=== block 1 ===
**src/rtl/wmc_pkg.sv**
```systemverilog
// wmc_pkg: state encoding and default phase lengths shared by the WMC and its phase timer.
// Latency: none, types and constants only.
// Backpressure: none.
package wmc_pkg;

  // PAUSED is only reachable when the timer is built with WMC_TIMER_PAUSE_EN.
  typedef enum logic [1:0] {
    ST_IDLE   = 2'd0,
    ST_RUN    = 2'd1,
    ST_PAUSED = 2'd2,
    ST_DONE   = 2'd3
  } wmc_state_e;

  // Default phase lengths in minutes, shared with the WMC sequencer.
  localparam int unsigned WMC_DURATION_MIN  = 20;
  localparam int unsigned WMC_LARGE_EXT_MIN = 5;

  // A phase is in progress while counting or frozen.
  function automatic logic wmc_is_busy(input wmc_state_e s);
    return (s == ST_RUN) || (s == ST_PAUSED);
  endfunction

endpackage

```
**src/rtl/wmc_tick_gen.sv**
```systemverilog
// wmc_tick_gen: prescaler turning CLOCK edges into a one-cycle minute tick.
// Latency: tick_o is high combinationally on the enabled edge that wraps the prescaler.
// Backpressure: none; en_i low freezes the count, clr_i zeroes it and wins over en_i.
module wmc_tick_gen #(
  parameter int unsigned TICKS_PER_MIN = 3000
) (
  input  logic clk_i,
  input  logic rst_i,
  input  logic clr_i,
  input  logic en_i,
  output logic tick_o
);

  localparam int unsigned   CW   = (TICKS_PER_MIN > 1) ? $clog2(TICKS_PER_MIN) : 1;
  localparam logic [CW-1:0] LAST = CW'(TICKS_PER_MIN - 1);

  logic [CW-1:0] cnt_q;
  logic [CW-1:0] cnt_d;

  // The wrap edge is the minute tick, so the caller decrements on the same edge.
  assign tick_o = en_i && (cnt_q == LAST);

  // Next prescaler value: clear, wrap at the last tick of a minute, or count up.
  always_comb begin
    cnt_d = cnt_q;
    if (clr_i) begin
      cnt_d = '0;
    end else if (en_i) begin
      cnt_d = tick_o ? '0 : cnt_q + 1'b1;
    end
  end

  // Prescaler register; the WMC runs on the falling edge.
  always_ff @(negedge clk_i) begin
    if (rst_i) begin
      cnt_q <= '0;
    end else begin
      cnt_q <= cnt_d;
    end
  end

endmodule

```
**src/rtl/wmc_phase_timer.sv**
```systemverilog
// wmc_phase_timer: WMC phase timer, loads a duration on T20START and pulses T20DONE when it expires.
// Latency: BUSY/MIN_LEFT valid one edge after start; T20DONE in the cycle after edge start+N*TICKS_PER_MIN.
// Backpressure: none; a start always restarts, ABORT always wins. WMC_TIMER_PAUSE_EN adds PAUSE/PAUSED.
module wmc_phase_timer
  import wmc_pkg::*;
#(
  parameter int unsigned TICKS_PER_MIN = 3000,
  parameter int unsigned DURATION      = WMC_DURATION_MIN,
  parameter int unsigned LARGE_EXT     = WMC_LARGE_EXT_MIN,
  parameter int unsigned MIN_W         = 5
) (
  input  logic             CLOCK,
  input  logic             RESET,
  input  logic             T20START,
  input  logic             LARGE_DISP,
  input  logic             ABORT,
`ifdef WMC_TIMER_PAUSE_EN
  input  logic             PAUSE,
`endif
  output logic             T20DONE,
  output logic             BUSY,
  output logic [MIN_W-1:0] MIN_LEFT
);

  localparam logic [MIN_W-1:0] LOAD_REG   = MIN_W'(DURATION);
  localparam logic [MIN_W-1:0] LOAD_LARGE = MIN_W'(DURATION + LARGE_EXT);

  wmc_state_e       state_q, state_d;
  logic [MIN_W-1:0] min_left_q, min_left_d;
  logic             done_q;
  logic             pause_w;
  logic             cnt_clr;
  logic             cnt_en;
  logic             min_tick;

`ifdef WMC_TIMER_PAUSE_EN
  assign pause_w = PAUSE;
`else
  assign pause_w = 1'b0;
`endif

  // Abort and start both restart the minute boundary; counting only runs in an
  // active phase on edges that are neither overridden nor frozen.
  assign cnt_clr = ABORT || T20START;
  assign cnt_en  = wmc_is_busy(state_q) && !cnt_clr && !pause_w;

  wmc_tick_gen #(
    .TICKS_PER_MIN(TICKS_PER_MIN)
  ) u_tick_gen (
    .clk_i (CLOCK),
    .rst_i (RESET),
    .clr_i (cnt_clr),
    .en_i  (cnt_en),
    .tick_o(min_tick)
  );

  // Next state and minute count, in priority order abort, start, pause, count.
  always_comb begin
    state_d    = state_q;
    min_left_d = min_left_q;
    if (ABORT) begin
      state_d    = ST_IDLE;
      min_left_d = '0;
    end else if (T20START) begin
      state_d    = ST_RUN;
      min_left_d = LARGE_DISP ? LOAD_LARGE : LOAD_REG;
    end else begin
      case (state_q)
        ST_RUN, ST_PAUSED: begin
`ifdef WMC_TIMER_PAUSE_EN
          state_d = pause_w ? ST_PAUSED : ST_RUN;
`else
          state_d = ST_RUN;
`endif
          if (min_tick) begin
            if (min_left_q != '0) begin
              min_left_d = min_left_q - 1'b1;
            end
            if (min_left_q == MIN_W'(1)) begin
              state_d = ST_DONE;
            end
          end
        end
        ST_DONE: state_d = ST_IDLE;
        default: state_d = ST_IDLE;
      endcase
    end
  end

  // State, minute counter and the registered done pulse (high exactly while in DONE).
  always_ff @(negedge CLOCK) begin
    if (RESET) begin
      state_q    <= ST_IDLE;
      min_left_q <= '0;
      done_q     <= 1'b0;
    end else begin
      state_q    <= state_d;
      min_left_q <= min_left_d;
      done_q     <= (state_d == ST_DONE);
    end
  end

  assign T20DONE  = done_q;
  assign BUSY     = wmc_is_busy(state_q);
  assign MIN_LEFT = min_left_q;

endmodule

```
**config.mk**
```make
export PLATFORM = sky130hd
export DESIGN_NAME = wmc_phase_timer
export DESIGN_NICKNAME = d
export VERILOG_FILES = /design/src/rtl/wmc_pkg.sv /design/src/rtl/wmc_tick_gen.sv /design/src/rtl/wmc_phase_timer.sv
export SDC_FILE = /design/constraint.sdc
export NUM_CORES = 1
export LEC_CHECK = 0
export ABC_AREA = 0
export CAP_MARGIN = 40
export CELL_PAD_IN_SITES_DETAIL_PLACEMENT = 1
export CELL_PAD_IN_SITES_GLOBAL_PLACEMENT = 1
export CORE_ASPECT_RATIO = 1.4
export CORE_MARGIN = 5
export CORE_UTILIZATION = 40
export CTS_CLUSTER_DIAMETER = 50
export CTS_CLUSTER_SIZE = 25
export DETAILED_ROUTE_END_ITERATION = 7
export GPL_TIMING_DRIVEN = 0
export PLACE_DENSITY = 0.83
export SLEW_MARGIN = 20
export SYNTH_ARGS = -nofsm -noshare
export SYNTH_HDL_FRONTEND = slang
export SYNTH_HIERARCHICAL = 1
export SYNTH_SLANG_ARGS = --single-unit
```
**constraint.sdc**
```tcl
create_clock -name CLOCK -period 3 [get_ports CLOCK]
set_input_delay 0.3 -clock CLOCK [delete_from_list [all_inputs] [get_ports CLOCK]]
set_output_delay 0.3 -clock CLOCK [all_outputs]
set_load 0.02 [all_outputs]
```
=== block 2 ===
`src/rtl/jfpjc_pkg.sv`:
```
// ============================================================================
// Module   : jfpjc_pkg
// Brief    : Shared types and constants for the JPEG stream framer.
// Revision : 1.0 - initial release
// ============================================================================
`default_nettype none

package jfpjc_pkg;

   typedef enum logic [2:0] {
      ST_IDLE     = 3'd0,
      ST_HEADER   = 3'd1,
      ST_PAYLOAD  = 3'd2,
      ST_TRAIL_FF = 3'd3,
      ST_TRAIL_D9 = 3'd4
   } framer_state_t;

   localparam logic [7:0] JPEG_EOI_HI = 8'hFF;
   localparam logic [7:0] JPEG_EOI_LO = 8'hD9;

   localparam int DEFAULT_HEADER_LEN   = 328;
   localparam int DEFAULT_QUANT_OFFSET = 25;
   localparam int DEFAULT_QUANT_LEN    = 64;

endpackage

`default_nettype wire

```
`src/rtl/jfpjc_byte_fifo.sv`:
```
// ============================================================================
// Module   : jfpjc_byte_fifo
// Brief    : Synchronous first-word-fall-through byte FIFO.
// Revision : 1.0 - initial release
// ============================================================================
`default_nettype none

module jfpjc_byte_fifo #(
   parameter int DEPTH = 16
) (
   input  logic       clock,
   input  logic       nreset,
   input  logic       push,
   input  logic       pop,
   input  logic [7:0] din,
   output logic [7:0] dout,
   output logic       full,
   output logic       empty
);

   localparam int AW = $clog2(DEPTH);

   logic [AW:0] r_wr_ptr;
   logic [AW:0] r_rd_ptr;
   logic [7:0]  r_mem [DEPTH];
   logic        w_do_push;
   logic        w_do_pop;

   // A push into a full FIFO is legal when the head leaves in the same cycle.
   assign w_do_push = push && (!full || pop);
   assign w_do_pop  = pop && !empty;

   assign empty = (r_wr_ptr == r_rd_ptr);
   assign full  = (r_wr_ptr[AW] != r_rd_ptr[AW]) &&
                  (r_wr_ptr[AW-1:0] == r_rd_ptr[AW-1:0]);
   assign dout  = r_mem[r_rd_ptr[AW-1:0]];

   always_ff @(posedge clock or negedge nreset) begin
      if (!nreset) begin
         r_wr_ptr <= '0;
         r_rd_ptr <= '0;
      end else begin
         if (w_do_push) r_wr_ptr <= r_wr_ptr + (AW+1)'(1);
         if (w_do_pop)  r_rd_ptr <= r_rd_ptr + (AW+1)'(1);
      end
   end

   always_ff @(posedge clock) begin
      if (w_do_push) r_mem[r_wr_ptr[AW-1:0]] <= din;
   end

endmodule

`default_nettype wire

```
`src/rtl/jpeg_stream_framer.sv`:
```
// ============================================================================
// Module   : jpeg_stream_framer
// Brief    : Wraps compressor payload bytes into a JFIF stream (header, payload, EOI).
// Revision : 1.0 - initial release
// ============================================================================
`default_nettype none

module jpeg_stream_framer
   import jfpjc_pkg::*;
#(
   parameter int HEADER_LEN   = DEFAULT_HEADER_LEN,
   parameter int QUANT_OFFSET = DEFAULT_QUANT_OFFSET,
   parameter int QUANT_LEN    = DEFAULT_QUANT_LEN,
   parameter int HDR_ADDR_W   = 9,
   parameter int FIFO_DEPTH   = 16
) (
   input  logic                  clock,
   input  logic                  nreset,
   input  logic                  frame_start,
   input  logic                  frame_end,
   input  logic                  in_valid,
   input  logic [7:0]            in_data,
   output logic [HDR_ADDR_W-1:0] header_ebr_raddr,
   output logic                  header_ebr_ren,
   input  logic [7:0]            header_ebr_dout,
   output logic [5:0]            quant_ebr_raddr,
   output logic                  quant_ebr_ren,
   input  logic [7:0]            quant_ebr_dout,
   output logic                  out_valid,
   input  logic                  out_ready,
   output logic [7:0]            out_data,
   output logic                  out_sof,
   output logic                  out_eof,
   output logic                  overflow,
   output logic                  frame_error
);

   localparam int IDX_W = $clog2(HEADER_LEN + 1);
   localparam logic [IDX_W-1:0] c_hdr_len = IDX_W'(HEADER_LEN);
   localparam logic [IDX_W-1:0] c_q_lo    = IDX_W'(QUANT_OFFSET);
   localparam logic [IDX_W-1:0] c_q_hi    = IDX_W'(QUANT_OFFSET + QUANT_LEN);

   framer_state_t    r_state;
   logic [IDX_W-1:0] r_rd_idx;
   logic             r_pend;
   logic             r_pend_quant;
   logic             r_skid_valid;
   logic [7:0]       r_skid_data;
   logic             r_first;
   logic             r_end_pending;
   logic             r_out_valid;
   logic [7:0]       r_out_data;
   logic             r_out_sof;
   logic             r_out_eof;
   logic             r_overflow;
   logic             r_frame_error;

   logic             w_can_load;
   logic             w_active;
   logic             w_in_quant;
   logic             w_rd_more;
   logic             w_ren;
   logic [7:0]       w_pend_data;
   logic             w_hdr_done;
   logic             w_fifo_push;
   logic             w_fifo_pop;
   logic             w_fifo_full;
   logic             w_fifo_empty;
   logic [7:0]       w_fifo_dout;
   logic             w_drop;

   assign w_can_load  = !r_out_valid || out_ready;
   assign w_active    = (r_state != ST_IDLE);
   assign w_in_quant  = (r_rd_idx >= c_q_lo) && (r_rd_idx < c_q_hi);
   assign w_rd_more   = (r_rd_idx < c_hdr_len);
   assign w_ren       = (r_state == ST_HEADER) && w_rd_more && w_can_load;
   assign w_pend_data = r_pend_quant ? quant_ebr_dout : header_ebr_dout;
   assign w_hdr_done  = !w_rd_more && !r_pend && !r_skid_valid && w_can_load;

   assign w_fifo_pop  = (r_state == ST_PAYLOAD) && w_can_load && !w_fifo_empty;
   assign w_fifo_push = in_valid && w_active && (!w_fifo_full || w_fifo_pop);
   assign w_drop      = in_valid && w_active && w_fifo_full && !w_fifo_pop;

   assign header_ebr_ren   = w_ren && !w_in_quant;
   assign quant_ebr_ren    = w_ren && w_in_quant;
   assign header_ebr_raddr = w_in_quant ? '0 : HDR_ADDR_W'(r_rd_idx);
   assign quant_ebr_raddr  = w_in_quant ? 6'(r_rd_idx - c_q_lo) : 6'd0;

   assign out_valid   = r_out_valid;
   assign out_data    = r_out_data;
   assign out_sof     = r_out_sof;
   assign out_eof     = r_out_eof;
   assign overflow    = r_overflow;
   assign frame_error = r_frame_error;

   jfpjc_byte_fifo #(
      .DEPTH (FIFO_DEPTH)
   ) u_fifo (
      .clock  (clock),
      .nreset (nreset),
      .push   (w_fifo_push),
      .pop    (w_fifo_pop),
      .din    (in_data),
      .dout   (w_fifo_dout),
      .full   (w_fifo_full),
      .empty  (w_fifo_empty)
   );

   always_ff @(posedge clock or negedge nreset) begin
      if (!nreset) begin
         r_state       <= ST_IDLE;
         r_rd_idx      <= '0;
         r_pend        <= 1'b0;
         r_pend_quant  <= 1'b0;
         r_skid_valid  <= 1'b0;
         r_skid_data   <= 8'h00;
         r_first       <= 1'b0;
         r_end_pending <= 1'b0;
         r_out_valid   <= 1'b0;
         r_out_data    <= 8'h00;
         r_out_sof     <= 1'b0;
         r_out_eof     <= 1'b0;
         r_overflow    <= 1'b0;
         r_frame_error <= 1'b0;
      end else begin
         r_pend       <= w_ren;
         r_pend_quant <= w_in_quant;
         if (w_ren) r_rd_idx <= r_rd_idx + IDX_W'(1);
         if (w_drop) r_overflow <= 1'b1;
         if (w_active && frame_start) r_frame_error <= 1'b1;
         if (w_active && frame_end) r_end_pending <= 1'b1;

         case (r_state)
            ST_IDLE: begin
               if (frame_start) begin
                  r_state       <= ST_HEADER;
                  r_rd_idx      <= '0;
                  r_first       <= 1'b1;
                  r_skid_valid  <= 1'b0;
                  r_overflow    <= 1'b0;
                  r_frame_error <= 1'b0;
                  r_end_pending <= 1'b0;
               end
            end

            ST_HEADER: begin
               // A read that lands while the output is stalled parks in the skid
               // register; no new read is issued until it has been consumed.
               if (w_can_load) begin
                  r_out_eof <= 1'b0;
                  if (r_skid_valid) begin
                     r_out_valid  <= 1'b1;
                     r_out_data   <= r_skid_data;
                     r_out_sof    <= r_first;
                     r_first      <= 1'b0;
                     r_skid_valid <= 1'b0;
                  end else if (r_pend) begin
                     r_out_valid <= 1'b1;
                     r_out_data  <= w_pend_data;
                     r_out_sof   <= r_first;
                     r_first     <= 1'b0;
                  end else begin
                     r_out_valid <= 1'b0;
                     r_out_sof   <= 1'b0;
                  end
               end else if (r_pend) begin
                  r_skid_valid <= 1'b1;
                  r_skid_data  <= w_pend_data;
               end
               if (w_hdr_done) r_state <= ST_PAYLOAD;
            end

            ST_PAYLOAD: begin
               if (w_can_load) begin
                  r_out_sof <= 1'b0;
                  r_out_eof <= 1'b0;
                  if (!w_fifo_empty) begin
                     r_out_valid <= 1'b1;
                     r_out_data  <= w_fifo_dout;
                  end else begin
                     r_out_valid <= 1'b0;
                     if (r_end_pending) r_state <= ST_TRAIL_FF;
                  end
               end
            end

            ST_TRAIL_FF: begin
               if (w_can_load) begin
                  r_out_valid <= 1'b1;
                  r_out_data  <= JPEG_EOI_HI;
                  r_out_sof   <= 1'b0;
                  r_out_eof   <= 1'b0;
                  r_state     <= ST_TRAIL_D9;
               end
            end

            ST_TRAIL_D9: begin
               if (r_out_valid && r_out_eof) begin
                  if (out_ready) begin
                     r_out_valid <= 1'b0;
                     r_out_eof   <= 1'b0;
                     r_state     <= ST_IDLE;
                  end
               end else if (w_can_load) begin
                  r_out_valid <= 1'b1;
                  r_out_data  <= JPEG_EOI_LO;
                  r_out_sof   <= 1'b0;
                  r_out_eof   <= 1'b1;
               end
            end

            default: r_state <= ST_IDLE;
         endcase
      end
   end

endmodule

`default_nettype wire

```
`config.mk`:
```
export PLATFORM = sky130hd
export DESIGN_NAME = jpeg_stream_framer
export DESIGN_NICKNAME = d
export VERILOG_FILES = /design/src/rtl/jfpjc_pkg.sv /design/src/rtl/jfpjc_byte_fifo.sv /design/src/rtl/jpeg_stream_framer.sv
export SDC_FILE = /design/constraint.sdc
export NUM_CORES = 1
export LEC_CHECK = 0
export ABC_AREA = 1
export CORE_ASPECT_RATIO = 0.8
export CORE_UTILIZATION = 45
export DETAILED_ROUTE_END_ITERATION = 10
export PLACE_DENSITY = 0.68
export SYNTH_ARGS = -nofsm -noshare
export SYNTH_HDL_FRONTEND = slang
export SYNTH_SLANG_ARGS = --single-unit
```
`constraint.sdc`:
```
create_clock -name clock -period 5.6 [get_ports clock]
set_clock_uncertainty 0.15 [all_clocks]
set_input_delay 1.12 -clock clock [delete_from_list [all_inputs] [get_ports clock]]
set_output_delay 1.12 -clock clock [all_outputs]
set_load 0.02 [all_outputs]
```

==> screenshots <==
Cell classes on the final placement.
shot_01.png
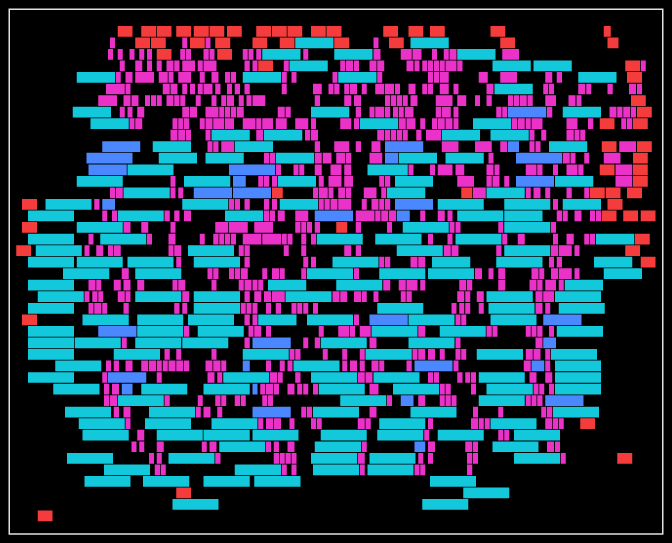
shot_02.png
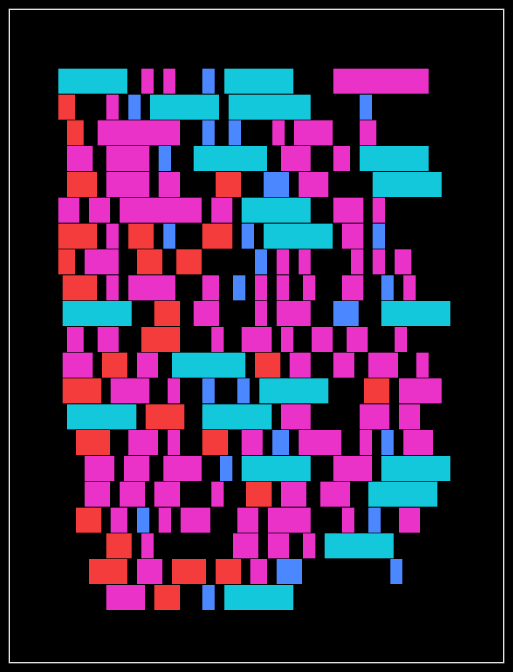
Of these, most sequential cells: shot_01.png
shot_01.png: block 2
shot_02.png: block 1

Fig. 1: block 1, gate families picked out
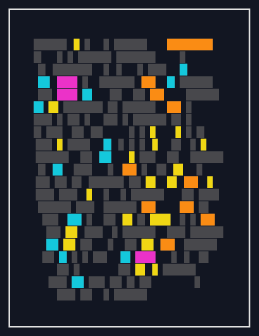
- fa/ha/maj cells: magenta (cells 3)
- nand cells: yellow (cells 20)
- xor and xnor cells: orange (cells 10)
- aoi and oai cells: cyan (cells 13)

==> impl_metrics.env, block 1 <==
# source this file to load flow results
export IMPL_status="complete, but fails checks"
export IMPL_violations="negative setup slack"
export IMPL_yosysChipArea_sq_um=985
export IMPL_synth_distinct_cells=35
export IMPL_combPwrFrac_pct=8.4
export IMPL_switching_share_pct=34.8
export IMPL_topCellsByArea="dfxtp_1 (41%), nor2_1 (5.3%), xnor2_1 (4.4%)"
export IMPL_cp_required_ps=1820
export IMPL_numCtsBuffers=3
export IMPL_finalPower_uw=576
export IMPL_worst_r2r_endpoint="MIN_LEFT[3]"
export IMPL_async_reset_ff_share_pct=0
export IMPL_n_all_inverters=6
export IMPL_power_share_clock_pct=43.8
export IMPL_p_int_uw=375
export IMPL_finalSetupViolations=8
export IMPL_synth_seq_share_pct=40.7
export IMPL_clk_share_pct=7.17
export IMPL_yosys_area_share_xor_xnor_pct=8.89
export IMPL_ctsResizeCount=34
export IMPL_grt_pass1_vias=1260
export IMPL_portBuffers=11
export IMPL_cp_depth=9
export IMPL_syn_cell_area_sq_um=985
export IMPL_sh_seq_area_pct=28.4
export IMPL_p_per_area_nw_per_um2=402
export IMPL_antenna_found_initial=0
export IMPL_layout_setup_ws_ps=-451
[block 1: tightest hold or removal path, stage by stage (launching register included)]
cell	delay, ps
dfxtp_1	330
o21ai_0	80
a21oi_1	60
[block 1: power by group through the flow]
stage	Combinational [mW]	Clock, mW	Sequential [mW]
floorplan	0.0195	0.0451	0.280
global placement	0.0380	0.0451	0.279
detailed placement	0.0394	0.0451	0.279
CTS	0.0428	0.261	0.275
global route	0.0521	0.296	0.275
finish	0.0483	0.252	0.275
[block 1: placed cells by master (no fill, tap or decap), types with 2 or more instances in the layout]
cell type	instances
nor3_1	3
inv_2	2
clkdlybuf4s50_1	2
or4_4	2
a21boi_0	2
buf_4	14
buf_6	5
nor4b_4	2
nand4_1	4
dlygate4sd2_1	2
nor2_1	13
and3_1	2
clkbuf_2	3
xor2_1	5
dfxtp_2	2
a31oi_1	4
xnor2_1	4
dfxtp_1	17
ha_1	3
nand3b_1	3
nand2_1	10
nor2b_1	2
o21ai_0	3
clkbuf_4	3
inv_1	23
[block 1: through the flow]
step	util, %	instance area, sq um
after global routing	59.9	1430
after detailed placement	48.1	1150
after CTS	57.1	1370
after global placement	48.1	1150
after floorplan	-	998
final	59.9	1430
Fig. 2: block 2, where the registers sit
Other sequential cells in the stronger gray, the rest of the logic in the fainter gray.
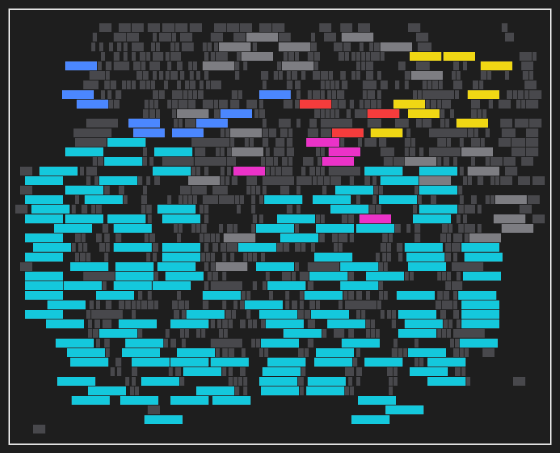
- `r_skid_data`: yellow (sequential cells 8; where upper right)
- `r_rd_idx`: blue (sequential cells 9)
- `u_fifo.r_rd_ptr`: magenta (sequential cells 5)
- `r_state`: red (sequential cells 3)
- `u_fifo.r_mem`: cyan (sequential cells 128)
- not colored: 23

==> impl_metrics.env, block 2 <==
# source this file to load flow results
export IMPL_grt_first_pass_wirelength_mm=30.7
export IMPL_rows=43
export IMPL_largestClassByArea="registers"
export IMPL_pin_count=60
export IMPL_buffer_area_share_pct=6.40
export IMPL_numCtsBuffers=17
export IMPL_cp_required_ps=4330
export IMPL_critPathMaxFanout=16
export IMPL_critPathMostFrequentCell="clkdlybuf4s50_1"
export IMPL_cts_buffer_depth=2
export IMPL_syn_inst=879
export IMPL_stdcell_count=1164
export IMPL_wl_met3_mm=1.35
export IMPL_cp_start_kind="input port"
export IMPL_ys_warn_count=0
export IMPL_path_clk_slew_ps=70
export IMPL_first_pass_iters=5
export IMPL_clk_latency_ps=430
export IMPL_worstSetupEndpointType="primary output"
export IMPL_hold_violations=0
export IMPL_status="finished clean"
export IMPL_arrival_ps=3010
export IMPL_syn2layout_area_growth_pct=16.2
export IMPL_finalCritPeriodShare_pct=76.5
export IMPL_async_reset_ff_share_pct=27.3
export IMPL_grt_pass1_vias=5682
export IMPL_crit_chain="clkdlybuf4s50_1 > nor2_2 > nor2_1 > nand2_2 > inv_2 > nand2_1 > inv_1 > clkdlybuf4s50_1"
export IMPL_yosysTopAreaCellShare_pct=46.4
export IMPL_yosysChipArea_sq_um=8280
[block 2: sequential cells by signal, indices dropped and copies added, names as in the netlist, 3 cells and up, named ones only]
name             flops
u_fifo.r_mem       128
r_skid_data          8
out_data             8
r_state              3
u_fifo.r_rd_ptr      5
r_rd_idx             9
u_fifo.r_wr_ptr      5
[block 2: kinds of logic (layout without fill, tap and decap cells)]
kind of cell               Yosys count  count (layout)
and+or+nand+nor                    450             450
DFF                                176             176
buffers and inverters              119             179
AOI/OAI and AO/OA                  106             106
xor gates and xnor gates            13              13
adders and majority gates            8               8
muxes                                7               7
[block 2: power breakdown]
group | internal (mW) | leakage [nW] | switching [mW]
registers | 1.62 | 1.75 | 0.158
logic | 0.603 | 1.86 | 1.25
clock network | 0.707 | 0.288 | 0.523
total | 2.93 | 3.90 | 1.93
[block 2: critical path, delay by kind of cell]
kind	cells	cell delay, ps
buffers and inverters	4	1320
AND/OR/NAND/NOR	4	560
[block 2: routing by layer]
layer	global-route usage (%)	vias to the layer above
li1	-	2988
met1	32.7	2944
met2	32.0	205
met3	4.80	18
met4	4.94	0
met5	0	-

=== block 3 ===
Fig. 3: block 3, clock network drawn from the DEF
The bar under the picture is 20 um long.
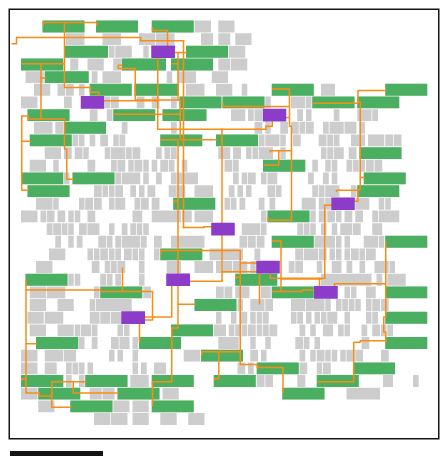

## src/rtl/ps2_kbd_pkg.sv

```systemverilog
// Shared PS/2 keyboard command constants plus the controller state and phase types.
// The phase remembers which byte of a command is currently in flight.
package ps2_kbd_pkg;

  localparam logic [7:0] CMD_RESET    = 8'hFF;
  localparam logic [7:0] CMD_SET_LED  = 8'hED;
  localparam logic [7:0] RSP_ACK      = 8'hFA;
  localparam logic [7:0] RSP_RESEND   = 8'hFE;
  localparam logic [7:0] RSP_BAT_OK   = 8'hAA;
  localparam logic [7:0] RSP_BAT_FAIL = 8'hFC;

  typedef enum logic [2:0] {
    ST_SEND, ST_TXWAIT, ST_RSPWAIT, ST_BATWAIT, ST_IDLE, ST_ERROR
  } state_t;

  typedef enum logic [1:0] {
    PH_RST, PH_LEDCMD, PH_LEDVAL
  } phase_t;

  function automatic logic is_busy_state(input state_t s);
    return !((s == ST_IDLE) || (s == ST_ERROR));
  endfunction

endpackage

```

## src/rtl/ps2_kbd_cmd_ctrl_if.sv

```systemverilog
// Byte-level link between the command controller and the PS/2 host transceiver.
// The controller is the master: it owns the write strobe and consumes the status signals.
interface ps2_kbd_cmd_ctrl_if;
  logic       ps2_wr_stb;
  logic [7:0] ps2_wr_data;
  logic       ps2_tx_done;
  logic       ps2_tx_ready;
  logic       ps2_rddata_valid;
  logic [7:0] ps2_rd_data;

  modport master (
    output ps2_wr_stb, ps2_wr_data,
    input  ps2_tx_done, ps2_tx_ready, ps2_rddata_valid, ps2_rd_data
  );

  modport slave (
    input  ps2_wr_stb, ps2_wr_data,
    output ps2_tx_done, ps2_tx_ready, ps2_rddata_valid, ps2_rd_data
  );
endinterface

```

## src/rtl/ps2_kbd_timeout.sv

```systemverilog
// Loadable down-counter that saturates at zero and flags when it is empty.
module ps2_kbd_timeout #(
  parameter int W = 8
) (
  input  logic         clk,
  input  logic         rst_n,
  input  logic         i_load,
  input  logic [W-1:0] i_load_val,
  input  logic         i_dec,
  output logic         o_zero
);

  logic [W-1:0] r_cnt;

  always_ff @(posedge clk or negedge rst_n) begin
    if (!rst_n)
      r_cnt <= '0;
    else if (i_load)
      r_cnt <= i_load_val;
    else if (i_dec && (r_cnt != '0))
      r_cnt <= r_cnt - W'(1);
  end

  assign o_zero = (r_cnt == '0);

endmodule

```

## src/rtl/ps2_kbd_cmd_ctrl.sv

```systemverilog
// PS/2 keyboard command sequencer: reset/BAT handshake, LED-set commands with
// resend and timeout recovery, and scan-code forwarding once the keyboard is up.
module ps2_kbd_cmd_ctrl
  import ps2_kbd_pkg::*;
#(
  parameter int RSP_TIMEOUT = 2_500_000,
  parameter int BAT_TIMEOUT = 50_000_000,
  parameter int MAX_RETRY   = 3
) (
  input  logic                clk,
  input  logic                rst_n,
  ps2_kbd_cmd_ctrl_if.master  bus,
  input  logic                i_led_req,
  input  logic [2:0]          i_led_val,
  input  logic                i_restart,
  output logic                o_key_valid,
  output logic [7:0]          o_key_data,
  output logic                o_init_done,
  output logic                o_busy,
  output logic                o_err
);

  localparam int TMAX = (RSP_TIMEOUT > BAT_TIMEOUT) ? RSP_TIMEOUT : BAT_TIMEOUT;
  localparam int TW   = $clog2(TMAX + 1);
  localparam int RW   = (MAX_RETRY > 0) ? $clog2(MAX_RETRY + 1) : 1;
  localparam logic [TW-1:0] RSP_LOAD = TW'(RSP_TIMEOUT);
  localparam logic [TW-1:0] BAT_LOAD = TW'(BAT_TIMEOUT);
  localparam logic [RW-1:0] RETRY_LIM = RW'(MAX_RETRY);

  state_t          r_state, w_state_nxt;
  phase_t          r_ph, w_ph_nxt;
  logic [7:0]      r_cur_byte, w_cur_nxt;
  logic [RW-1:0]   r_retry, w_retry_nxt;
  logic            r_led_pend, r_wr_stb, r_key_valid, r_init_done, r_err, r_busy;
  logic [2:0]      r_led_sh;
  logic [7:0]      r_wr_data, r_key_data;
  logic            w_stb_nxt, w_init_nxt, w_err_nxt, w_pend_clr;
  logic            w_tmo_load, w_tmo_dec, w_tmo_zero, w_fwd;
  logic [TW-1:0]   w_tmo_val;

  wire w_rx_ack    = bus.ps2_rddata_valid && (bus.ps2_rd_data == RSP_ACK);
  wire w_rx_resend = bus.ps2_rddata_valid && (bus.ps2_rd_data == RSP_RESEND);

  ps2_kbd_timeout #(.W(TW)) u_timeout (
    .clk        (clk),
    .rst_n      (rst_n),
    .i_load     (w_tmo_load),
    .i_load_val (w_tmo_val),
    .i_dec      (w_tmo_dec),
    .o_zero     (w_tmo_zero)
  );

  assign w_tmo_dec = (r_state == ST_RSPWAIT) || (r_state == ST_BATWAIT);
  assign w_fwd     = (r_state == ST_IDLE) && bus.ps2_rddata_valid && !i_restart;

  always_comb begin
    w_state_nxt = r_state;
    w_ph_nxt    = r_ph;
    w_cur_nxt   = r_cur_byte;
    w_retry_nxt = r_retry;
    w_stb_nxt   = 1'b0;
    w_init_nxt  = r_init_done;
    w_err_nxt   = r_err;
    w_pend_clr  = 1'b0;
    w_tmo_load  = 1'b0;
    w_tmo_val   = RSP_LOAD;
    case (r_state)
      ST_SEND: begin
        if (bus.ps2_tx_ready) begin
          w_stb_nxt   = 1'b1;
          w_state_nxt = ST_TXWAIT;
        end
      end
      ST_TXWAIT: begin
        if (bus.ps2_tx_done) begin
          w_tmo_load  = 1'b1;
          w_state_nxt = ST_RSPWAIT;
        end
      end
      ST_RSPWAIT: begin
        if (w_rx_ack) begin
          w_retry_nxt = '0;
          case (r_ph)
            PH_RST: begin
              w_tmo_load  = 1'b1;
              w_tmo_val   = BAT_LOAD;
              w_state_nxt = ST_BATWAIT;
            end
            PH_LEDCMD: begin
              w_cur_nxt   = {5'b0, r_led_sh};
              w_ph_nxt    = PH_LEDVAL;
              w_state_nxt = ST_SEND;
            end
            default: w_state_nxt = ST_IDLE;
          endcase
        end else if (w_rx_resend || w_tmo_zero) begin
          // Same byte goes out again; cur_byte is left untouched on purpose
          if (r_retry < RETRY_LIM) begin
            w_retry_nxt = r_retry + RW'(1);
            w_state_nxt = ST_SEND;
          end else begin
            w_state_nxt = ST_ERROR;
            w_err_nxt   = 1'b1;
            w_init_nxt  = 1'b0;
          end
        end
      end
      ST_BATWAIT: begin
        if (bus.ps2_rddata_valid && (bus.ps2_rd_data == RSP_BAT_OK)) begin
          w_state_nxt = ST_IDLE;
          w_init_nxt  = 1'b1;
        end else if ((bus.ps2_rddata_valid && (bus.ps2_rd_data == RSP_BAT_FAIL)) || w_tmo_zero) begin
          w_state_nxt = ST_ERROR;
          w_err_nxt   = 1'b1;
          w_init_nxt  = 1'b0;
        end
      end
      ST_IDLE: begin
        if (r_led_pend) begin
          w_cur_nxt   = CMD_SET_LED;
          w_ph_nxt    = PH_LEDCMD;
          w_pend_clr  = 1'b1;
          w_state_nxt = ST_SEND;
        end
      end
      default: ;
    endcase
    // A restart overrides whatever the state machine decided this cycle
    if (i_restart) begin
      w_state_nxt = ST_SEND;
      w_ph_nxt    = PH_RST;
      w_cur_nxt   = CMD_RESET;
      w_retry_nxt = '0;
      w_stb_nxt   = 1'b0;
      w_init_nxt  = 1'b0;
      w_err_nxt   = 1'b0;
      w_tmo_load  = 1'b0;
    end
  end

  always_ff @(posedge clk or negedge rst_n) begin
    if (!rst_n) begin
      r_state    <= ST_SEND;
      r_ph       <= PH_RST;
      r_cur_byte <= CMD_RESET;
      r_retry    <= '0;
    end else begin
      r_state    <= w_state_nxt;
      r_ph       <= w_ph_nxt;
      r_cur_byte <= w_cur_nxt;
      r_retry    <= w_retry_nxt;
    end
  end

  always_ff @(posedge clk or negedge rst_n) begin
    if (!rst_n) begin
      r_wr_stb    <= 1'b0;
      r_wr_data   <= 8'h00;
      r_key_valid <= 1'b0;
      r_key_data  <= 8'h00;
      r_init_done <= 1'b0;
      r_err       <= 1'b0;
      r_busy      <= 1'b0;
      r_led_pend  <= 1'b0;
      r_led_sh    <= 3'b000;
    end else begin
      r_wr_stb    <= w_stb_nxt;
      if (w_stb_nxt)
        r_wr_data <= r_cur_byte;
      r_key_valid <= w_fwd;
      if (w_fwd)
        r_key_data <= bus.ps2_rd_data;
      r_init_done <= w_init_nxt;
      r_err       <= w_err_nxt;
      r_busy      <= is_busy_state(w_state_nxt);
      // A fresh request re-arms the pending flag even while the previous one is taken
      if (i_restart)
        r_led_pend <= 1'b0;
      else if (i_led_req && (r_state != ST_ERROR)) begin
        r_led_pend <= 1'b1;
        r_led_sh   <= i_led_val;
      end else if (w_pend_clr)
        r_led_pend <= 1'b0;
    end
  end

  assign bus.ps2_wr_stb  = r_wr_stb;
  assign bus.ps2_wr_data = r_wr_data;
  assign o_key_valid     = r_key_valid;
  assign o_key_data      = r_key_data;
  assign o_init_done     = r_init_done;
  assign o_busy          = r_busy;
  assign o_err           = r_err;

endmodule

```

## src/flat_wrapper.sv

```systemverilog
// flat-port wrapper written by rule: the top's interface ports become plain ports
module ps2_kbd_cmd_ctrl_flat import ps2_kbd_pkg::*;
#(
  parameter int RSP_TIMEOUT = 2_500_000,
  parameter int BAT_TIMEOUT = 50_000_000,
  parameter int MAX_RETRY   = 3
)
  (clk, rst_n, i_led_req, i_led_val, i_restart, o_key_valid, o_key_data, o_init_done, o_busy, o_err, bus_ps2_wr_stb, bus_ps2_wr_data, bus_ps2_tx_done, bus_ps2_tx_ready, bus_ps2_rddata_valid, bus_ps2_rd_data);
  ps2_kbd_cmd_ctrl_if bus_i ();
  input  logic clk;
  input  logic rst_n;
  input  logic i_led_req;
  input  logic [2:0] i_led_val;
  input  logic i_restart;
  output logic o_key_valid;
  output logic [7:0] o_key_data;
  output logic o_init_done;
  output logic o_busy;
  output logic o_err;
  output wire logic [$bits(bus_i.ps2_wr_stb)-1:0] bus_ps2_wr_stb;
  output wire logic [$bits(bus_i.ps2_wr_data)-1:0] bus_ps2_wr_data;
  input wire logic [$bits(bus_i.ps2_tx_done)-1:0] bus_ps2_tx_done;
  input wire logic [$bits(bus_i.ps2_tx_ready)-1:0] bus_ps2_tx_ready;
  input wire logic [$bits(bus_i.ps2_rddata_valid)-1:0] bus_ps2_rddata_valid;
  input wire logic [$bits(bus_i.ps2_rd_data)-1:0] bus_ps2_rd_data;
  assign bus_ps2_wr_stb = bus_i.ps2_wr_stb;
  assign bus_ps2_wr_data = bus_i.ps2_wr_data;
  assign bus_i.ps2_tx_done = bus_ps2_tx_done;
  assign bus_i.ps2_tx_ready = bus_ps2_tx_ready;
  assign bus_i.ps2_rddata_valid = bus_ps2_rddata_valid;
  assign bus_i.ps2_rd_data = bus_ps2_rd_data;
  ps2_kbd_cmd_ctrl #(.RSP_TIMEOUT(RSP_TIMEOUT), .BAT_TIMEOUT(BAT_TIMEOUT), .MAX_RETRY(MAX_RETRY)) u_core (.clk(clk), .rst_n(rst_n), .bus(bus_i), .i_led_req(i_led_req), .i_led_val(i_led_val), .i_restart(i_restart), .o_key_valid(o_key_valid), .o_key_data(o_key_data), .o_init_done(o_init_done), .o_busy(o_busy), .o_err(o_err));
endmodule
```

## config.mk

```make
export PLATFORM = sky130hd
export DESIGN_NAME = ps2_kbd_cmd_ctrl_flat
export DESIGN_NICKNAME = d
export VERILOG_FILES = /design/src/rtl/ps2_kbd_pkg.sv /design/src/rtl/ps2_kbd_cmd_ctrl_if.sv /design/src/rtl/ps2_kbd_timeout.sv /design/src/rtl/ps2_kbd_cmd_ctrl.sv /design/src/flat_wrapper.sv
export SDC_FILE = /design/constraint.sdc
export NUM_CORES = 1
export LEC_CHECK = 0
export ABC_AREA = 1
export CAP_MARGIN = 20
export CORE_MARGIN = 2
export CORE_UTILIZATION = 45
export CTS_BUF_LIST = sky130_fd_sc_hd__clkbuf_4 sky130_fd_sc_hd__clkbuf_8 sky130_fd_sc_hd__clkbuf_16
export DETAILED_ROUTE_END_ITERATION = 10
export GPL_TIMING_DRIVEN = 0
export PLACE_DENSITY_LB_ADDON = 0.2
export RECOVER_POWER = 25
export SETUP_SLACK_MARGIN = 0.02
export SKIP_LAST_GASP = 1
export SYNTH_ARGS = -nofsm -noshare
export SYNTH_HDL_FRONTEND = slang
export SYNTH_SLANG_ARGS = --single-unit
```

## constraint.sdc

```tcl
create_clock -name clk -period 2.7 [get_ports clk]
set_input_delay 0.54 -clock clk [delete_from_list [all_inputs] [get_ports clk]]
set_output_delay 0.54 -clock clk [all_outputs]
set_load 0.01 [all_outputs]
```

=== block 4 ===
### src/rtl/student_fir_scheduler_pkg.sv
// Shared definitions for the FIR scheduler: default parameter values and
// the scheduler FSM state encoding.
package student_fir_scheduler_pkg;

  localparam int unsigned DEF_DATA_SIZE         = 16;
  localparam int unsigned DEF_DATA_SIZE_FIR_OUT = 24;
  localparam int unsigned DEF_FIFO_DEPTH        = 4;
  localparam int unsigned DEF_ADDER_LAT         = 1;
  localparam int unsigned DEF_TIMEOUT           = 1024;

  typedef enum logic [2:0] {
    ST_IDLE,
    ST_ISSUE,
    ST_BUSY,
    ST_DRAIN,
    ST_OUT
  } state_t;

endpackage

### src/rtl/student_fir_sched_fifo.sv
// Sample queue for the FIR scheduler. Power-of-two depth, first-word
// fall-through head (dout is the oldest entry whenever empty is low).
// Ports:
//   clk_i, rst_i  clock, synchronous active-high reset (empties the queue)
//   push, din     write din at the tail; caller only pushes when !full or popping
//   pop           drop the head; caller only pops when !empty
//   dout          current head entry
//   full, empty   occupancy flags
module student_fir_sched_fifo #(
  parameter int unsigned WIDTH = 16,
  parameter int unsigned DEPTH = 4
) (
  input  logic             clk_i,
  input  logic             rst_i,
  input  logic             push,
  input  logic [WIDTH-1:0] din,
  input  logic             pop,
  output logic [WIDTH-1:0] dout,
  output logic             full,
  output logic             empty
);

  localparam int unsigned AW = $clog2(DEPTH);

  logic [WIDTH-1:0] mem [DEPTH];
  // One extra pointer bit distinguishes full from empty when indices match.
  logic [AW:0]      wr_ptr;
  logic [AW:0]      rd_ptr;

  assign empty = (wr_ptr == rd_ptr);
  assign full  = (wr_ptr[AW] != rd_ptr[AW]) && (wr_ptr[AW-1:0] == rd_ptr[AW-1:0]);
  assign dout  = mem[rd_ptr[AW-1:0]];

  always_ff @(posedge clk_i) begin
    if (rst_i) begin
      wr_ptr <= '0;
      rd_ptr <= '0;
    end else begin
      if (push) wr_ptr <= wr_ptr + 1'b1;
      if (pop)  rd_ptr <= rd_ptr + 1'b1;
    end
  end

  // Storage needs no reset; the pointers define what is valid.
  always_ff @(posedge clk_i) begin
    if (push) mem[wr_ptr[AW-1:0]] <= din;
  end

endmodule

### src/rtl/student_fir_scheduler.sv
// FIR scheduler: queues audio-stream and host-injected samples, issues them
// one at a time to an external FIR array, waits for completion plus the
// adder-tree latency, and registers the summed result.
// Ports:
//   clk_i, rst_i                      clock, synchronous active-high reset
//   stream_valid_i, stream_sample_i   audio strobe (rising edge = new sample)
//   host_valid_i, host_sample_i       host request, held until host_ready_o
//   host_ready_o                      host sample accepted this cycle
//   fir_start_o, fir_sample_o         one-cycle start pulse and held sample
//   fir_done_i, fir_y_i               FIR completion pulse and summed result
//   y_valid_o, y_o                    result strobe and held result
//   busy_o                            FSM not in IDLE
//   timeout_o, clr_i                  sticky abort flag and its clear
// Build option FIR_SCHED_STATS_EN adds drop_cnt_o / issue_cnt_o, saturating
// 16-bit counters of dropped stream samples and issued starts.
module student_fir_scheduler
  import student_fir_scheduler_pkg::*;
#(
  parameter int unsigned DATA_SIZE         = DEF_DATA_SIZE,
  parameter int unsigned DATA_SIZE_FIR_OUT = DEF_DATA_SIZE_FIR_OUT,
  parameter int unsigned FIFO_DEPTH        = DEF_FIFO_DEPTH,
  parameter int unsigned ADDER_LAT         = DEF_ADDER_LAT,
  parameter int unsigned TIMEOUT           = DEF_TIMEOUT
) (
  input  logic                         clk_i,
  input  logic                         rst_i,
  input  logic                         stream_valid_i,
  input  logic [DATA_SIZE-1:0]         stream_sample_i,
  input  logic                         host_valid_i,
  input  logic [DATA_SIZE-1:0]         host_sample_i,
  output logic                         host_ready_o,
  output logic                         fir_start_o,
  output logic [DATA_SIZE-1:0]         fir_sample_o,
  input  logic                         fir_done_i,
  input  logic [DATA_SIZE_FIR_OUT-1:0] fir_y_i,
  output logic                         y_valid_o,
  output logic [DATA_SIZE_FIR_OUT-1:0] y_o,
  output logic                         busy_o,
  input  logic                         clr_i,
  output logic                         timeout_o
`ifdef FIR_SCHED_STATS_EN
  ,
  output logic [15:0]                  drop_cnt_o,
  output logic [15:0]                  issue_cnt_o
`endif
);

  localparam int unsigned TW       = $clog2(TIMEOUT + 1);
  localparam int unsigned LW       = $clog2(ADDER_LAT + 2);
  localparam int unsigned LAT_LAST = (ADDER_LAT > 0) ? ADDER_LAT - 1 : 0;

  state_t               state, next;
  logic                 stream_prev;
  logic                 stream_edge;
  logic                 fifo_push, fifo_pop, fifo_full, fifo_empty;
  logic [DATA_SIZE-1:0] fifo_din, fifo_head;
  logic [TW-1:0]        busy_cnt;
  logic [LW-1:0]        lat_cnt;
  logic                 timeout_evt;

  assign stream_edge = stream_valid_i & ~stream_prev;
  assign fifo_pop    = (state == ST_ISSUE);
  // A full queue still takes a stream sample when the head leaves this cycle.
  assign host_ready_o = host_valid_i & ~fifo_full & ~stream_edge & ~rst_i;
  assign fifo_push    = (stream_edge & (~fifo_full | fifo_pop)) | host_ready_o;
  assign fifo_din     = stream_edge ? stream_sample_i : host_sample_i;
  assign busy_o       = (state != ST_IDLE);

  student_fir_sched_fifo #(
    .WIDTH (DATA_SIZE),
    .DEPTH (FIFO_DEPTH)
  ) u_fifo (
    .clk_i (clk_i),
    .rst_i (rst_i),
    .push  (fifo_push),
    .din   (fifo_din),
    .pop   (fifo_pop),
    .dout  (fifo_head),
    .full  (fifo_full),
    .empty (fifo_empty)
  );

  always_comb begin
    next        = state;
    timeout_evt = 1'b0;
    unique case (state)
      ST_IDLE:  if (!fifo_empty) next = ST_ISSUE;
      ST_ISSUE: next = ST_BUSY;
      ST_BUSY: begin
        if (fir_done_i) begin
          next = (ADDER_LAT == 0) ? ST_OUT : ST_DRAIN;
        end else if (busy_cnt == TW'(TIMEOUT - 1)) begin
          timeout_evt = 1'b1;
          next        = ST_IDLE;
        end
      end
      ST_DRAIN: if (lat_cnt == LW'(LAT_LAST)) next = ST_OUT;
      ST_OUT:   next = ST_IDLE;
      default:  next = ST_IDLE;
    endcase
  end

  // Start/result outputs are loaded on the transition into ISSUE/OUT so the
  // pulses coincide with those states and y_valid_o lands ADDER_LAT+1 cycles
  // after fir_done_i.
  always_ff @(posedge clk_i) begin
    if (rst_i) begin
      state        <= ST_IDLE;
      stream_prev  <= 1'b0;
      fir_start_o  <= 1'b0;
      fir_sample_o <= '0;
      y_valid_o    <= 1'b0;
      y_o          <= '0;
      busy_cnt     <= '0;
      lat_cnt      <= '0;
      timeout_o    <= 1'b0;
    end else begin
      state       <= next;
      stream_prev <= stream_valid_i;
      fir_start_o <= (next == ST_ISSUE);
      if (next == ST_ISSUE) fir_sample_o <= fifo_head;
      y_valid_o <= (next == ST_OUT);
      if (next == ST_OUT) y_o <= fir_y_i;
      busy_cnt <= (state == ST_BUSY)  ? busy_cnt + 1'b1 : '0;
      lat_cnt  <= (state == ST_DRAIN) ? lat_cnt + 1'b1  : '0;
      if (timeout_evt)  timeout_o <= 1'b1;
      else if (clr_i)   timeout_o <= 1'b0;
    end
  end

`ifdef FIR_SCHED_STATS_EN
  logic drop;
  assign drop = stream_edge & fifo_full & ~fifo_pop;

  always_ff @(posedge clk_i) begin
    if (rst_i || clr_i) begin
      drop_cnt_o  <= '0;
      issue_cnt_o <= '0;
    end else begin
      if (drop && drop_cnt_o != '1) drop_cnt_o <= drop_cnt_o + 1'b1;
      if (next == ST_ISSUE && issue_cnt_o != '1) issue_cnt_o <= issue_cnt_o + 1'b1;
    end
  end
`endif

endmodule
### config.mk
export PLATFORM = sky130hd
export DESIGN_NAME = student_fir_scheduler
export DESIGN_NICKNAME = d
export VERILOG_FILES = /design/src/rtl/student_fir_scheduler_pkg.sv /design/src/rtl/student_fir_sched_fifo.sv /design/src/rtl/student_fir_scheduler.sv
export SDC_FILE = /design/constraint.sdc
export NUM_CORES = 1
export LEC_CHECK = 0
export CAP_MARGIN = 5
export CORE_ASPECT_RATIO = 0.6
export CORE_UTILIZATION = 30
export CTS_BUF_LIST = sky130_fd_sc_hd__clkbuf_16
export DETAILED_ROUTE_END_ITERATION = 12
export HOLD_SLACK_MARGIN = 0.15
export PLACE_DENSITY_LB_ADDON = 0.25
export SLEW_MARGIN = 20
export SYNTH_ARGS = -nofsm -noshare
export SYNTH_HDL_FRONTEND = slang
export SYNTH_SLANG_ARGS = --single-unit
### constraint.sdc
create_clock -name clk_i -period 4 [get_ports clk_i]
set_input_delay 0.8 -clock clk_i [delete_from_list [all_inputs] [get_ports clk_i]]
set_output_delay 0.8 -clock clk_i [all_outputs]
set_load 0.03 [all_outputs]
=== block 5 ===
--- config.mk ---
export PLATFORM = sky130hd
export DESIGN_NAME = riscv_pd_rsbq
export DESIGN_NICKNAME = d
export VERILOG_FILES = /design/src/rtl/riscv_pd_rsbq.sv
export SDC_FILE = /design/constraint.sdc
export NUM_CORES = 1
export LEC_CHECK = 0
export CORE_ASPECT_RATIO = 1.25
export CORE_MARGIN = 2
export CORE_UTILIZATION = 48
export CTS_BUF_LIST = sky130_fd_sc_hd__clkbuf_4 sky130_fd_sc_hd__clkbuf_8
export DETAILED_ROUTE_END_ITERATION = 8
export PLACE_DENSITY = 0.89
export SLEW_MARGIN = 15
export SYNTH_ARGS = -nofsm -noshare
export SYNTH_HDL_FRONTEND = slang
export SYNTH_SLANG_ARGS = --single-unit
export TNS_END_PERCENT = 100
--- constraint.sdc ---
create_clock -name clk_i -period 4.4 [get_ports clk_i]
set_input_delay 0.88 -clock clk_i [delete_from_list [all_inputs] [get_ports clk_i]]
set_output_delay 0.88 -clock clk_i [all_outputs]
set_load 0.005 [all_outputs]
--- src/rtl/riscv_pd_rsbq.sv ---
// riscv_pd_rsbq: pre-decode stage with static branch prediction, circular return-stack buffer and programmable CSR-write stall.
// Optional: define RV12_PD_RSB_FLUSH_CLEAR_EN to invalidate the RSB on st_flush_i.
module riscv_pd_rsbq #(
  parameter int              XLEN             = 32,
  parameter logic [XLEN-1:0] PC_INIT          = 'h200,
  parameter int              HAS_RVC          = 0,
  parameter int              HAS_BPU          = 0,
  parameter int              RSB_DEPTH        = 4,
  parameter int              CSR_STALL_CYCLES = 2
) (
  input  logic            clk_i,
  input  logic            rst_ni,
  input  logic            id_stall_i,
  input  logic            du_mode_i,
  input  logic            bu_flush_i,
  input  logic            st_flush_i,
  input  logic [XLEN-1:0] bu_nxt_pc_i,
  input  logic [XLEN-1:0] st_nxt_pc_i,
  input  logic [XLEN-1:0] if_pc_i,
  input  logic [31:0]     if_instr_i,
  input  logic            if_bubble_i,
  input  logic [1:0]      bp_predict_i,
  output logic            pd_stall_o,
  output logic            pd_flush_o,
  output logic [XLEN-1:0] pd_pc_o,
  output logic [31:0]     pd_instr_o,
  output logic            pd_bubble_o,
  output logic [1:0]      pd_bp_predict_o,
  output logic [XLEN-1:0] pd_rsb_pc_o,
  output logic [XLEN-1:0] pd_nxt_pc_o,
  output logic            pd_latch_nxt_pc_o
);
  localparam bit              HAS_RSB = RSB_DEPTH != 0;
  localparam int              D       = HAS_RSB ? RSB_DEPTH : 2;
  localparam int              PW      = $clog2(D);
  localparam int              CW      = $clog2(D + 1);
  localparam logic [XLEN-1:0] MASK    = HAS_RVC != 0 ? ~XLEN'(1) : ~XLEN'(3);
`ifdef RV12_PD_RSB_FLUSH_CLEAR_EN
  localparam bit FLUSH_CLR = 1'b1;
`else
  localparam bit FLUSH_CLR = 1'b0;
`endif

  logic [6:0]      opc;
  logic [4:0]      rd, rs1;
  logic [2:0]      f3;
  logic            valid, is_jal, is_jalr, is_br, rd_l, rs1_l;
  logic            push, pop, repl, csr_trig, taken, upd, we;
  logic [XLEN-1:0] imm_uj, imm_sb, link_pc, rsb_top;
  logic [1:0]      pred;
  logic [XLEN-1:0] mem_q [2**PW];
  logic [PW-1:0]   ptr_q, ptr_d;
  logic [CW-1:0]   cnt_q, cnt_d;
  logic [3:0]      scnt_q, scnt_d;
  logic            stalled_q, stalled_d;
  logic [XLEN-1:0] pd_pc_q, pd_pc_d, pd_rsb_pc_q, pd_rsb_pc_d;
  logic [31:0]     pd_instr_q, pd_instr_d;
  logic            pd_bubble_q, pd_bubble_d;
  logic [1:0]      pd_bp_q, pd_bp_d;

  assign opc      = if_instr_i[6:0];
  assign rd       = if_instr_i[11:7];
  assign rs1      = if_instr_i[19:15];
  assign f3       = if_instr_i[14:12];
  assign valid    = ~if_bubble_i & ~du_mode_i;
  assign is_jal   = valid & (opc == 7'b1101111);
  assign is_jalr  = valid & (opc == 7'b1100111);
  assign is_br    = valid & (opc == 7'b1100011);
  assign rd_l     = (rd == 5'd1) | (rd == 5'd5);
  assign rs1_l    = (rs1 == 5'd1) | (rs1 == 5'd5);
  // JAL has no rs1, so it can only push
  assign push     = (is_jal & rd_l) | (is_jalr & rd_l & (~rs1_l | (rs1 == rd)));
  assign pop      = is_jalr & rs1_l & ~rd_l;
  assign repl     = is_jalr & rd_l & rs1_l & (rs1 != rd);
  assign csr_trig = ~if_bubble_i & (opc == 7'b1110011) & ((f3[1:0] == 2'b01) | (f3[1] & (rs1 != 5'd0)));

  assign imm_uj  = {{(XLEN-20){if_instr_i[31]}}, if_instr_i[19:12], if_instr_i[20], if_instr_i[30:21], 1'b0};
  assign imm_sb  = {{(XLEN-12){if_instr_i[31]}}, if_instr_i[7], if_instr_i[30:25], if_instr_i[11:8], 1'b0};
  assign link_pc = if_pc_i + ((HAS_RVC != 0 && if_instr_i[1:0] != 2'b11) ? XLEN'(2) : XLEN'(4));
  assign rsb_top = mem_q[ptr_q];

  assign taken = is_jal | (is_br & (HAS_BPU != 0 ? bp_predict_i[1] : if_instr_i[31]))
               | (HAS_RSB & (pop | repl) & (cnt_q != '0));
  assign pred  = is_jal ? 2'b10 : is_br ? (HAS_BPU != 0 ? bp_predict_i : {if_instr_i[31], 1'b0}) : 2'b00;

  assign pd_flush_o        = bu_flush_i | st_flush_i;
  assign pd_stall_o        = id_stall_i | (scnt_q != 4'd0);
  assign pd_nxt_pc_o       = is_jal ? if_pc_i + imm_uj : is_br ? if_pc_i + imm_sb : rsb_top;
  assign pd_latch_nxt_pc_o = taken & ~stalled_q & ~pd_flush_o;
  assign upd               = HAS_RSB & ~pd_stall_o & ~pd_flush_o;

  always_comb begin
    pd_pc_d     = st_flush_i ? st_nxt_pc_i & MASK : bu_flush_i ? bu_nxt_pc_i & MASK : pd_stall_o ? pd_pc_q : if_pc_i & MASK;
    pd_instr_d  = id_stall_i ? pd_instr_q : if_instr_i;
    pd_bubble_d = pd_flush_o ? 1'b1 : id_stall_i ? pd_bubble_q : (scnt_q != 4'd0) | if_bubble_i;
    pd_bp_d     = id_stall_i ? pd_bp_q : pred;
    pd_rsb_pc_d = pd_stall_o ? pd_rsb_pc_q : HAS_RSB ? rsb_top : '0;
    scnt_d      = pd_flush_o ? 4'd0 : id_stall_i ? scnt_q : scnt_q != 4'd0 ? scnt_q - 4'd1
                : csr_trig ? 4'(CSR_STALL_CYCLES) : 4'd0;
    stalled_d   = taken & id_stall_i;
    ptr_d       = ptr_q;
    cnt_d       = cnt_q;
    we          = 1'b0;
    if (upd && push) begin
      ptr_d = ptr_q + PW'(1);
      cnt_d = cnt_q == CW'(D) ? cnt_q : cnt_q + CW'(1);
      we    = 1'b1;
    end else if (upd && pop && cnt_q != '0) begin
      ptr_d = ptr_q - PW'(1);
      cnt_d = cnt_q - CW'(1);
    end else if (upd && repl) begin
      cnt_d = cnt_q == '0 ? CW'(1) : cnt_q;
      we    = 1'b1;
    end
    if (FLUSH_CLR && st_flush_i) begin
      ptr_d = '0;
      cnt_d = '0;
    end
  end

  always_ff @(posedge clk_i or negedge rst_ni) begin
    if (!rst_ni) begin
      pd_pc_q     <= PC_INIT & MASK;
      pd_instr_q  <= 32'h0000_0013;
      pd_bubble_q <= 1'b1;
      pd_bp_q     <= 2'b00;
      pd_rsb_pc_q <= '0;
      scnt_q      <= 4'd0;
      stalled_q   <= 1'b0;
      ptr_q       <= '0;
      cnt_q       <= '0;
    end else begin
      pd_pc_q     <= pd_pc_d;
      pd_instr_q  <= pd_instr_d;
      pd_bubble_q <= pd_bubble_d;
      pd_bp_q     <= pd_bp_d;
      pd_rsb_pc_q <= pd_rsb_pc_d;
      scnt_q      <= scnt_d;
      stalled_q   <= stalled_d;
      ptr_q       <= ptr_d;
      cnt_q       <= cnt_d;
    end
  end

  // push writes the new slot, replace rewrites the current top; ptr_d addresses both
  always_ff @(posedge clk_i) begin
    if (we) mem_q[ptr_d] <= link_pc;
  end

  assign pd_pc_o         = pd_pc_q;
  assign pd_instr_o      = pd_instr_q;
  assign pd_bubble_o     = pd_bubble_q;
  assign pd_bp_predict_o = pd_bp_q;
  assign pd_rsb_pc_o     = pd_rsb_pc_q;
endmodule

Fig. 4: block 4, where the registers sit
Other sequential cells in the stronger gray, the rest of the logic in the fainter gray.
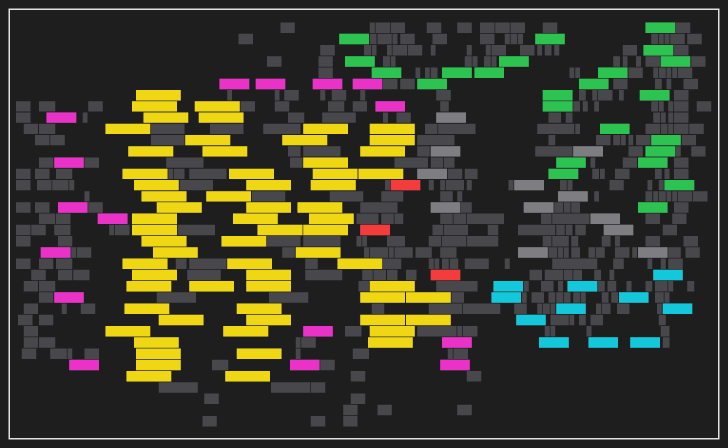
- `busy_cnt`: cyan (sequential cells 11)
- `u_fifo.wr_ptr`: red (sequential cells 3)
- `y_o`: green (sequential cells 24; where upper right)
- `u_fifo.mem`: yellow (sequential cells 64)
- `fir_sample_o`: magenta (sequential cells 16)

Fig. 5: block 4, gate families picked out
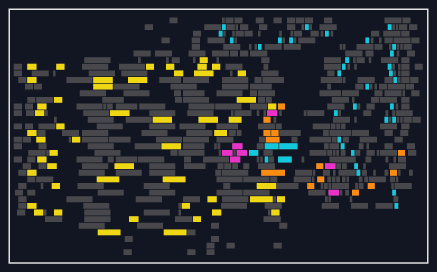
- xor and xnor cells: orange (cells 13)
- fa/ha/maj cells: magenta (cells 7; where center)
- aoi and oai cells: cyan (cells 36)
- mux cells: yellow (cells 51)

==> impl_metrics.env, block 4 <==
# source this file to load flow results
export IMPL_cts_htree_levels=4
export IMPL_worstSetupEndpointType="primary output"
export IMPL_post_cts_buffers=0
export IMPL_drv_slew=0
export IMPL_largest_reg_flops=64
export IMPL_critPathLaunch="host_valid_i"
export IMPL_wl_per_cell_um=15.0
export IMPL_ys_top_logic_family="multiplexers"
export IMPL_multiInputGateArea_sq_um=1790
export IMPL_mux_share_pct=14.7
export IMPL_portBuffers=106
export IMPL_chipArea_sq_um=17700
export IMPL_drt_met1_wl_mm=5.60
export IMPL_ctsResizeCount=0
export IMPL_final_nets=576
export IMPL_status="finished clean"
export IMPL_ys_warn_count=0
export IMPL_yosys_area_share_xor_xnor_pct=2.72
export IMPL_numCtsBuffers=17
export IMPL_drive_gt1_share_pct=15.6
export IMPL_path_clk_slew_ps=60
export IMPL_use_met2_pct=20.0
export IMPL_rr_startpoint="state[0]"
export IMPL_clk_share_pct=8.12
export IMPL_lay_top_count="clkdlybuf4s50_1"
export IMPL_n_tap_cell=228
export IMPL_route_antenna_remaining_nets=0
export IMPL_design_core_area_sq_um=16500
export IMPL_maxSlewHeadroom_pct=31.8
export IMPL_warnings=29
export IMPL_grtUsageMet3_pct=4.32
export IMPL_p_per_area_nw_per_um2=619
export IMPL_comb_cells=234
export IMPL_critPathKind="in2out"
export IMPL_pin_count=107
export IMPL_antenna_found_initial=0
==> block 4: cell usage after synthesis, types with 4 or more instances <==
library cell	n	share of area, %
mux4_1	5	2.5
nor2b_1	9	1.1
clkbuf_1	9	0.65
o21ai_0	4	0.39
nand2_1	54	3.9
buf_1	4	0.29
dfxtp_1	66	26
mux4_2	11	4.8
a21oi_1	28	2.7
mux2_2	16	3.5
nand3_1	6	0.58
buf_2	4	0.39
and3_1	5	0.61
edfxtp_1	64	37
inv_1	9	0.65
nor2_1	37	2.7
xnor2_1	6	1.0
xor2_1	5	0.85
nor3_1	4	0.39
ha_1	7	1.7
mux2i_1	17	3.3
==> block 4: critical path, cell delays in order <==
cell and delay (ps):
clkdlybuf4s50_1 540, o311ai_2 180, nor2_1 180, clkdlybuf4s50_1 700
==> block 4: power by group <==
group          switching, mW  internal [mW]
clock                  0.617          0.872
sequential            0.0916           1.57
combinational          0.653          0.558
==> block 4: worst min path at each step <==
stage / to / slack (ps) / cells after the start
after detailed placement: busy_cnt[0] / 440 / 1
final: busy_cnt[0] / 450 / 1
after global placement: busy_cnt[0] / 430 / 1
after global routing: busy_cnt[0] / 470 / 1
after floorplan: busy_cnt[0] / 420 / 1
after CTS: busy_cnt[0] / 450 / 1
Fig. 6: block 5, cell classes on the final placement
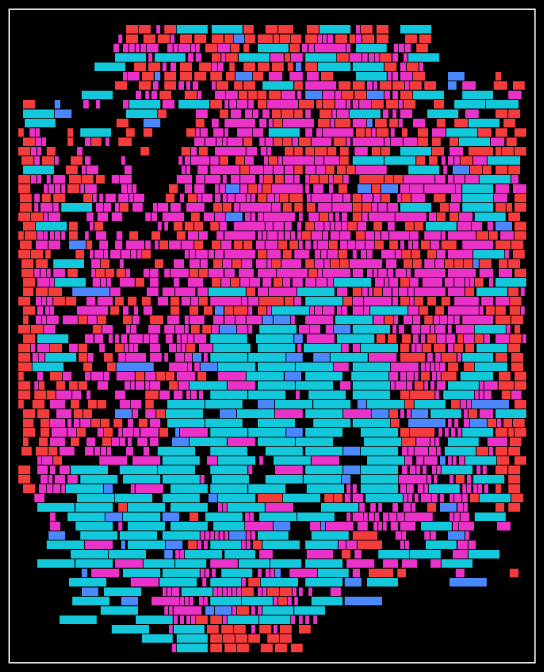
- remaining logic cells: magenta (cells 955; share of their area 37%)
- clock drivers and dummy loads: blue (cells 71; share of their area 4.7%)
- remaining buffers and delay cells: red (cells 530; share of their area 24%)
- registers: cyan (cells 234; share of their area 34%)

==> impl_metrics.env, block 5 <==
# source this file to load flow results
export IMPL_lay_top_count="buf_4"
export IMPL_critPathLaunch="if_instr_i[1]"
export IMPL_crit_chain="clkdlybuf4s50_1 > nand4_1 > or2_4 > nor3_4 > nand2_1 > buf_4 > buf_4 > a211oi_1 > o21ai_0 > o211ai_1 > dlygate4sd2_1"
export IMPL_dieWidth_um=152
export IMPL_cp_depth=11
export IMPL_clk_latency_ps=600
export IMPL_grt_first_pass_wirelength_mm=72.6
export IMPL_rr_worst_depth=12
export IMPL_aoi_share_pct=14.6
export IMPL_grt_remaining_overflow=0
export IMPL_fmax_mhz=220
export IMPL_power_leader="sequential cells"
export IMPL_grt_use_total_pct=32.4
export IMPL_numClockSinks=234
export IMPL_path_clk_slew_ps=70
export IMPL_final_nets=1948
export IMPL_layout_setup_ws_ps=-154
export IMPL_dp_cells=2032
export IMPL_syn_inst=1250
export IMPL_rr_startpoint="scnt_q[0]"
export IMPL_yosysTopAreaCellShare_pct=29.2
export IMPL_post_route_util_pct=73.2
export IMPL_arrival_ps=3670
export IMPL_p_per_area_nw_per_um2=316
export IMPL_pwr_share_seq_pct=40.0
export IMPL_ys_warn_count=0
export IMPL_cp_start_kind="input port"
export IMPL_critPathMostFrequentCell="buf_4"
export IMPL_vias=13100
export IMPL_violations="negative setup slack"
export IMPL_status="complete, but fails checks"
export IMPL_switchingPower_mw=1.74
export IMPL_drv_slew=0
export IMPL_rows=67
export IMPL_critPathBufInv=4
export IMPL_drt_wl_total_mm=50.5
export IMPL_route_antenna_remaining_nets=0
export IMPL_switching_share_pct=28.0
export IMPL_yosysChipArea_sq_um=13200
export IMPL_chipArea_sq_um=28800
export IMPL_power_share_clock_pct=36.2
export IMPL_finalSetupViolations=7
export IMPL_rrSetupSlack_ps=1250
export IMPL_syn_cell_area_sq_um=13200
[block 5: layer usage]
metal / vias up / global-route usage [%] / share of wire, % / wire length, um
met4: 2 / 23.5 / 8.9 / 4480
met1: 6234 / 34.9 / 33 / 16700
li1: 5622 / - / - / -
met5: - / 0 / 0.022 / 11
met2: 949 / 55.9 / 49 / 24700
met3: 321 / 7.71 / 9.2 / 4630
[block 5: sequential cells by signal, summed over array words and instances, names as in the netlist, 2 cells and up]
register     cells
cnt_q            3
mem_q          128
pd_instr_o      32
pd_pc_o         30
pd_rsb_pc_o     32
ptr_q            2
scnt_q           4
[block 5: cell type report]
cell class / instances / area [sq um] / area share (%)
well taps: 345 / 432 / 2.19
clock buffers: 48 / 611 / 3.10
inverters: 25 / 93.8 / 0.477
multi-input cells: 930 / 7110 / 36.1
flip-flops and latches: 234 / 6500 / 33.0
repair buffers: 530 / 4650 / 23.6
clock inverters: 23 / 287 / 1.46
[block 5: timing repair]
item                       4_1_cts  5_1_grt
pin swaps                       54       52
buffers inserted                19       14
setup endpoints to repair       27       24
resized                        195       92
hold buffers                     0        0
Fig. 7: block 3, where the registers sit
Other sequential cells in the stronger gray, the rest of the logic in the fainter gray.
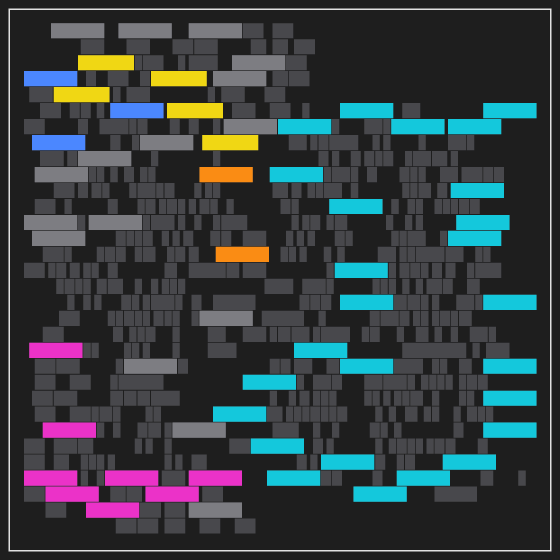
- `u_core.u_timeout.r_cnt`: cyan (sequential cells 26)
- `u_core.r_led_sh`: blue (sequential cells 3)
- `u_core.o_key_data`: magenta (sequential cells 8; where lower left)
- `u_core.r_retry`: orange (sequential cells 2)
- `u_core.r_cur_byte`: yellow (sequential cells 5)

Notes on Fig. 3 above:
- clock wires: orange (length 929 um)
- flip-flops: green (count 60)
- clock-net drivers: purple (count 9)
- flops lie: all over the die

==> impl_metrics.env, block 3 <==
# source this file to load flow results
export IMPL_synth_distinct_cells=38
export IMPL_ys_sh_simple_pct=31.3
export IMPL_drv_slew=30
export IMPL_min_to="u_core.r_cur_byte[4]"
export IMPL_power_leakage_nw=1.96
export IMPL_hold_path_class="reg2reg"
export IMPL_tightest_slew_ps=1640
export IMPL_detail_route_iter0_violations=125
export IMPL_clk_latency_ps=350
export IMPL_cts_buffer_depth=2
export IMPL_first_pass_iters=4
export IMPL_final_nets=512
export IMPL_route_antenna_remaining_nets=0
export IMPL_ys_warn_count=0
export IMPL_finalSetupViolations=0
export IMPL_rsz0062_at_grt="false"
export IMPL_grt_pass1_vias=2905
export IMPL_ys_flop_type="dfrtp_1"
export IMPL_worst_r2r_endpoint="u_core.u_timeout.r_cnt[10]"
export IMPL_synth_seq_share_pct=43.3
export IMPL_vias=3069
export IMPL_die_h_um=91.9
export IMPL_pg_clk_uw=827
export IMPL_post_cts_buffers=0
export IMPL_rrSetupSlack_ps=700
export IMPL_ys_sh_adder_pct=0.719
export IMPL_antenna_found_initial=0
export IMPL_mux_share_pct=3.88
export IMPL_ys_ff=60
export IMPL_status="complete, but fails checks"
export IMPL_arrival_ps=2440
export IMPL_syn_cell_area_sq_um=3480
export IMPL_violations="max-capacitance violations, max-slew violations"
export IMPL_dieWidth_um=91.9
export IMPL_cap_violations=1
export IMPL_holdPathStages=2
export IMPL_design_core_area_sq_um=7610
export IMPL_ctsResizeCount=0
export IMPL_warnings=26
export IMPL_cts_htree_levels=3
==> block 3: per-stage QoR <==
stage / worst slack [ps] / power (mW) / utilization (%) / setup TNS (ps)
after global routing: 362 / 3.08 / 55.2 / 0
after detailed placement: 112 / 2.06 / 52.6 / 0
after global placement: -936 / 2.03 / 52.4 / -52380
after floorplan: 979 / 1.80 / - / 0
final: 499 / 2.88 / 55.2 / 0
after CTS: 511 / 2.90 / 55.2 / 0
==> block 3: cell type report <==
type / count / area, sq um / share of cell area, %
inverters: 55 / 211 / 5.03
clock buffers: 9 / 124 / 2.95
plain buffers: 10 / 80.1 / 1.91
well taps: 102 / 128 / 3.04
multi-input cells: 317 / 1680 / 40.0
flip-flops and latches: 60 / 1510 / 35.9
clock inverters: 7 / 75.1 / 1.79
repair buffers: 39 / 394 / 9.38
==> block 3: per-layer routing <==
layer,up-vias,part of all wire (%)
met5,-,0
met4,0,2.0
met3,15,3.5
met2,58,48
met1,1462,46
li1,1534,-
==> block 3: worst max-delay path, stage by stage <==
cell,delay (ps)
clkdlybuf4s50_1,620
clkbuf_1,410
inv_1,260
nand3_1,250
mux2_2,360


==> layout pictures side by side <==
Clock routing.
(a)
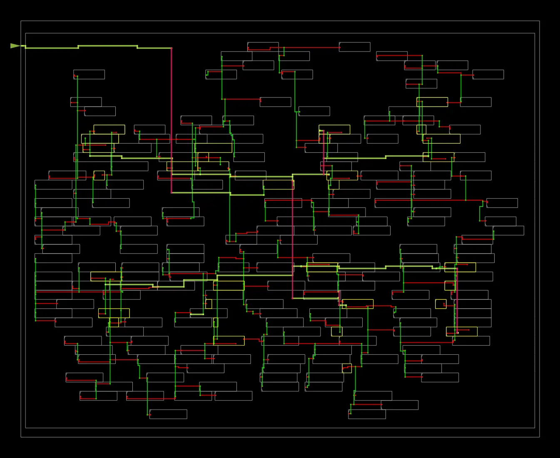
(b)
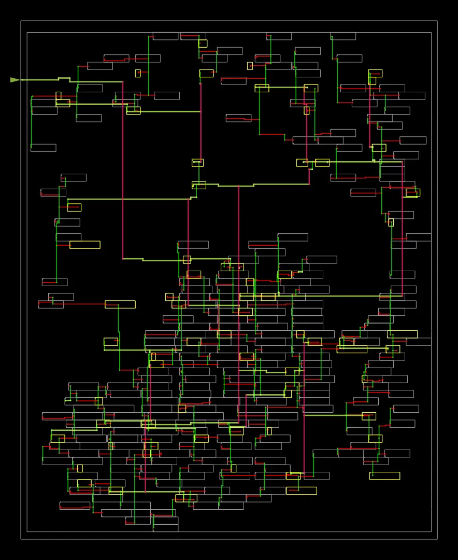
(c)
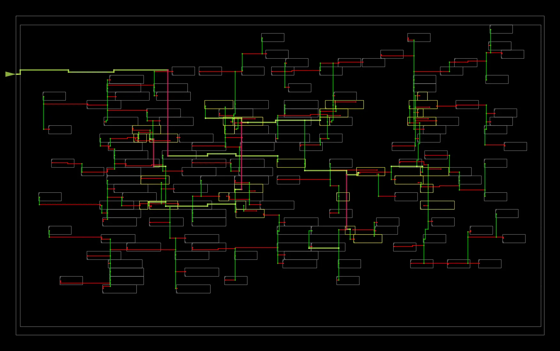
(d)
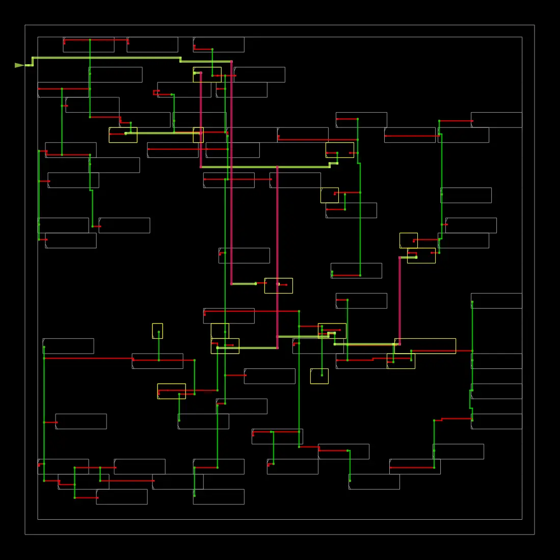
(c) comes from block 4.
(a) comes from block 2.
(b) comes from block 5.
(d) comes from block 3.


==> gallery <==
Clock network drawn from the DEF.
picture 1
The bar under the picture is 20 um long.
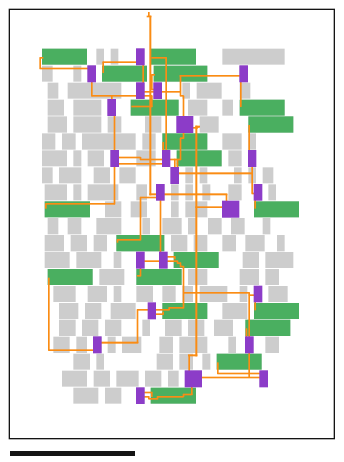
picture 2
The bar under the picture is 50 um long.
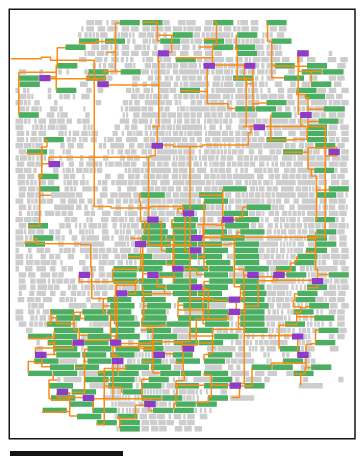
picture 3
The bar under the picture is 50 um long.
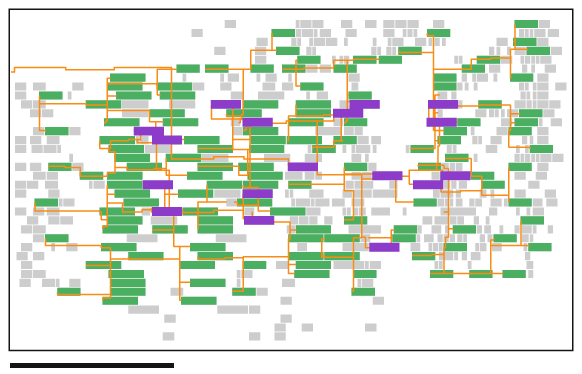
picture 4
The bar under the picture is 50 um long.
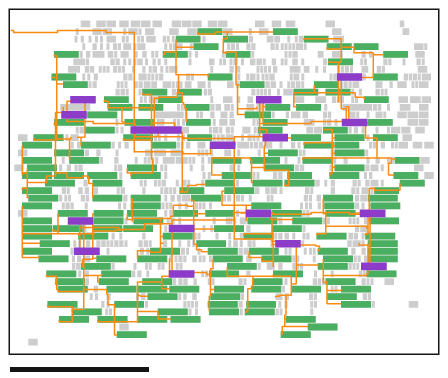
block 4 -> picture 3
block 5 -> picture 2
block 2 -> picture 4
block 1 -> picture 1

Power figures rest on the tool's default switching activity, not on a simulated workload.
